==================== datapath_controller_flat
==> datapath_controller_flat/met2.png <==
(4 px per micron)
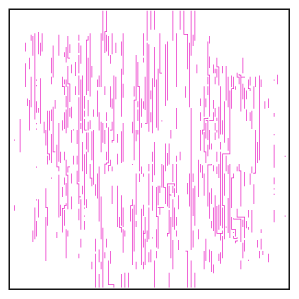

### src/rtl/datapath_controller_if.sv
// datapath_controller_if: control/status bundle between the multi-cycle
// controller (master) and the RV32 subset datapath (slave).
// Optional macro CTRL_PERF_CNT_EN adds the cycle_cnt/stall_cnt counters.
interface datapath_controller_if #(
    parameter int unsigned RETIRE_W = 16
);
    logic [31:0]         Instr;
    logic [3:0]          Status;
    logic                run;
    logic                mem_ready;
    logic [1:0]          imm_sel;
    logic                RegRW;
    logic                ALUsrc;
    logic [3:0]          ALUop;
    logic                MRW;
    logic                WB;
    logic                PCsrc;
    logic                pc_en;
    logic                halted;
    logic                illegal;
    logic [RETIRE_W-1:0] retired;
`ifdef CTRL_PERF_CNT_EN
    logic [RETIRE_W-1:0] cycle_cnt;
    logic [RETIRE_W-1:0] stall_cnt;
`endif

    modport master (
        input  Instr, Status, run, mem_ready,
`ifdef CTRL_PERF_CNT_EN
        output cycle_cnt, stall_cnt,
`endif
        output imm_sel, RegRW, ALUsrc, ALUop, MRW, WB, PCsrc, pc_en,
        output halted, illegal, retired
    );

    modport slave (
        output Instr, Status, run, mem_ready,
`ifdef CTRL_PERF_CNT_EN
        input  cycle_cnt, stall_cnt,
`endif
        input  imm_sel, RegRW, ALUsrc, ALUop, MRW, WB, PCsrc, pc_en,
        input  halted, illegal, retired
    );
endinterface

### src/rtl/datapath_controller.sv
// datapath_controller: multi-cycle FETCH/DECODE/EXEC/MEM/WBACK/HALT sequencer
// for the RV32 subset datapath. Control outputs are decoded from the state
// register and the latched instruction fields; branches resolve on Status.
// Optional macro CTRL_PERF_CNT_EN adds cycle and stall counters.
module datapath_controller #(
    parameter int unsigned RETIRE_W        = 16,
    parameter bit          HALT_ON_ILLEGAL = 1'b1
) (
    input logic                   clk,
    input logic                   reset,
    datapath_controller_if.master bus
);
    typedef enum logic [2:0] {FETCH, DECODE, EXEC, MEM, WBACK, HALT} state_t;
    typedef enum logic [2:0] {
        CL_OP, CL_OPIMM, CL_LOAD, CL_STORE, CL_BRANCH, CL_SYSTEM, CL_ILLEGAL
    } class_t;

    state_t              state_q, state_d;
    logic [6:0]          op_q;
    logic [2:0]          f3_q;
    logic                b30_q;
    logic                illegal_q;
    logic [RETIRE_W-1:0] retired_q;

    class_t              cls;
    logic [1:0]          d_imm;
    logic                d_src;
    logic [3:0]          d_aluop;
    logic                d_wb;
    logic                taken;

    logic [1:0]          imm_sel;
    logic                reg_rw;
    logic                alu_src;
    logic [3:0]          alu_op;
    logic                mrw;
    logic                wb;
    logic                pc_src;
    logic                pc_en;

    // Instruction fields the controller never inspects (registers, immediates)
    logic unused_instr_bits;
    assign unused_instr_bits = ^{bus.Instr[31], bus.Instr[29:15], bus.Instr[11:7]};

    // Classify the latched instruction and derive its datapath controls
    always_comb begin
        cls     = CL_ILLEGAL;
        d_imm   = 2'b00;
        d_src   = 1'b0;
        d_aluop = 4'b0100;
        d_wb    = 1'b1;
        taken   = 1'b0;
        case (op_q)
            7'b0110011, 7'b0010011: begin
                cls   = op_q[5] ? CL_OP : CL_OPIMM;
                d_src = ~op_q[5];
                case (f3_q)
                    3'b000:  d_aluop = (op_q[5] && b30_q) ? 4'b1100 : 4'b0100;
                    3'b100:  d_aluop = 4'b0010;
                    3'b110:  d_aluop = 4'b0001;
                    3'b111:  d_aluop = 4'b0000;
                    default: cls = CL_ILLEGAL;
                endcase
            end
            7'b0000011: begin
                if (f3_q == 3'b010) begin
                    cls   = CL_LOAD;
                    d_src = 1'b1;
                    d_wb  = 1'b0;
                end
            end
            7'b0100011: begin
                if (f3_q == 3'b010) begin
                    cls   = CL_STORE;
                    d_src = 1'b1;
                    d_imm = 2'b01;
                end
            end
            7'b1100011: begin
                cls     = CL_BRANCH;
                d_imm   = 2'b10;
                d_aluop = 4'b1100;
                case (f3_q)
                    3'b000:  taken = bus.Status[2];
                    3'b001:  taken = ~bus.Status[2];
                    3'b100:  taken = bus.Status[3] ^ bus.Status[0];
                    3'b101:  taken = ~(bus.Status[3] ^ bus.Status[0]);
                    3'b110:  taken = ~bus.Status[1];
                    3'b111:  taken = bus.Status[1];
                    default: cls = CL_ILLEGAL;
                endcase
            end
            7'b1110011: cls = CL_SYSTEM;
            default:    cls = CL_ILLEGAL;
        endcase
    end

    // Next-state selection and per-state control outputs
    always_comb begin
        state_d = state_q;
        imm_sel = 2'b00;
        reg_rw  = 1'b0;
        alu_src = 1'b0;
        alu_op  = 4'b0100;
        mrw     = 1'b0;
        wb      = 1'b1;
        pc_src  = 1'b0;
        pc_en   = 1'b0;
        if ((state_q inside {DECODE, EXEC, MEM, WBACK}) && cls != CL_ILLEGAL) begin
            imm_sel = d_imm;
            alu_src = d_src;
            alu_op  = d_aluop;
            wb      = d_wb;
        end
        case (state_q)
            FETCH: if (bus.run) state_d = DECODE;
            DECODE: begin
                if (cls == CL_SYSTEM)
                    state_d = HALT;
                else if (cls == CL_ILLEGAL)
                    state_d = HALT_ON_ILLEGAL ? HALT : WBACK;
                else
                    state_d = EXEC;
            end
            EXEC: begin
                case (cls)
                    CL_BRANCH: begin
                        pc_en   = 1'b1;
                        pc_src  = taken;
                        state_d = FETCH;
                    end
                    CL_LOAD, CL_STORE: state_d = MEM;
                    default:           state_d = WBACK;
                endcase
            end
            MEM: begin
                mrw = (cls == CL_STORE);
                if (bus.mem_ready) begin
                    if (cls == CL_STORE) begin
                        pc_en   = 1'b1;
                        state_d = FETCH;
                    end else begin
                        state_d = WBACK;
                    end
                end
            end
            // An illegal instruction retires here as a NOP: no register write
            WBACK: begin
                reg_rw  = (cls != CL_ILLEGAL);
                pc_en   = 1'b1;
                state_d = FETCH;
            end
            HALT:    state_d = HALT;
            default: state_d = FETCH;
        endcase
    end

    // State, latched instruction fields, sticky illegal flag, retire counter
    always_ff @(posedge clk) begin
        if (reset) begin
            state_q   <= FETCH;
            op_q      <= '0;
            f3_q      <= '0;
            b30_q     <= 1'b0;
            illegal_q <= 1'b0;
            retired_q <= '0;
        end else begin
            state_q <= state_d;
            if (state_q == FETCH && bus.run) begin
                op_q  <= bus.Instr[6:0];
                f3_q  <= bus.Instr[14:12];
                b30_q <= bus.Instr[30];
            end
            if (state_q == DECODE && cls == CL_ILLEGAL) illegal_q <= 1'b1;
            if (pc_en) retired_q <= retired_q + RETIRE_W'(1);
        end
    end

`ifdef CTRL_PERF_CNT_EN
    logic [RETIRE_W-1:0] cycle_q;
    logic [RETIRE_W-1:0] stall_q;

    // Count live cycles and cycles spent waiting on run or mem_ready
    always_ff @(posedge clk) begin
        if (reset) begin
            cycle_q <= '0;
            stall_q <= '0;
        end else begin
            if (state_q != HALT) cycle_q <= cycle_q + RETIRE_W'(1);
            if ((state_q == FETCH && !bus.run) || (state_q == MEM && !bus.mem_ready))
                stall_q <= stall_q + RETIRE_W'(1);
        end
    end

    assign bus.cycle_cnt = cycle_q;
    assign bus.stall_cnt = stall_q;
`endif

    assign bus.imm_sel = imm_sel;
    assign bus.RegRW   = reg_rw;
    assign bus.ALUsrc  = alu_src;
    assign bus.ALUop   = alu_op;
    assign bus.MRW     = mrw;
    assign bus.WB      = wb;
    assign bus.PCsrc   = pc_src;
    assign bus.pc_en   = pc_en;
    assign bus.halted  = (state_q == HALT);
    assign bus.illegal = illegal_q;
    assign bus.retired = retired_q;
endmodule

### src/flat_wrapper.sv
// flat-port wrapper written by rule: the top's interface ports become plain ports
module datapath_controller_flat 
#(
    parameter int unsigned RETIRE_W        = 16,
    parameter bit          HALT_ON_ILLEGAL = 1'b1
)
  (clk, reset, bus_Instr, bus_Status, bus_run, bus_mem_ready, bus_imm_sel, bus_RegRW, bus_ALUsrc, bus_ALUop, bus_MRW, bus_WB, bus_PCsrc, bus_pc_en, bus_halted, bus_illegal, bus_retired);
  datapath_controller_if #(.RETIRE_W(RETIRE_W)) bus_i ();
  input logic clk;
  input logic reset;
  input wire logic [$bits(bus_i.Instr)-1:0] bus_Instr;
  input wire logic [$bits(bus_i.Status)-1:0] bus_Status;
  input wire logic [$bits(bus_i.run)-1:0] bus_run;
  input wire logic [$bits(bus_i.mem_ready)-1:0] bus_mem_ready;
  output wire logic [$bits(bus_i.imm_sel)-1:0] bus_imm_sel;
  output wire logic [$bits(bus_i.RegRW)-1:0] bus_RegRW;
  output wire logic [$bits(bus_i.ALUsrc)-1:0] bus_ALUsrc;
  output wire logic [$bits(bus_i.ALUop)-1:0] bus_ALUop;
  output wire logic [$bits(bus_i.MRW)-1:0] bus_MRW;
  output wire logic [$bits(bus_i.WB)-1:0] bus_WB;
  output wire logic [$bits(bus_i.PCsrc)-1:0] bus_PCsrc;
  output wire logic [$bits(bus_i.pc_en)-1:0] bus_pc_en;
  output wire logic [$bits(bus_i.halted)-1:0] bus_halted;
  output wire logic [$bits(bus_i.illegal)-1:0] bus_illegal;
  output wire logic [$bits(bus_i.retired)-1:0] bus_retired;
  assign bus_i.Instr = bus_Instr;
  assign bus_i.Status = bus_Status;
  assign bus_i.run = bus_run;
  assign bus_i.mem_ready = bus_mem_ready;
  assign bus_imm_sel = bus_i.imm_sel;
  assign bus_RegRW = bus_i.RegRW;
  assign bus_ALUsrc = bus_i.ALUsrc;
  assign bus_ALUop = bus_i.ALUop;
  assign bus_MRW = bus_i.MRW;
  assign bus_WB = bus_i.WB;
  assign bus_PCsrc = bus_i.PCsrc;
  assign bus_pc_en = bus_i.pc_en;
  assign bus_halted = bus_i.halted;
  assign bus_illegal = bus_i.illegal;
  assign bus_retired = bus_i.retired;
  datapath_controller #(.RETIRE_W(RETIRE_W), .HALT_ON_ILLEGAL(HALT_ON_ILLEGAL)) u_core (.clk(clk), .reset(reset), .bus(bus_i));
endmodule
### config.mk
export PLATFORM = sky130hd
export DESIGN_NAME = datapath_controller_flat
export DESIGN_NICKNAME = d
export VERILOG_FILES = /design/src/rtl/datapath_controller_if.sv /design/src/rtl/datapath_controller.sv /design/src/flat_wrapper.sv
export SDC_FILE = /design/constraint.sdc
export NUM_CORES = 1
export LEC_CHECK = 0
export ABC_AREA = 1
export CAP_MARGIN = 20
export CORE_MARGIN = 2
export CORE_UTILIZATION = 47
export DETAILED_ROUTE_END_ITERATION = 16
export GPL_ROUTABILITY_DRIVEN = 0
export PLACE_DENSITY_LB_ADDON = 0.05
export RECOVER_POWER = 50
export SYNTH_ARGS = -nofsm -noshare
export SYNTH_HDL_FRONTEND = slang
export SYNTH_SLANG_ARGS = --single-unit
### constraint.sdc
create_clock -name clk -period 4.8 [get_ports clk]
set_input_delay 1.44 -clock clk [delete_from_list [all_inputs] [get_ports clk]]
set_output_delay 1.44 -clock clk [all_outputs]
set_load 0.005 [all_outputs]
==================== rnd_lfsr_source
$ cat config.mk
export PLATFORM = sky130hd
export DESIGN_NAME = rnd_lfsr_source
export DESIGN_NICKNAME = d
export VERILOG_FILES = /design/src/rtl/rnd_lfsr_source_pkg.sv /design/src/rtl/rnd_lfsr_source_lfsr_step.sv /design/src/rtl/rnd_lfsr_source.sv
export SDC_FILE = /design/constraint.sdc
export NUM_CORES = 1
export LEC_CHECK = 0
export CORE_ASPECT_RATIO = 2
export CORE_MARGIN = 2
export CORE_UTILIZATION = 46
export DETAILED_ROUTE_END_ITERATION = 7
export PLACE_DENSITY = 0.84
export SYNTH_ARGS = -nofsm -noshare
export SYNTH_HDL_FRONTEND = slang
export SYNTH_SLANG_ARGS = --single-unit
$ cat constraint.sdc
create_clock -name clk -period 1.5 [get_ports clk]
set_input_delay 0.3 -clock clk [delete_from_list [all_inputs] [get_ports clk]]
set_output_delay 0.3 -clock clk [all_outputs]
set_load 0.05 [all_outputs]
$ cat src/rtl/rnd_lfsr_source_pkg.sv
// rnd_lfsr_source_pkg: shared word width, FSM encodings and default LFSR tap table
`ifndef RNDSIZE
`define RNDSIZE 8
`endif
package rnd_lfsr_source_pkg;
    localparam int RNDSIZE_W = `RNDSIZE;
    localparam logic [1:0] IDLE = 2'd0;
    localparam logic [1:0] RUN  = 2'd1;
    localparam logic [1:0] HOLD = 2'd2;
    function automatic logic [31:0] default_taps(input int w);
        return w == 4 ? 32'h0000_000C : w == 8 ? 32'h0000_00B8 :
               w == 16 ? 32'h0000_B400 : w == 32 ? 32'h8020_0003 : 32'h0000_0001;
    endfunction
endpackage

$ cat src/rtl/rnd_lfsr_source_lfsr_step.sv
// lfsr_step: one Fibonacci LFSR shift, parity of (state & taps) enters at bit 0
module lfsr_step #(
    parameter int W = 8
) (
    input  logic [W-1:0] state,
    input  logic [W-1:0] taps,
    output logic [W-1:0] next
);
    assign next = {state[W-2:0], ^(state & taps)};
endmodule

$ cat src/rtl/rnd_lfsr_source.sv
// rnd_lfsr_source: seedable LFSR advancing STEPS shifts per word, seed in while idle, r out via valid/ready
module rnd_lfsr_source
    import rnd_lfsr_source_pkg::*;
#(
    parameter int               RND_W      = RNDSIZE_W,
    parameter logic [RND_W-1:0] TAPS       = {{(RND_W-1){1'b0}}, 1'b1},
    parameter int               STEPS      = RND_W,
    parameter logic [RND_W-1:0] RESET_SEED = {{(RND_W-1){1'b0}}, 1'b1}
) (
    input  logic             clk,
    input  logic             rst,
    input  logic             enable,
    input  logic             seed_valid,
    input  logic [RND_W-1:0] seed,
    output logic             seed_ready,
    output logic             seed_err,
    output logic             r_valid,
    input  logic             r_ready,
    output logic [RND_W-1:0] r,
    output logic [15:0]      word_cnt
);
    logic [1:0]       fsm;
    logic [7:0]       cnt;
    logic [RND_W-1:0] lfsr;
    logic [RND_W-1:0] nxt;
    lfsr_step #(.W(RND_W)) u_step (.state(lfsr), .taps(TAPS), .next(nxt));
    assign seed_ready = fsm == IDLE;
    always_ff @(posedge clk or posedge rst) begin
        if (rst) begin
            fsm      <= IDLE;
            cnt      <= '0;
            lfsr     <= RESET_SEED;
            r        <= '0;
            r_valid  <= 1'b0;
            seed_err <= 1'b0;
            word_cnt <= '0;
        end else begin
            seed_err <= 1'b0;
            case (fsm)
                IDLE: begin
                    if (seed_valid) begin
                        lfsr     <= seed == '0 ? RESET_SEED : seed;
                        seed_err <= seed == '0;
                    end
                    if (enable) begin
                        fsm <= RUN;
                        cnt <= '0;
                    end
                end
                RUN: begin
                    if (!enable) begin
                        fsm <= IDLE;
                        cnt <= '0;
                    end else begin
                        lfsr <= nxt;
                        cnt  <= cnt + 8'd1;
                        if (cnt == 8'(STEPS - 1)) begin
                            r       <= nxt;
                            r_valid <= 1'b1;
                            fsm     <= HOLD;
                            cnt     <= '0;
                        end
                    end
                end
                HOLD: begin
                    if (r_ready) begin
                        r_valid  <= 1'b0;
                        word_cnt <= word_cnt + 16'd1;
                        fsm      <= enable ? RUN : IDLE;
                        cnt      <= '0;
                    end
                end
                default: fsm <= IDLE;
            endcase
        end
    end
    a_lfsr_nonzero: assert property (@(posedge clk) disable iff (rst) lfsr != '0);
endmodule

==================== alu_arbiter
==> config.mk <==
export PLATFORM = sky130hd
export DESIGN_NAME = alu_arbiter
export DESIGN_NICKNAME = d
export VERILOG_FILES = /design/src/rtl/alu_arbiter.sv
export SDC_FILE = /design/constraint.sdc
export NUM_CORES = 1
export LEC_CHECK = 0
export CORE_AREA = 3 3 132 134
export CTS_CLUSTER_DIAMETER = 120
export DETAILED_ROUTE_END_ITERATION = 6
export DIE_AREA = 0 0 135 137
export PLACE_DENSITY_LB_ADDON = 0.1
export SYNTH_ARGS = -nofsm -noshare
export SYNTH_HDL_FRONTEND = slang
export SYNTH_SLANG_ARGS = --single-unit
==> constraint.sdc <==
create_clock -name clk -period 2.1 [get_ports clk]
set_clock_uncertainty 0.05 [all_clocks]
set_input_delay 0.42 -clock clk [delete_from_list [all_inputs] [get_ports clk]]
set_output_delay 0.42 -clock clk [all_outputs]
set_load 0.03 [all_outputs]
==> src/rtl/alu_arbiter.sv <==
// Round-robin arbiter sharing one combinational ALU between two requesters.
// One operation is in flight at a time: IDLE (accept) -> EXEC (capture ALU
// result) -> RESP (hold result until the owning requester consumes it).
module alu_arbiter #(
    parameter int XLEN = 32
) (
    input  logic            clk,
    input  logic            rst_n,

    input  logic            req0_valid,
    output logic            req0_ready,
    input  logic [XLEN-1:0] req0_in1,
    input  logic [XLEN-1:0] req0_in2,
    input  logic [2:0]      req0_funct3,
    input  logic            req0_funct7,
    output logic            rsp0_valid,
    input  logic            rsp0_ready,
    output logic [XLEN-1:0] rsp0_data,

    input  logic            req1_valid,
    output logic            req1_ready,
    input  logic [XLEN-1:0] req1_in1,
    input  logic [XLEN-1:0] req1_in2,
    input  logic [2:0]      req1_funct3,
    input  logic            req1_funct7,
    output logic            rsp1_valid,
    input  logic            rsp1_ready,
    output logic [XLEN-1:0] rsp1_data,

    output logic [XLEN-1:0] alu_in1,
    output logic [XLEN-1:0] alu_in2,
    output logic [2:0]      alu_funct3,
    output logic            alu_funct7,
    input  logic [XLEN-1:0] alu_out,

    output logic            busy
);

    localparam logic [1:0] IDLE = 2'd0;
    localparam logic [1:0] EXEC = 2'd1;
    localparam logic [1:0] RESP = 2'd2;

    logic [1:0]      state_q,      state_d;
    logic            last_grant_q, last_grant_d;
    logic            owner_q,      owner_d;
    logic [XLEN-1:0] in1_q,        in1_d;
    logic [XLEN-1:0] in2_q,        in2_d;
    logic [2:0]      funct3_q,     funct3_d;
    logic            funct7_q,     funct7_d;
    logic [XLEN-1:0] result_q,     result_d;

    logic            grant_valid;
    logic            grant_idx;
    logic            owner_rsp_ready;

    // Arbitration: single requester wins outright; on a tie the port that
    // did not win last time is granted. Ready is suppressed while in reset.
    always_comb begin
        grant_valid = rst_n && (state_q == IDLE) && (req0_valid || req1_valid);
        if (req0_valid && req1_valid) begin
            grant_idx = ~last_grant_q;
        end else begin
            grant_idx = req1_valid;
        end
    end

    assign req0_ready = grant_valid && !grant_idx;
    assign req1_ready = grant_valid &&  grant_idx;

    assign owner_rsp_ready = owner_q ? rsp1_ready : rsp0_ready;

    // Next-state and datapath register updates for the three-state sequencer.
    always_comb begin
        // NOTE: every signal gets a default first so no path leaves it
        // unassigned, which would otherwise infer a latch.
        state_d      = state_q;
        last_grant_d = last_grant_q;
        owner_d      = owner_q;
        in1_d        = in1_q;
        in2_d        = in2_q;
        funct3_d     = funct3_q;
        funct7_d     = funct7_q;
        result_d     = result_q;

        case (state_q)
            IDLE: begin
                if (grant_valid) begin
                    in1_d        = grant_idx ? req1_in1    : req0_in1;
                    in2_d        = grant_idx ? req1_in2    : req0_in2;
                    funct3_d     = grant_idx ? req1_funct3 : req0_funct3;
                    funct7_d     = grant_idx ? req1_funct7 : req0_funct7;
                    owner_d      = grant_idx;
                    last_grant_d = grant_idx;
                    state_d      = EXEC;
                end
            end
            EXEC: begin
                result_d = alu_out;
                state_d  = RESP;
            end
            RESP: begin
                if (owner_rsp_ready) begin
                    state_d = IDLE;
                end
            end
            default: begin
                state_d = IDLE;
            end
        endcase
    end

    // State registers; reset discards any in-flight operation.
    always_ff @(posedge clk or negedge rst_n) begin
        // NOTE: only control and small datapath registers live here, so all of
        // them are reset, which also forces every output to 0 during reset.
        if (!rst_n) begin
            state_q      <= IDLE;
            last_grant_q <= 1'b1;
            owner_q      <= 1'b0;
            in1_q        <= '0;
            in2_q        <= '0;
            funct3_q     <= '0;
            funct7_q     <= 1'b0;
            result_q     <= '0;
        end else begin
            // NOTE: non-blocking assignments so every flop samples the
            // pre-edge values regardless of statement order.
            state_q      <= state_d;
            last_grant_q <= last_grant_d;
            owner_q      <= owner_d;
            in1_q        <= in1_d;
            in2_q        <= in2_d;
            funct3_q     <= funct3_d;
            funct7_q     <= funct7_d;
            result_q     <= result_d;
        end
    end

    assign alu_in1    = in1_q;
    assign alu_in2    = in2_q;
    assign alu_funct3 = funct3_q;
    assign alu_funct7 = funct7_q;

    assign rsp0_valid = (state_q == RESP) && !owner_q;
    assign rsp1_valid = (state_q == RESP) &&  owner_q;
    assign rsp0_data  = result_q;
    assign rsp1_data  = result_q;

    assign busy = (state_q != IDLE);

endmodule

==> screenshots <==
Wiring by layer.
picture 1
(6 px per micron)
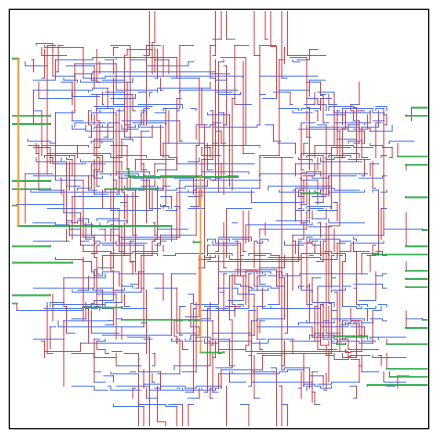
picture 2
(4 px per micron)
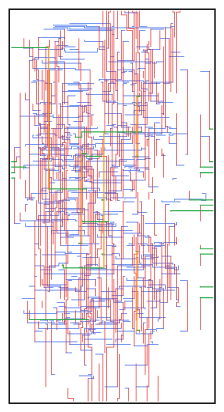
picture 3
(3 px per micron)
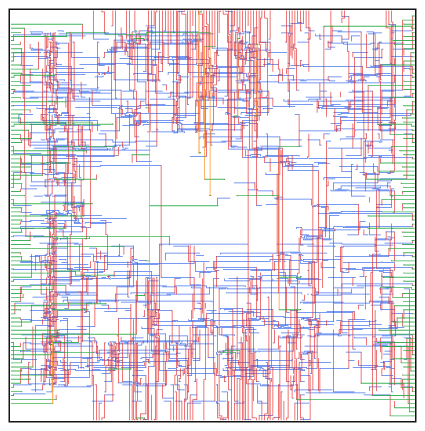
| picture | from |
|---|---|
| picture 1 | datapath_controller_flat |
| picture 3 | alu_arbiter |
| picture 2 | rnd_lfsr_source |
Of these, largest die: picture 3

==> datapath_controller_flat/final_clocks.png <==
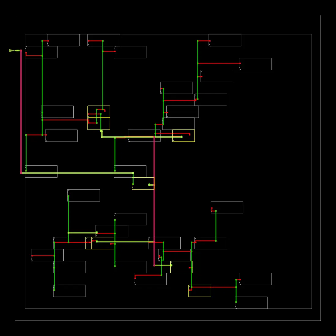
clk_skew: 0.00626 ns
TritonCTS Buffers: 5
worst-skew pair later-pin latency: 0.28 ns
sequential cells: 31

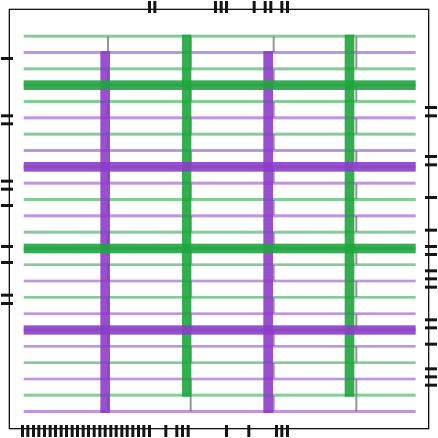
(datapath_controller_flat/pdn.png)
(6 px per micron) Pins as bars on the die edge. Tap cells in grey.
- purple: VSS
- green: VDD
- tap cells: 50
- met4 straps: 4
- rows: 23
- met1 rails: 24
- met5 straps: 4
die height: 69.7 microns
core region area: 4090 sq um
Die W: 69.7 microns
Max VDD drop: 0.202 mV

About datapath_controller_flat/met2.png:
- share of all routed wire: 47%
- longest straight run: 35.4 microns
GR Util met2: 34.4%
final WL: 4.69 mm
vias post-DR: 2071

==> impl_metrics.py, datapath_controller_flat <==
# Auto-generated metrics
metrics = {
    "run_status": {
        "status": "completed",
    },
    "yosys": {
        "synth_cell_types": 29,
        "synth-edff-count": 0,
        "synth.most_common_cell": "nand2_1",
        "top_cells_by_area": "dfxtp_1 (31%), nand2_1 (10%), nand3_1 (9.1%)",
    },
    "worst_hold_path": {
        "holdCritStartpoint": "u_core.bus.illegal",
        "holdPathStages": 2,
        "hold_path.class": "flip-flop to flip-flop",
    },
    "critical_path": {
        "crit_family": "buffers and inverters",
        "critPathSlowestCell": "dlygate4sd3_1",
        "path_depth": 8,
        "required_ns": 3.36,
        "rrSetupSlack_ns": 2.20,
        "crit_type": "input port to output port",
        "critical_path.max_fanout": 17,
        "startpoint": "bus_mem_ready",
    },
    "route": {
        "ant_nets": 0,
        "wl_met3_microns": 212,
        "dr_wl_met2_mm": 2.18,
    },
    "power": {
        "power_per_cell_area_nw_per_um2": 244,
        "swShare_pct": 28.9,
    },
    "floorplan": {
        "tap_cells": 50,
        "fp_util_pct": 49.6,
    },
    "finish": {
        "seq_area_share_pct": 23.9,
        "non_clock_buffer_area_share_pct": 18.8,
        "final_core_util_pct": 63.6,
        "layout.nets": 394,
    },
    "clock_network": {
        "cts.sinks": 31,
        "post_cts_buffers": 0,
    },
    "global_routing": {
        "grt-busiest-layer": "met2",
    },
}
-- datapath_controller_flat: state kept, by name, summed over array words and instances (netlist names) --
register	flops
u_core.b30_q	1
u_core.op_q	7
u_core.state_q	3
u_core.bus.retired	16
u_core.f3_q	3
u_core.bus.illegal	1
-- datapath_controller_flat: logic make-up after synthesis --
| kind of cell | count (synthesis) | synth area share, % |
|---|---|---|
| fa+ha+maj | 1 | 0.618 |
| compound gates | 52 | 14.8 |
| xor+xnor | 14 | 6.05 |
| flops | 31 | 30.6 |
| simple gates | 165 | 39.2 |
| buf+inv | 41 | 8.65 |
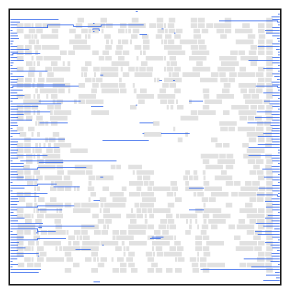
(alu_arbiter/met3.png)
(2 px per micron)
- share of all routed wire: 9.6%
- longest straight run: 47.8 microns
- wire length on this layer: 1650 microns
- nets with wire on the layer: 209
- main direction: horizontal
vias post-DR: 4518
grt met3 use: 5.77%
final WL: 17.3 mm

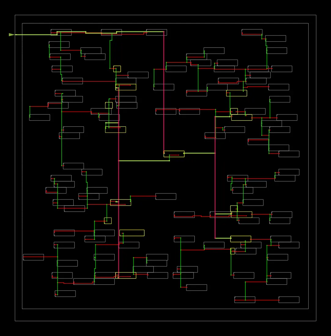
(alu_arbiter/final_clocks.png)
TritonCTS Buffers: 9
worst-skew pair later-pin latency: 0.35 ns
sequential cells: 104
Clock group: 0.00175 W

==> impl_metrics.py, alu_arbiter <==
# Auto-generated metrics
metrics = {
    "run_status": {
        "status": "completed",
    },
    "clock_network": {
        "post_cts_buffers": 2,
        "cts_hold_buf": 0,
    },
    "power": {
        "switching_power_w": 0.00567,
    },
    "yosys": {
        "common_cells": "dfrtp_1 (103), nand2_1 (69), a221o_1 (68), nor3_1 (59), buf_4 (34)",
        "synthSimpleGateAreaFrac_pct": 14.8,
        "top_cells_by_area": "dfrtp_1 (53%), a221o_1 (14%), mux2_2 (7.6%)",
        "ys_cells": 434,
    },
    "sta": {
        "rsz0062_at_grt": "true",
        "drv_slew": 0,
    },
    "critical_path": {
        "worstSetupEndpointType": "output port",
        "crit_type": "flip-flop to output port",
    },
    "finish": {
        "nNonClkBuffers": 329,
    },
    "route": {
        "drc": 0,
        "wl_met3_mm": 1.65,
    },
}
## alu_arbiter: worst reg2reg max path, delay by kind of cell (launching register included)
| family | cells | cell delay, ns |
|---|---|---|
| buf+inv | 1 | 0.29 |
| compound gates | 1 | 0.15 |
| simple gates | 2 | 0.74 |
| flops | 1 | 0.41 |
## alu_arbiter: per-stage QoR
| step | util (%) | instances | instance area, sq um |
|---|---|---|---|
| global route | 50.7 | 924 | 8320 |
| floorplan | - | 434 | 4860 |
| CTS | 50.6 | 923 | 8310 |
| finish | 50.7 | 924 | 8320 |
| detailed placement | 48.7 | 905 | 7990 |
| global placement | 48.7 | 905 | 7990 |
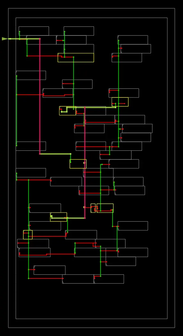
(rnd_lfsr_source/final_clocks.png)
worst-skew pair later-pin latency: 0.29 ns
clk_skew: 0.00889 ns

==> impl_metrics.py, rnd_lfsr_source <==
# Auto-generated metrics
metrics = {
    "run_status": {
        "status": "finished with violations",
        "violations": "negative setup slack",
    },
    "power": {
        "power_frac_seq_pct": 49.9,
    },
    "route": {
        "ant_nets": 0,
        "wl_per_cell_microns": 15.9,
        "dr_total_vias": 1603,
        "wl_mm": 4.81,
        "wl_met3_microns": 121,
    },
    "critical_path": {
        "critPathSlowestCell": "dfrtp_1",
        "crit_family": "simple AND/OR/NAND/NOR gates",
        "critical_path_buf_inv_count": 0,
        "startpoint_type": "flip-flop",
    },
    "global_routing": {
        "grt_use_met2_pct": 37.9,
    },
    "finish": {
        "final_core_util_pct": 74.0,
    },
    "placed_design": {
        "dpl.hpwl_mm": 3.34,
    },
    "clock_network": {
        "post_cts_buffers": 5,
    },
    "sta": {
        "fin_ws_ns": -0.0745,
        "setup_viol": 15,
        "drv_slew": 0,
        "relSlewSlack_pct": 71.2,
    },
    "yosys": {
        "synth-edff-count": 0,
        "ys_cells": 179,
        "syn-num-nets": 195,
    },
    "floorplan": {
        "fp.dieH_microns": 98.1,
        "row_count": 34,
    },
    "worst_hold_path": {
        "holdCritStartpoint": "r_ready",
        "hold_path.class": "input port to flip-flop",
    },
}
==> rnd_lfsr_source: worst max-delay path by stage <==
stage | slack [ns] | endpoint | from
CTS | -0.07 | r[1] | cnt[1]
detailed placement | -0.39 | word_cnt[15] | r_ready
finish | -0.07 | r[3] | cnt[1]
global route | -0.16 | r[3] | cnt[1]
floorplan | 0.001 | word_cnt[15] | word_cnt[8]
global placement | -0.31 | word_cnt[15] | r_ready
==> rnd_lfsr_source: registers in the layout, summed over array words and instances, names as in the netlist <==
signal	flops
seed_err	1
r_valid	1
word_cnt	16
r	7
lfsr	7
fsm	2
cnt	8

==================== serial_byte_receiver_flat
<file path="config.mk">
export PLATFORM = sky130hd
export DESIGN_NAME = serial_byte_receiver_flat
export DESIGN_NICKNAME = d
export VERILOG_FILES = /design/src/rtl/serial_rx_pkg.sv /design/src/rtl/serial_byte_receiver_if.sv /design/src/rtl/bit_synchronizer.sv /design/src/rtl/serial_byte_receiver.sv /design/src/flat_wrapper.sv
export SDC_FILE = /design/constraint.sdc
export NUM_CORES = 1
export LEC_CHECK = 0
export CAP_MARGIN = 20
export CORE_ASPECT_RATIO = 1.5
export CORE_MARGIN = 5
export CORE_UTILIZATION = 45
export DETAILED_ROUTE_END_ITERATION = 10
export DONT_BUFFER_PORTS = 1
export GPL_TIMING_DRIVEN = 0
export PLACE_DENSITY_LB_ADDON = 0.05
export SYNTH_ARGS = -nofsm -noshare
export SYNTH_HDL_FRONTEND = slang
export SYNTH_SLANG_ARGS = --single-unit
</file>
<file path="constraint.sdc">
create_clock -name clk -period 1.9 [get_ports clk]
set_input_delay 0.285 -clock clk [delete_from_list [all_inputs] [get_ports clk]]
set_output_delay 0.285 -clock clk [all_outputs]
set_load 0.02 [all_outputs]
</file>
<file path="src/rtl/serial_rx_pkg.sv">
// -----------------------------------------------------------------------------
// serial_rx_pkg
// Shared definitions for the serial byte receiver: FSM state encoding, data
// width, idle line level and the even-parity helper.
// -----------------------------------------------------------------------------
package serial_rx_pkg;

   localparam int   DATA_BITS     = 8;
   localparam logic RX_IDLE_LEVEL = 1'b1;

   typedef enum logic [2:0] {
      ST_IDLE   = 3'd0,
      ST_START  = 3'd1,
      ST_DATA   = 3'd2,
      ST_PARITY = 3'd3,
      ST_STOP   = 3'd4
   } rx_state_t;

   // Even parity holds when data bits plus parity bit contain an even number of ones.
   function automatic logic even_parity_ok(input logic [DATA_BITS-1:0] data,
                                           input logic                 par);
      return (((^data) ^ par) == 1'b0);
   endfunction

endpackage

</file>
<file path="src/rtl/serial_byte_receiver_if.sv">
// -----------------------------------------------------------------------------
// serial_byte_receiver_if
// Bundles the serial line and the parallel result bus of serial_byte_receiver.
//   rx        : serial line, idles high, asynchronous to clk
//   data_out  : last correctly received byte (held)
//   valid     : one-cycle pulse, data_out updated this cycle
//   busy      : frame in progress
//   frame_err : one-cycle pulse, frame rejected
// Modports: master = line driver / byte consumer, slave = receiver.
// -----------------------------------------------------------------------------
interface serial_byte_receiver_if;
   import serial_rx_pkg::*;

   logic                 rx;
   logic [DATA_BITS-1:0] data_out;
   logic                 valid;
   logic                 busy;
   logic                 frame_err;

   modport master (output rx, input data_out, input valid, input busy, input frame_err);
   modport slave  (input rx, output data_out, output valid, output busy, output frame_err);

endinterface

</file>
<file path="src/rtl/bit_synchronizer.sv">
// -----------------------------------------------------------------------------
// bit_synchronizer
// Two-flop synchronizer for a single asynchronous input bit.
//   clk       : destination clock, rising edge
//   rst       : asynchronous, active-low reset; both flops load RESET_VAL
//   i_d       : asynchronous input
//   o_q       : synchronized output
// Parameter RESET_VAL should match the idle level of the input so that reset
// release does not look like an edge.
// -----------------------------------------------------------------------------
module bit_synchronizer #(
   parameter logic RESET_VAL = 1'b0
) (
   input  logic clk,
   input  logic rst,
   input  logic i_d,
   output logic o_q
);

   logic r_meta;
   logic r_sync;

   // Two-stage capture of the asynchronous input.
   always_ff @(posedge clk or negedge rst) begin
      if (!rst) begin
         r_meta <= RESET_VAL;
         r_sync <= RESET_VAL;
      end else begin
         r_meta <= i_d;
         r_sync <= r_meta;
      end
   end

   assign o_q = r_sync;

endmodule

</file>
<file path="src/rtl/serial_byte_receiver.sv">
// -----------------------------------------------------------------------------
// serial_byte_receiver
// UART-style receiver: start bit, 8 data bits LSB first, optional even parity,
// stop bit. The assembled byte is presented as a held output that only changes
// on a good frame.
//   clk  : sole clock, rising edge
//   rst  : asynchronous, active-low reset
//   bus  : serial_byte_receiver_if.slave (rx in; data_out, valid, busy,
//          frame_err out, all registered)
// Parameter CLKS_PER_BIT: clocks per serial bit, even and >= 4.
// Build option SERIAL_RX_PARITY_EN: when defined, an even-parity bit follows
// the data bits and a parity mismatch rejects the frame.
// -----------------------------------------------------------------------------
module serial_byte_receiver
   import serial_rx_pkg::*;
#(
   parameter int CLKS_PER_BIT = 16
) (
   input  logic                   clk,
   input  logic                   rst,
   serial_byte_receiver_if.slave  bus
);

   localparam int HALF_BIT = CLKS_PER_BIT / 2;
   localparam int CW       = $clog2(CLKS_PER_BIT);
   localparam int IW       = $clog2(DATA_BITS);

   localparam logic [CW-1:0] CNT_HALF_LAST = CW'(HALF_BIT - 1);
   localparam logic [CW-1:0] CNT_BIT_LAST  = CW'(CLKS_PER_BIT - 1);
   localparam logic [CW-1:0] CNT_ONE       = CW'(1);
   localparam logic [IW-1:0] IDX_LAST      = IW'(DATA_BITS - 1);
   localparam logic [IW-1:0] IDX_ONE       = IW'(1);

   logic                 w_rx_s;
   logic                 w_par_ok;
   rx_state_t            r_state;
   logic [CW-1:0]        r_cnt;
   logic [IW-1:0]        r_idx;
   logic [DATA_BITS-1:0] r_shift;
   logic [DATA_BITS-1:0] r_data;
   logic                 r_valid;
   logic                 r_frame_err;
   logic                 r_busy;

   // Preset to the idle level so reset release is not mistaken for a start edge.
   bit_synchronizer #(
      .RESET_VAL (RX_IDLE_LEVEL)
   ) u_rx_sync (
      .clk (clk),
      .rst (rst),
      .i_d (bus.rx),
      .o_q (w_rx_s)
   );

`ifdef SERIAL_RX_PARITY_EN
   logic r_par;
   assign w_par_ok = even_parity_ok(r_shift, r_par);
`else
   assign w_par_ok = 1'b1;
`endif

   // Frame FSM: counters, shift register and all registered outputs.
   always_ff @(posedge clk or negedge rst) begin
      if (!rst) begin
         r_state     <= ST_IDLE;
         r_cnt       <= '0;
         r_idx       <= '0;
         r_shift     <= '0;
         r_data      <= '0;
         r_valid     <= 1'b0;
         r_frame_err <= 1'b0;
         r_busy      <= 1'b0;
`ifdef SERIAL_RX_PARITY_EN
         r_par       <= 1'b0;
`endif
      end else begin
         r_valid     <= 1'b0;
         r_frame_err <= 1'b0;
         case (r_state)
            ST_IDLE: begin
               r_cnt <= '0;
               if (w_rx_s != RX_IDLE_LEVEL) begin
                  r_state <= ST_START;
                  r_busy  <= 1'b1;
               end else begin
                  r_busy  <= 1'b0;
               end
            end
            ST_START: begin
               // Mid-bit recheck: a line already back high was only a glitch.
               if (r_cnt == CNT_HALF_LAST) begin
                  r_cnt <= '0;
                  r_idx <= '0;
                  if (w_rx_s != RX_IDLE_LEVEL) begin
                     r_state <= ST_DATA;
                  end else begin
                     r_state <= ST_IDLE;
                     r_busy  <= 1'b0;
                  end
               end else begin
                  r_cnt <= r_cnt + CNT_ONE;
               end
            end
            ST_DATA: begin
               if (r_cnt == CNT_BIT_LAST) begin
                  r_cnt          <= '0;
                  r_shift[r_idx] <= w_rx_s;
                  if (r_idx == IDX_LAST) begin
                     r_idx   <= '0;
`ifdef SERIAL_RX_PARITY_EN
                     r_state <= ST_PARITY;
`else
                     r_state <= ST_STOP;
`endif
                  end else begin
                     r_idx <= r_idx + IDX_ONE;
                  end
               end else begin
                  r_cnt <= r_cnt + CNT_ONE;
               end
            end
`ifdef SERIAL_RX_PARITY_EN
            ST_PARITY: begin
               if (r_cnt == CNT_BIT_LAST) begin
                  r_cnt   <= '0;
                  r_par   <= w_rx_s;
                  r_state <= ST_STOP;
               end else begin
                  r_cnt <= r_cnt + CNT_ONE;
               end
            end
`endif
            ST_STOP: begin
               if (r_cnt == CNT_BIT_LAST) begin
                  r_cnt   <= '0;
                  r_state <= ST_IDLE;
                  r_busy  <= 1'b0;
                  // data_out is only ever loaded here, so a rejected frame leaves it held.
                  if ((w_rx_s == RX_IDLE_LEVEL) && w_par_ok) begin
                     r_data  <= r_shift;
                     r_valid <= 1'b1;
                  end else begin
                     r_frame_err <= 1'b1;
                  end
               end else begin
                  r_cnt <= r_cnt + CNT_ONE;
               end
            end
            default: begin
               r_state <= ST_IDLE;
               r_cnt   <= '0;
               r_busy  <= 1'b0;
            end
         endcase
      end
   end

   assign bus.data_out  = r_data;
   assign bus.valid     = r_valid;
   assign bus.busy      = r_busy;
   assign bus.frame_err = r_frame_err;

endmodule

</file>
<file path="src/flat_wrapper.sv">
// flat-port wrapper written by rule: the top's interface ports become plain ports
module serial_byte_receiver_flat import serial_rx_pkg::*;
#(
   parameter int CLKS_PER_BIT = 16
)
  (clk, rst, bus_rx, bus_data_out, bus_valid, bus_busy, bus_frame_err);
  serial_byte_receiver_if bus_i ();
  input  logic clk;
  input  logic rst;
  input wire logic [$bits(bus_i.rx)-1:0] bus_rx;
  output wire logic [$bits(bus_i.data_out)-1:0] bus_data_out;
  output wire logic [$bits(bus_i.valid)-1:0] bus_valid;
  output wire logic [$bits(bus_i.busy)-1:0] bus_busy;
  output wire logic [$bits(bus_i.frame_err)-1:0] bus_frame_err;
  assign bus_i.rx = bus_rx;
  assign bus_data_out = bus_i.data_out;
  assign bus_valid = bus_i.valid;
  assign bus_busy = bus_i.busy;
  assign bus_frame_err = bus_i.frame_err;
  serial_byte_receiver #(.CLKS_PER_BIT(CLKS_PER_BIT)) u_core (.clk(clk), .rst(rst), .bus(bus_i));
endmodule
</file>
==================== mod_addsub_serial
File: src/rtl/mod_addsub_serial.sv
// Limb-serial modular adder/subtractor: (x + y) mod P or (x - y) mod P.
// Raw limb pass followed by a correction pass; one operation in flight.
module mod_addsub_serial #(
  parameter int unsigned       WIDTH = 256,
  parameter int unsigned       LIMB  = 64,
  parameter logic [WIDTH-1:0]  P     =
      256'hFFFFFFFF_FFFFFFFF_FFFFFFFF_FFFFFFFF_FFFFFFFF_FFFFFFFF_FFFFFFFE_FFFFFC2F
) (
  input  logic             clk,
  input  logic             rst_n,
  input  logic             in_valid,
  output logic             in_ready,
  input  logic             op,
  input  logic [WIDTH-1:0] x,
  input  logic [WIDTH-1:0] y,
  output logic             out_valid,
  input  logic             out_ready,
  output logic [WIDTH-1:0] result,
  output logic             in_err,
  output logic             busy
);

  localparam int unsigned NLIMB = WIDTH / LIMB;
  localparam int unsigned CW    = (NLIMB > 1) ? $clog2(NLIMB) : 1;
  localparam logic [CW-1:0] LastCnt = CW'(NLIMB - 1);

  typedef enum logic [1:0] {StIdle, StRaw, StCorr, StDone} state_e;

  state_e           state_q, state_d;
  logic [CW-1:0]    cnt_q;
  logic [WIDTH-1:0] x_q, y_q, s_q, t_q, res_q;
  logic             op_q, chain_q, f1_q, err_q;

  logic             last;
  logic [LIMB-1:0]  a_limb, b_limb;
  logic             do_sub;
  logic [LIMB:0]    limb_res;
  logic [WIDTH-1:0] ins_top, s_shift, s_rot, t_next;

  assign last = (cnt_q == LastCnt);

  // Shared LIMB+1 bit adder/subtractor; bit LIMB is the carry/borrow chain bit.
  always_comb begin
    a_limb   = '0;
    b_limb   = '0;
    do_sub   = 1'b0;
    limb_res = '0;
    if (state_q == StRaw) begin
      a_limb = x_q[LIMB-1:0];
      b_limb = y_q[LIMB-1:0];
      do_sub = op_q;
    end else begin
      a_limb = s_q[LIMB-1:0];
      b_limb = P[int'(cnt_q)*LIMB +: LIMB];
      do_sub = ~op_q;
    end
    if (do_sub) begin
      limb_res = {1'b0, a_limb} - {1'b0, b_limb} - {{LIMB{1'b0}}, chain_q};
    end else begin
      limb_res = {1'b0, a_limb} + {1'b0, b_limb} + {{LIMB{1'b0}}, chain_q};
    end
  end

  // New limbs enter at the top so that after NLIMB steps the word is in order.
  always_comb begin
    ins_top = WIDTH'(limb_res[LIMB-1:0]) << (WIDTH - LIMB);
    s_shift = (s_q >> LIMB) | ins_top;
    t_next  = (t_q >> LIMB) | ins_top;
    // The correction pass rotates s so it is intact again after the last limb.
    s_rot   = (s_q >> LIMB) | (s_q << (WIDTH - LIMB));
  end

  // State register
  always_ff @(posedge clk) begin
    if (!rst_n) begin
      state_q <= StIdle;
    end else begin
      state_q <= state_d;
    end
  end

  // Next-state logic
  always_comb begin
    state_d = state_q;
    unique case (state_q)
      StIdle:  if (in_valid) state_d = StRaw;
      StRaw:   if (last) state_d = StCorr;
      StCorr:  if (last) state_d = StDone;
      StDone:  if (out_ready) state_d = StIdle;
      default: state_d = StIdle;
    endcase
  end

  // Outputs
  always_comb begin
    in_ready  = (state_q == StIdle);
    out_valid = (state_q == StDone);
    busy      = (state_q != StIdle);
    result    = res_q;
    in_err    = err_q;
  end

  // Datapath
  always_ff @(posedge clk) begin
    if (!rst_n) begin
      cnt_q   <= '0;
      x_q     <= '0;
      y_q     <= '0;
      s_q     <= '0;
      t_q     <= '0;
      res_q   <= '0;
      op_q    <= 1'b0;
      chain_q <= 1'b0;
      f1_q    <= 1'b0;
      err_q   <= 1'b0;
    end else begin
      unique case (state_q)
        StIdle: begin
          if (in_valid) begin
            x_q     <= x;
            y_q     <= y;
            op_q    <= op;
            err_q   <= (x >= P) || (y >= P);
            chain_q <= 1'b0;
            cnt_q   <= '0;
          end
        end
        StRaw: begin
          x_q <= x_q >> LIMB;
          y_q <= y_q >> LIMB;
          s_q <= s_shift;
          if (last) begin
            f1_q    <= limb_res[LIMB];
            chain_q <= 1'b0;
            cnt_q   <= '0;
          end else begin
            chain_q <= limb_res[LIMB];
            cnt_q   <= cnt_q + CW'(1);
          end
        end
        StCorr: begin
          s_q <= s_rot;
          t_q <= t_next;
          if (last) begin
            chain_q <= 1'b0;
            cnt_q   <= '0;
            // add: t if the sum overflowed or s >= P; sub: t if x - y went negative
            if (op_q) begin
              res_q <= f1_q ? t_next : s_rot;
            end else begin
              res_q <= (f1_q || !limb_res[LIMB]) ? t_next : s_rot;
            end
          end else begin
            chain_q <= limb_res[LIMB];
            cnt_q   <= cnt_q + CW'(1);
          end
        end
        StDone: ;
        default: ;
      endcase
    end
  end

endmodule
File: config.mk
export PLATFORM = sky130hd
export DESIGN_NAME = mod_addsub_serial
export DESIGN_NICKNAME = d
export VERILOG_FILES = /design/src/rtl/mod_addsub_serial.sv
export SDC_FILE = /design/constraint.sdc
export NUM_CORES = 2
export LEC_CHECK = 0
export CORE_ASPECT_RATIO = 0.5
export CORE_UTILIZATION = 30
export DETAILED_ROUTE_END_ITERATION = 6
export GPL_ROUTABILITY_DRIVEN = 0
export PLACE_DENSITY_LB_ADDON = 0.25
export SETUP_SLACK_MARGIN = 0.05
export SYNTH_ARGS = -nofsm -noshare
export SYNTH_HDL_FRONTEND = slang
export SYNTH_SLANG_ARGS = --single-unit
File: constraint.sdc
create_clock -name clk -period 5.6 [get_ports clk]
set_input_delay 1.12 -clock clk [delete_from_list [all_inputs] [get_ports clk]]
set_output_delay 1.12 -clock clk [all_outputs]
set_load 0.01 [all_outputs]
==================== baud_tick_gen
<file path="config.mk">
export PLATFORM = sky130hd
export DESIGN_NAME = baud_tick_gen
export DESIGN_NICKNAME = d
export VERILOG_FILES = /design/src/rtl/baud_pkg.sv /design/src/rtl/frac_period_div.sv /design/src/rtl/baud_tick_gen.sv
export SDC_FILE = /design/constraint.sdc
export NUM_CORES = 1
export LEC_CHECK = 0
export CORE_MARGIN = 3
export CORE_UTILIZATION = 45
export CTS_CLUSTER_DIAMETER = 60
export DETAILED_ROUTE_END_ITERATION = 7
export PLACE_DENSITY = 0.64
export SLEW_MARGIN = 10
export SYNTH_ARGS = -nofsm -noshare
export SYNTH_HDL_FRONTEND = slang
export SYNTH_SLANG_ARGS = --single-unit
</file>
<file path="constraint.sdc">
create_clock -name Clk -period 9.3 [get_ports Clk]
set_input_delay 0.93 -clock Clk [delete_from_list [all_inputs] [get_ports Clk]]
set_output_delay 0.93 -clock Clk [all_outputs]
set_load 0.1 [all_outputs]
</file>
<file path="src/rtl/baud_pkg.sv">
// rtl/baud_pkg.sv - shared constants and divisor helper for the baud tick generator
//
// Purpose: default widths, minimum divisor and standard UART divisor settings
//          for a 100 MHz clock with 16x oversampling.
// Ports:   none (package).

package baud_pkg;

   localparam int DIV_W_DEF  = 16;
   localparam int FRAC_W_DEF = 4;
   localparam int OSR_DEF    = 16;

   // Smallest integer divisor the period counter can honour.
   localparam int MIN_DIV = 2;

   // {int, frac} divisors for 100 MHz / (rate * 16), frac in 1/16 cycle.
   localparam int DIV_9600_INT    = 651;
   localparam int DIV_9600_FRAC   = 1;
   localparam int DIV_19200_INT   = 325;
   localparam int DIV_19200_FRAC  = 8;
   localparam int DIV_57600_INT   = 108;
   localparam int DIV_57600_FRAC  = 8;
   localparam int DIV_115200_INT  = 54;
   localparam int DIV_115200_FRAC = 4;

   function automatic int unsigned clamp_div(input int unsigned v);
      return (v < int'(MIN_DIV)) ? int'(MIN_DIV) : v;
   endfunction

endpackage

</file>
<file path="src/rtl/frac_period_div.sv">
// rtl/frac_period_div.sv - fractional period counter producing the oversample tick
//
// Purpose: counts periods of Div_Int or Div_Int+1 cycles, the extra cycle taken
//          whenever the fractional accumulator carries, so the mean period is
//          Div_Int + Div_Frac/2^FRAC_W.
// Ports:   Clk, Reset_n   clock, synchronous active-low reset
//          Enable         1 = count, 0 = hold
//          Restart        clear count and accumulator (phase realign)
//          Div_Int/Frac   divisor sampled at each period start
//          Tick_Due       combinational: a tick is being registered this edge
//          Os_Tick        registered one-cycle pulse at the end of each period

module frac_period_div
   import baud_pkg::*;
#(
   parameter int DIV_W  = DIV_W_DEF,
   parameter int FRAC_W = FRAC_W_DEF
) (
   input  logic              Clk,
   input  logic              Reset_n,
   input  logic              Enable,
   input  logic              Restart,
   input  logic [DIV_W-1:0]  Div_Int,
   input  logic [FRAC_W-1:0] Div_Frac,
   output logic              Tick_Due,
   output logic              Os_Tick
);

   logic [DIV_W-1:0]  cnt;
   logic [DIV_W-1:0]  last;
   logic [FRAC_W-1:0] frac_acc;
   logic [FRAC_W:0]   frac_sum;

   assign frac_sum = {1'b0, frac_acc} + {1'b0, Div_Frac};

   // cnt==0 is always the period-start cycle; Div_Int>=2 guarantees it never
   // coincides with the final cycle, so a stale 'last' there is harmless.
   assign Tick_Due = Enable && !Restart && (cnt != '0) && (cnt == last);

   always_ff @(posedge Clk) begin
      if (!Reset_n) begin
         cnt      <= '0;
         last     <= '0;
         frac_acc <= '0;
         Os_Tick  <= 1'b0;
      end else if (Restart) begin
         cnt      <= '0;
         frac_acc <= '0;
         Os_Tick  <= 1'b0;
      end else if (!Enable) begin
         Os_Tick  <= 1'b0;
      end else begin
         Os_Tick <= Tick_Due;
         if (cnt == '0) begin
            // Period length is Div_Int plus the accumulator carry; store P-1.
            cnt      <= DIV_W'(1);
            last     <= Div_Int + DIV_W'(frac_sum[FRAC_W]) - DIV_W'(1);
            frac_acc <= frac_sum[FRAC_W-1:0];
         end else if (cnt == last) begin
            cnt <= '0;
         end else begin
            cnt <= cnt + DIV_W'(1);
         end
      end
   end

endmodule

</file>
<file path="src/rtl/baud_tick_gen.sv">
// rtl/baud_tick_gen.sv - programmable fractional baud generator with bit/mid-bit ticks
//
// Purpose: oversample, bit and mid-bit ticks for the UART TX/RX engines, with a
//          runtime divisor that switches only on bit boundaries and a Sync
//          input that realigns phase to an RX start-bit edge.
// Ports:   Clk, Reset_n              clock, synchronous active-low reset
//          Enable                    run / hold
//          Sync                      one-cycle phase restart
//          Div_Load, Div_Int_In,
//          Div_Frac_In               divisor load strobe and value
//          Os_Tick, Bit_Tick,
//          Mid_Tick                  registered tick pulses
//          Div_Pending               a loaded divisor awaits the next bit boundary

module baud_tick_gen
   import baud_pkg::*;
#(
   parameter int DIV_W    = DIV_W_DEF,
   parameter int FRAC_W   = FRAC_W_DEF,
   parameter int OSR      = OSR_DEF,
   parameter int DEF_INT  = DIV_9600_INT,
   parameter int DEF_FRAC = DIV_9600_FRAC
) (
   input  logic              Clk,
   input  logic              Reset_n,
   input  logic              Enable,
   input  logic              Sync,
   input  logic              Div_Load,
   input  logic [DIV_W-1:0]  Div_Int_In,
   input  logic [FRAC_W-1:0] Div_Frac_In,
   output logic              Os_Tick,
   output logic              Bit_Tick,
   output logic              Mid_Tick,
   output logic              Div_Pending
);

   localparam int PH_W = $clog2(OSR);

   logic [DIV_W-1:0]  act_int;
   logic [FRAC_W-1:0] act_frac;
   logic [DIV_W-1:0]  shd_int;
   logic [FRAC_W-1:0] shd_frac;
   logic [PH_W-1:0]   phase;
   logic              tick_due;
   logic              apply_shadow;
   logic [DIV_W-1:0]  load_int;
   logic [DIV_W-1:0]  use_int;
   logic [FRAC_W-1:0] use_frac;

   assign load_int = DIV_W'(clamp_div(32'(Div_Int_In)));

   // The cycle after Bit_Tick is the next period start; feeding the shadow
   // straight through lets that period already run at the new rate.
   assign apply_shadow = Div_Pending && (Bit_Tick || Sync);
   assign use_int      = apply_shadow ? shd_int  : act_int;
   assign use_frac     = apply_shadow ? shd_frac : act_frac;

   frac_period_div #(
      .DIV_W  (DIV_W),
      .FRAC_W (FRAC_W)
   ) u_div (
      .Clk      (Clk),
      .Reset_n  (Reset_n),
      .Enable   (Enable),
      .Restart  (Sync),
      .Div_Int  (use_int),
      .Div_Frac (use_frac),
      .Tick_Due (tick_due),
      .Os_Tick  (Os_Tick)
   );

   always_ff @(posedge Clk) begin
      if (!Reset_n) begin
         act_int     <= DIV_W'(DEF_INT);
         act_frac    <= FRAC_W'(DEF_FRAC);
         shd_int     <= '0;
         shd_frac    <= '0;
         Div_Pending <= 1'b0;
         phase       <= '0;
         Bit_Tick    <= 1'b0;
         Mid_Tick    <= 1'b0;
      end else begin
         if (apply_shadow) begin
            act_int     <= shd_int;
            act_frac    <= shd_frac;
            Div_Pending <= 1'b0;
         end
         // A load in the apply cycle is a fresh request: it wins the shadow.
         if (Div_Load) begin
            if (Enable) begin
               shd_int     <= load_int;
               shd_frac    <= Div_Frac_In;
               Div_Pending <= 1'b1;
            end else begin
               act_int     <= load_int;
               act_frac    <= Div_Frac_In;
               Div_Pending <= 1'b0;
            end
         end

         if (Sync) begin
            phase    <= '0;
            Bit_Tick <= 1'b0;
            Mid_Tick <= 1'b0;
         end else if (tick_due) begin
            phase    <= (phase == PH_W'(OSR - 1)) ? '0 : phase + PH_W'(1);
            Bit_Tick <= (phase == PH_W'(OSR - 1));
            Mid_Tick <= (phase == PH_W'(OSR / 2 - 1));
         end else begin
            Bit_Tick <= 1'b0;
            Mid_Tick <= 1'b0;
         end
      end
   end

endmodule
</file>
==================== servo_frame_modulator
`config.mk`:
```
export PLATFORM = sky130hd
export DESIGN_NAME = servo_frame_modulator
export DESIGN_NICKNAME = d
export VERILOG_FILES = /design/src/rtl/servo_frame_modulator.sv
export SDC_FILE = /design/constraint.sdc
export NUM_CORES = 1
export LEC_CHECK = 0
export ABC_AREA = 1
export CAP_MARGIN = 10
export CORE_MARGIN = 2
export CORE_UTILIZATION = 69
export DETAILED_ROUTE_END_ITERATION = 10
export DONT_BUFFER_PORTS = 1
export GPL_ROUTABILITY_DRIVEN = 0
export PLACE_DENSITY = 0.85
export SETUP_SLACK_MARGIN = 0.02
export SYNTH_ARGS = -nofsm -noshare
export SYNTH_HDL_FRONTEND = slang
export SYNTH_SLANG_ARGS = --single-unit
```
`constraint.sdc`:
```
create_clock -name CLK -period 6.98 [get_ports CLK]
set_input_delay 2.094 -clock CLK [delete_from_list [all_inputs] [get_ports CLK]]
set_output_delay 2.094 -clock CLK [all_outputs]
set_load 0.005 [all_outputs]
```
`src/rtl/servo_frame_modulator.sv`:
```
// rtl/servo_frame_modulator.sv - multi-channel 50 Hz servo pulse generator with accumulator-spread power level
// Optional reversal guard: define SERVO_REVERSE_GUARD_EN.
module servo_frame_modulator #(
    parameter int CHANNELS     = 2,
    parameter int LEVEL_BITS   = 4,
    parameter int CLK_RATE     = 100000000,
    parameter int FRAME_US     = 20000,
    parameter int FWD_US       = 1000,
    parameter int NEU_US       = 1500,
    parameter int REV_US       = 2000,
    parameter int GUARD_FRAMES = 2
) (
    input  logic                                 CLK,
    input  logic                                 RST,
    input  logic [CHANNELS*(LEVEL_BITS+2)-1:0]   ModInfo,
    output logic [CHANNELS-1:0]                  Servo,
    output logic [CHANNELS-1:0]                  Active,
    output logic                                 FrameTick
);
    localparam int CPU       = CLK_RATE / 1000000;
    localparam int FRAME_CYC = FRAME_US * CPU;
    localparam int CW        = $clog2(FRAME_CYC);
    localparam int SW        = LEVEL_BITS + 2;
    localparam int LMAX      = (1 << LEVEL_BITS) - 1;
    localparam logic [CW-1:0] FWD_W = CW'(FWD_US * CPU);
    localparam logic [CW-1:0] NEU_W = CW'(NEU_US * CPU);
    localparam logic [CW-1:0] REV_W = CW'(REV_US * CPU);
    localparam logic [CW-1:0] LAST  = CW'(FRAME_CYC - 1);

    if (FWD_US * CPU >= FRAME_CYC || NEU_US * CPU >= FRAME_CYC ||
        REV_US * CPU >= FRAME_CYC || GUARD_FRAMES < 0) begin : g_bad_params
        $error("servo_frame_modulator: pulse widths must be shorter than the frame");
    end

    logic [CW-1:0] cnt;
    logic          boundary;

    assign boundary = (cnt == '0);

    always_ff @(posedge CLK or posedge RST) begin
        if (RST) begin
            cnt       <= '0;
            FrameTick <= 1'b0;
        end else begin
            cnt       <= (cnt == LAST) ? '0 : cnt + 1'b1;
            FrameTick <= boundary;
        end
    end

    for (genvar c = 0; c < CHANNELS; c++) begin : g_ch
        logic [1:0]            nd;
        logic [LEVEL_BITS-1:0] nl;
        logic [1:0]            ldir;
        logic [LEVEL_BITS-1:0] acc, acc_n, base;
        logic [LEVEL_BITS:0]   sum;
        logic                  drv_dir, drive;
        logic [CW-1:0]         wid, wid_n;
        logic                  servo_r, active_r;

        assign nd      = ModInfo[c*SW +: 2];
        assign nl      = ModInfo[c*SW + 2 +: LEVEL_BITS];
        assign drv_dir = (nd == 2'd0) || (nd == 2'd2);

`ifdef SERVO_REVERSE_GUARD_EN
        localparam int GW = $clog2(GUARD_FRAMES + 1) + 1;
        logic [GW-1:0] gcnt, gcnt_n, g_eff;
        logic [1:0]    rdir;
        logic          rvalid, rev_hit;
`endif

        always_comb begin
            base  = (nd != ldir) ? '0 : acc;
            sum   = {1'b0, base} + {1'b0, nl};
            drive = 1'b0;
            acc_n = acc;
            if (drv_dir && nl != '0) begin
                if (sum >= (LEVEL_BITS+1)'(LMAX)) begin
                    drive = 1'b1;
                    acc_n = LEVEL_BITS'(sum - (LEVEL_BITS+1)'(LMAX));
                end else begin
                    acc_n = sum[LEVEL_BITS-1:0];
                end
            end
`ifdef SERVO_REVERSE_GUARD_EN
            // A forward<->reverse flip against the last driven direction forces neutral frames.
            rev_hit = drv_dir && rvalid && (nd != rdir);
            g_eff   = rev_hit ? GW'(GUARD_FRAMES) : gcnt;
            gcnt_n  = '0;
            if (g_eff != '0) begin
                drive  = 1'b0;
                acc_n  = '0;
                gcnt_n = g_eff - 1'b1;
            end
`endif
            wid_n = drive ? ((nd == 2'd0) ? FWD_W : REV_W) : NEU_W;
        end

        always_ff @(posedge CLK or posedge RST) begin
            if (RST) begin
                ldir     <= 2'd1;
                acc      <= '0;
                wid      <= NEU_W;
                servo_r  <= 1'b0;
                active_r <= 1'b0;
`ifdef SERVO_REVERSE_GUARD_EN
                gcnt     <= '0;
                rdir     <= 2'd1;
                rvalid   <= 1'b0;
`endif
            end else begin
                // Width chosen at count 0 takes effect immediately so the pulse spans counts 1..width.
                servo_r <= (cnt < (boundary ? wid_n : wid));
                if (boundary) begin
                    ldir     <= nd;
                    acc      <= acc_n;
                    wid      <= wid_n;
                    active_r <= drive;
`ifdef SERVO_REVERSE_GUARD_EN
                    gcnt     <= gcnt_n;
                    if (drv_dir) begin
                        rdir   <= nd;
                        rvalid <= 1'b1;
                    end
`endif
                end
            end
        end

        assign Servo[c]  = servo_r;
        assign Active[c] = active_r;
    end
endmodule
```
==> serial_byte_receiver_flat/final_clocks.png <==
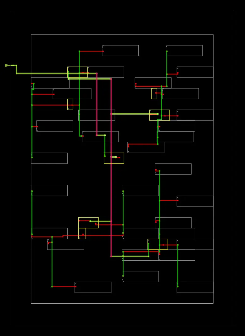
sequential cells: 31
clock net sink count: 31
TritonCTS Buffers: 5

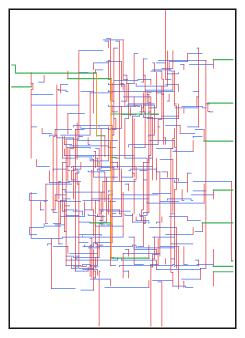
(serial_byte_receiver_flat/metal_stack.png)
(4 px per micron)
- orange: met4 (wire length 60.5 microns)
- blue: met1 (wire length 1030 microns)
- red: met2 (wire length 1430 microns)
- green: met3 (wire length 109 microns)
Wirelength per Cell: 15.8 microns
final WL: 2.63 mm
vias post-DR: 919
Total GRT Usage: 13.6%

==> impl_metrics.py, serial_byte_receiver_flat <==
# Auto-generated metrics
metrics = {
    "finish": {
        "n_clock_buffer": 7,
        "n_all_inverters": 4,
        "drive_gt1_share_pct": 17.3,
        "clock_area_share_pct": 5.03,
    },
    "run_status": {
        "status": "completed",
    },
    "sta": {
        "worst_pin_slew_ns": 0.423,
        "fmax_ghz": 0.575,
        "drv_slew": 0,
        "setup_tns_ns": 0,
    },
    "global_routing": {
        "grt_pass1_wl_mm": 4.60,
        "grt_overflow": 0,
        "grt_pass1_vias": 971,
        "grtUsageMet3_pct": 5.02,
    },
    "floorplan": {
        "core_sq_um": 3130,
        "row_count": 25,
    },
    "power": {
        "swShare_pct": 29.8,
        "p_leak_nw": 0.752,
    },
    "clock_network": {
        "clock-root-buffer": "clkbuf_8",
    },
    "yosys": {
        "ys_ff": 31,
    },
    "critical_path": {
        "ff2ff_path_depth": 4,
    },
    "worst_hold_path": {
        "whs_endpoint": "u_core.u_rx_sync.o_q",
    },
}
-- serial_byte_receiver_flat: sequential cells by signal, summed over array words and instances, names as in the netlist --
name / cells
u_core.bus.valid: 1
u_core.bus.frame_err: 1
u_core.r_cnt: 4
u_core.u_rx_sync.r_meta: 1
u_core.r_state: 3
u_core.r_shift: 8
u_core.u_rx_sync.o_q: 1
u_core.r_idx: 3
u_core.bus.busy: 1
u_core.bus.data_out: 8
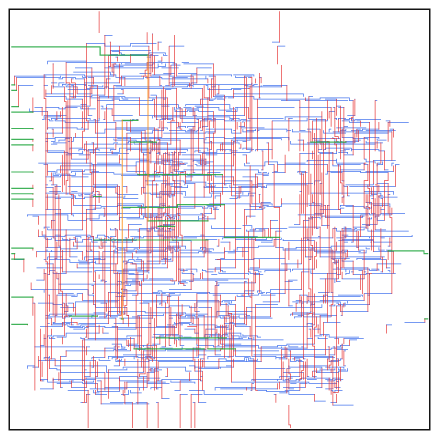
(baud_tick_gen/metal_stack.png)
(4 px per micron)
- red: met2 (wire length 4420 microns)
- blue: met1 (wire length 5400 microns)
- orange: met4 (wire length 91.1 microns)
- green: met3 (wire length 290 microns)
final WL: 10.2 mm
Wirelength per Cell: 15.1 microns
Total GRT Usage: 18.8%

==> impl_metrics.py, baud_tick_gen <==
# Auto-generated metrics
metrics = {
    "run_status": {
        "status": "completed",
    },
    "route": {
        "drtIter0Drc": 146,
    },
    "power": {
        "power_per_cell_area_nw_per_um2": 148,
        "power_frac_comb_pct": 14.3,
        "p_leak_nw": 1.88,
        "finalPower_w": 0.000724,
    },
    "sta": {
        "period_used_pct": 46.9,
    },
    "finish": {
        "final_core_util_pct": 52.2,
        "largest_class": "multi-input combinational cells",
        "n_clock_buffer": 12,
    },
    "clock_network": {
        "cts_tree": "done",
    },
    "global_routing": {
        "grt_pass1_wl_mm": 17.1,
        "grt_antenna_before_repair": 0,
    },
    "yosys": {
        "top_cells_by_area": "dfxtp_1 (38%), nand2_1 (7.4%), xor2_1 (5.2%)",
        "top_area_cell": "dfxtp_1",
        "synthFlopType": "dfxtp_1",
    },
    "critical_path": {
        "worstSetupEndpointType": "flip-flop",
    },
    "worst_hold_path": {
        "whs_endpoint": "shd_frac[0]",
    },
}
## baud_tick_gen: per-layer routing
layer / track usage [%] / wire, microns / vias to the layer above
met3: 2.47 / 289 / 5
met2: 28.3 / 4420 / 46
met1: 27.8 / 5400 / 1722
li1: - / - / 1920
met4: 5.81 / 91 / 0
met5: 0 / 0 / -
## baud_tick_gen: through the flow
stage | cell area (sq um) | hold slack [ns]
after floorplan | 4390 | 0.436
after global placement | 4720 | 0.452
after detailed placement | 4720 | 0.453
after CTS | 4890 | 0.465
after global routing | 4890 | 0.480
final | 4890 | 0.467
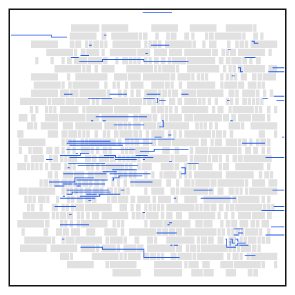
(servo_frame_modulator/met3.png)
(3 px per micron)
- nets with wire on the layer: 69
- longest straight run: 28.3 microns
- share of all routed wire: 5.7%
- wire length on this layer: 682 microns
- main direction: horizontal
vias post-DR: 4413
final WL: 12.0 mm

==> impl_metrics.py, servo_frame_modulator <==
# Auto-generated metrics
metrics = {
    "floorplan": {
        "fp.dieH_microns": 91.7,
        "dieArea_sq_um": 8400,
        "core_sq_um": 7330,
        "row_count": 31,
    },
    "run_status": {
        "status": "completed",
    },
    "power": {
        "p_leak_nw": 3.17,
        "power_frac_seq_pct": 46.0,
        "finalPower_w": 0.00108,
    },
    "finish": {
        "clock_area_share_pct": 4.50,
        "syn2layout_area_growth_pct": 5.95,
        "drive_gt1_share_pct": 19.1,
        "num-multi-input-gates": 448,
        "layout.nets": 732,
        "top_regs": "g_ch.wid (42), cnt (21), g_ch.acc (8)",
    },
    "yosys": {
        "ys_ff": 80,
        "yosysWarnings": 0,
        "ys_cells": 663,
        "async_flop_share_pct": 100,
        "synth_area_sq_um": 5300,
    },
    "critical_path": {
        "critPathSlowestCell": "fa_1",
        "startpoint_type": "input port",
        "path_depth": 20,
    },
    "clock_network": {
        "cts_max_level": 3,
    },
    "route": {
        "drt-vias-per-instance": 5.73,
        "wl_per_cell_microns": 15.6,
        "drtIter0Drc": 267,
    },
    "flow_run": {
        "max_cap_viol_count": 0,
    },
    "worst_hold_path": {
        "whs_endpoint": "g_ch[0].wid[14]",
    },
    "global_routing": {
        "grt_pass1_vias": 4656,
    },
}
[servo_frame_modulator: metal layers]
metal  track usage, %  wire (microns)  vias up
met5                0               0        -
met4             16.7             549        0
met3             6.49             681       57
met2             53.0            5890      164
met1             36.6            4870     2088
li1                 -               -     2104
[servo_frame_modulator: cell families (layout without fill, tap and decap cells)]
family	after synthesis	in the layout	synth area share, %
XOR/XNOR	15	15	2.48
buffers and inverters	135	143	10.2
adder cells (fa/ha/maj)	52	52	12.6
flip-flops	80	80	38.2
AND-OR/OR-AND	53	53	5.78
AND/OR/NAND/NOR	328	328	30.8
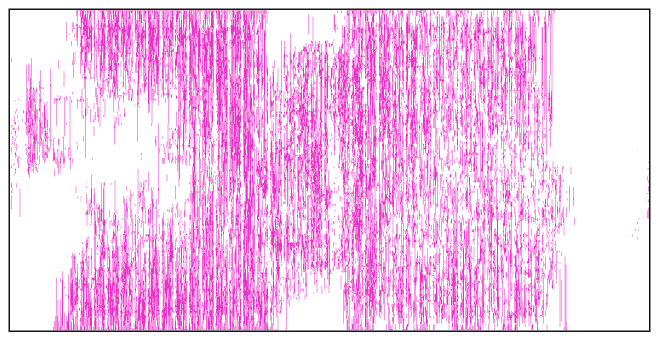
(mod_addsub_serial/met2.png)
(1 px per micron)
- wire length on this layer: 114 mm
- longest straight run: 124 microns
- share of all routed wire: 44%
final WL: 260 mm
GR Util met2: 37.3%
vias post-DR: 55600

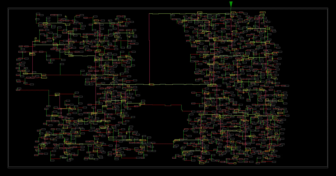
(mod_addsub_serial/final_clocks.png)
worst-skew pair later-pin latency: 0.75 ns
clock net sink count: 1224
TritonCTS Buffers: 116
clk_skew: 0.0375 ns
Clock group: 0.00824 W

==> impl_metrics.py, mod_addsub_serial <==
# Auto-generated metrics
metrics = {
    "critical_path": {
        "crit_family": "AND-OR/OR-AND gates",
    },
    "finish": {
        "n_all_inverters": 252,
        "seqCellArea_sq_um": 24500,
        "largest_class": "multi-input combinational cells",
    },
    "global_routing": {
        "grt_overflow": 0,
        "track_usage_pct": 24.1,
        "grt_antenna_before_repair": 37,
    },
    "sta": {
        "hold_slack_ns": 0.455,
    },
    "power": {
        "ir_drop_mv": 1.01,
    },
    "flow_run": {
        "max_cap_viol_count": 0,
    },
    "yosys": {
        "synthFlopType": "dfxtp_1",
    },
    "floorplan": {
        "dieWidth_microns": 639,
    },
    "clock_network": {
        "post_cts_buffers": 0,
        "cts_max_level": 3,
        "cts_resized": 0,
    },
    "route": {
        "wl_met1_mm": 121,
    },
    "run_status": {
        "status": "completed",
    },
    "placed_design": {
        "dpl.cell_count": 10300,
    },
}
## mod_addsub_serial: path summary, 6_finish.rpt
check | start | to | slack, ns | depth (start not counted)
min reg2reg | result[201] | result[201] | 0.45 | 2
max reg2reg | state_q[1] | result[176] | 0.28 | 18
max | state_q[1] | result[176] | 0.28 | 18
min | result[201] | result[201] | 0.45 | 2
## mod_addsub_serial: cell usage after synthesis (152+ instances only)
cell and number:
nor2_1 1291, dfxtp_1 1224, nand4_1 162, nand2_1 685
o21ai_0 207, inv_1 249, a211oi_1 435, a21oi_1 267
a311oi_1 152, mux2i_1 778, ha_1 196, clkbuf_1 456

==> layout pictures side by side <==
PDN straps and rails.
shot_01.png
(4 px per micron) Pins as bars on the die edge. Tap cells in grey.
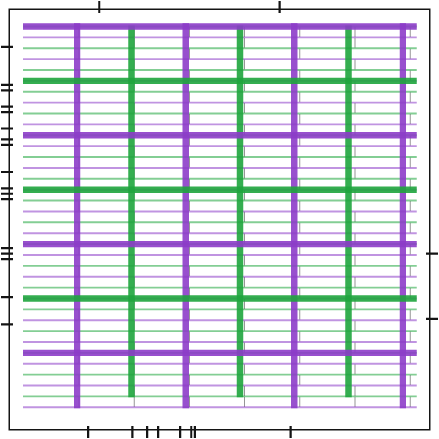
shot_02.png
(4 px per micron) Pins as bars on the die edge. Tap cells in grey.
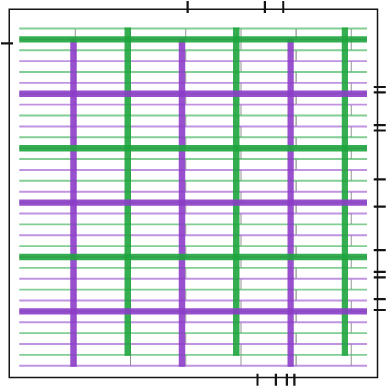
shot_03.png
Pins as bars on the die edge. Tap cells in grey.
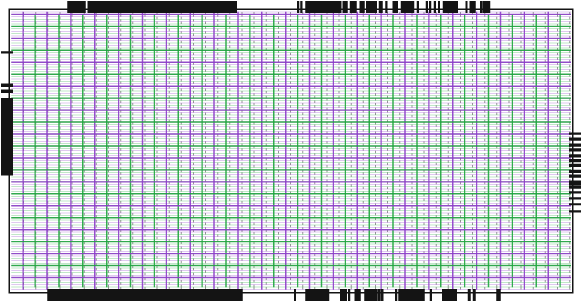
shot_04.png
(4 px per micron) Pins as bars on the die edge. Tap cells in grey.
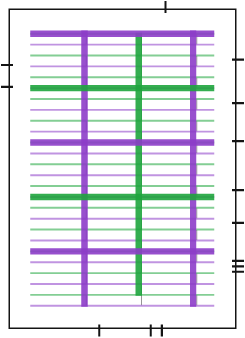
shot_02.png: servo_frame_modulator
shot_01.png: baud_tick_gen
shot_03.png: mod_addsub_serial
shot_04.png: serial_byte_receiver_flat



==> gallery <==
Met2 routing.
Plate I
(3 px per micron)
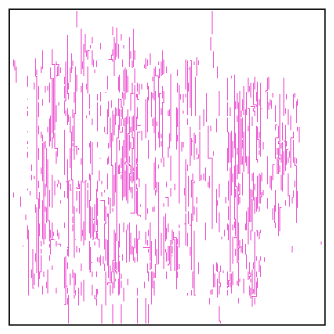
Plate II
(3 px per micron)
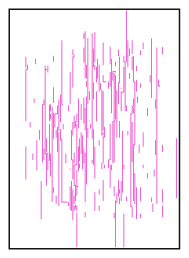
Plate III
(3 px per micron)
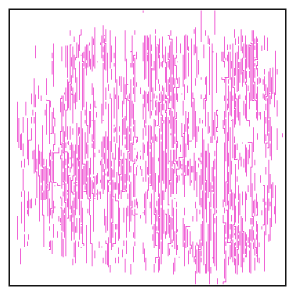
Plate IV
(4 px per micron)
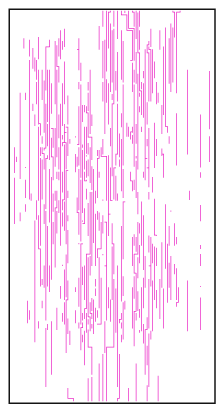
Plate V
(2 px per micron)
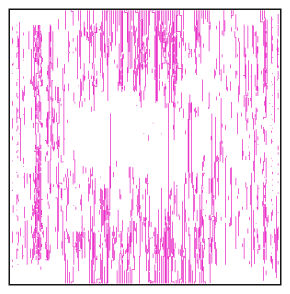
- servo_frame_modulator = Plate III
- alu_arbiter = Plate V
- rnd_lfsr_source = Plate IV
- serial_byte_receiver_flat = Plate II
- baud_tick_gen = Plate I

Key to Plate II:
- share of all routed wire: 54%
- main direction: vertical
- wire length on this layer: 1430 microns


## Gallery

Metal 3.
image #1
(1 px per micron)
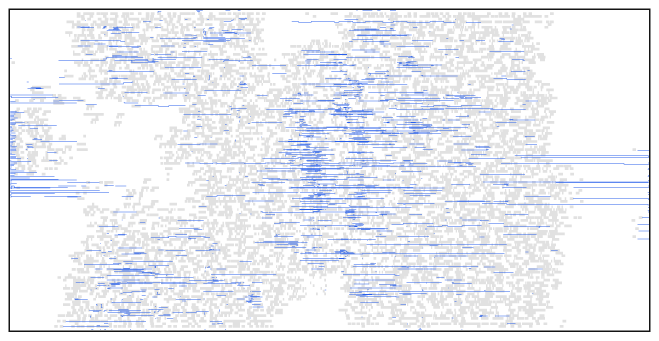
image #2
(3 px per micron)
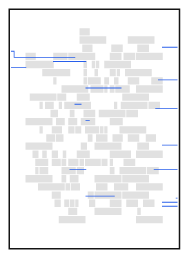
image #3
(4 px per micron)
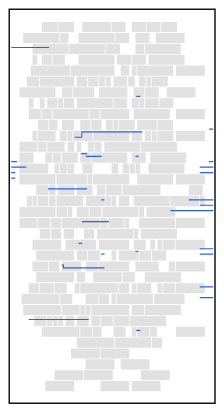
image #4
(3 px per micron)
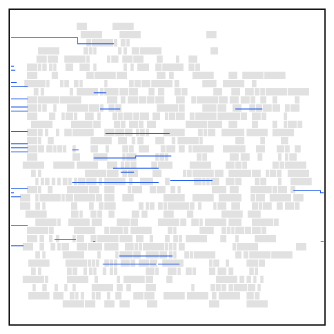
image #5
(4 px per micron)
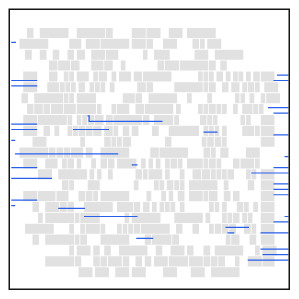
The one with the largest die is image #1.
- image #2 = serial_byte_receiver_flat
- image #5 = datapath_controller_flat
- image #3 = rnd_lfsr_source
- image #4 = baud_tick_gen
- image #1 = mod_addsub_serial

Key to image #2:
- longest straight run: 20.2 microns
- main direction: horizontal

No activity file was given, so power comes from the tool's default toggle rates.
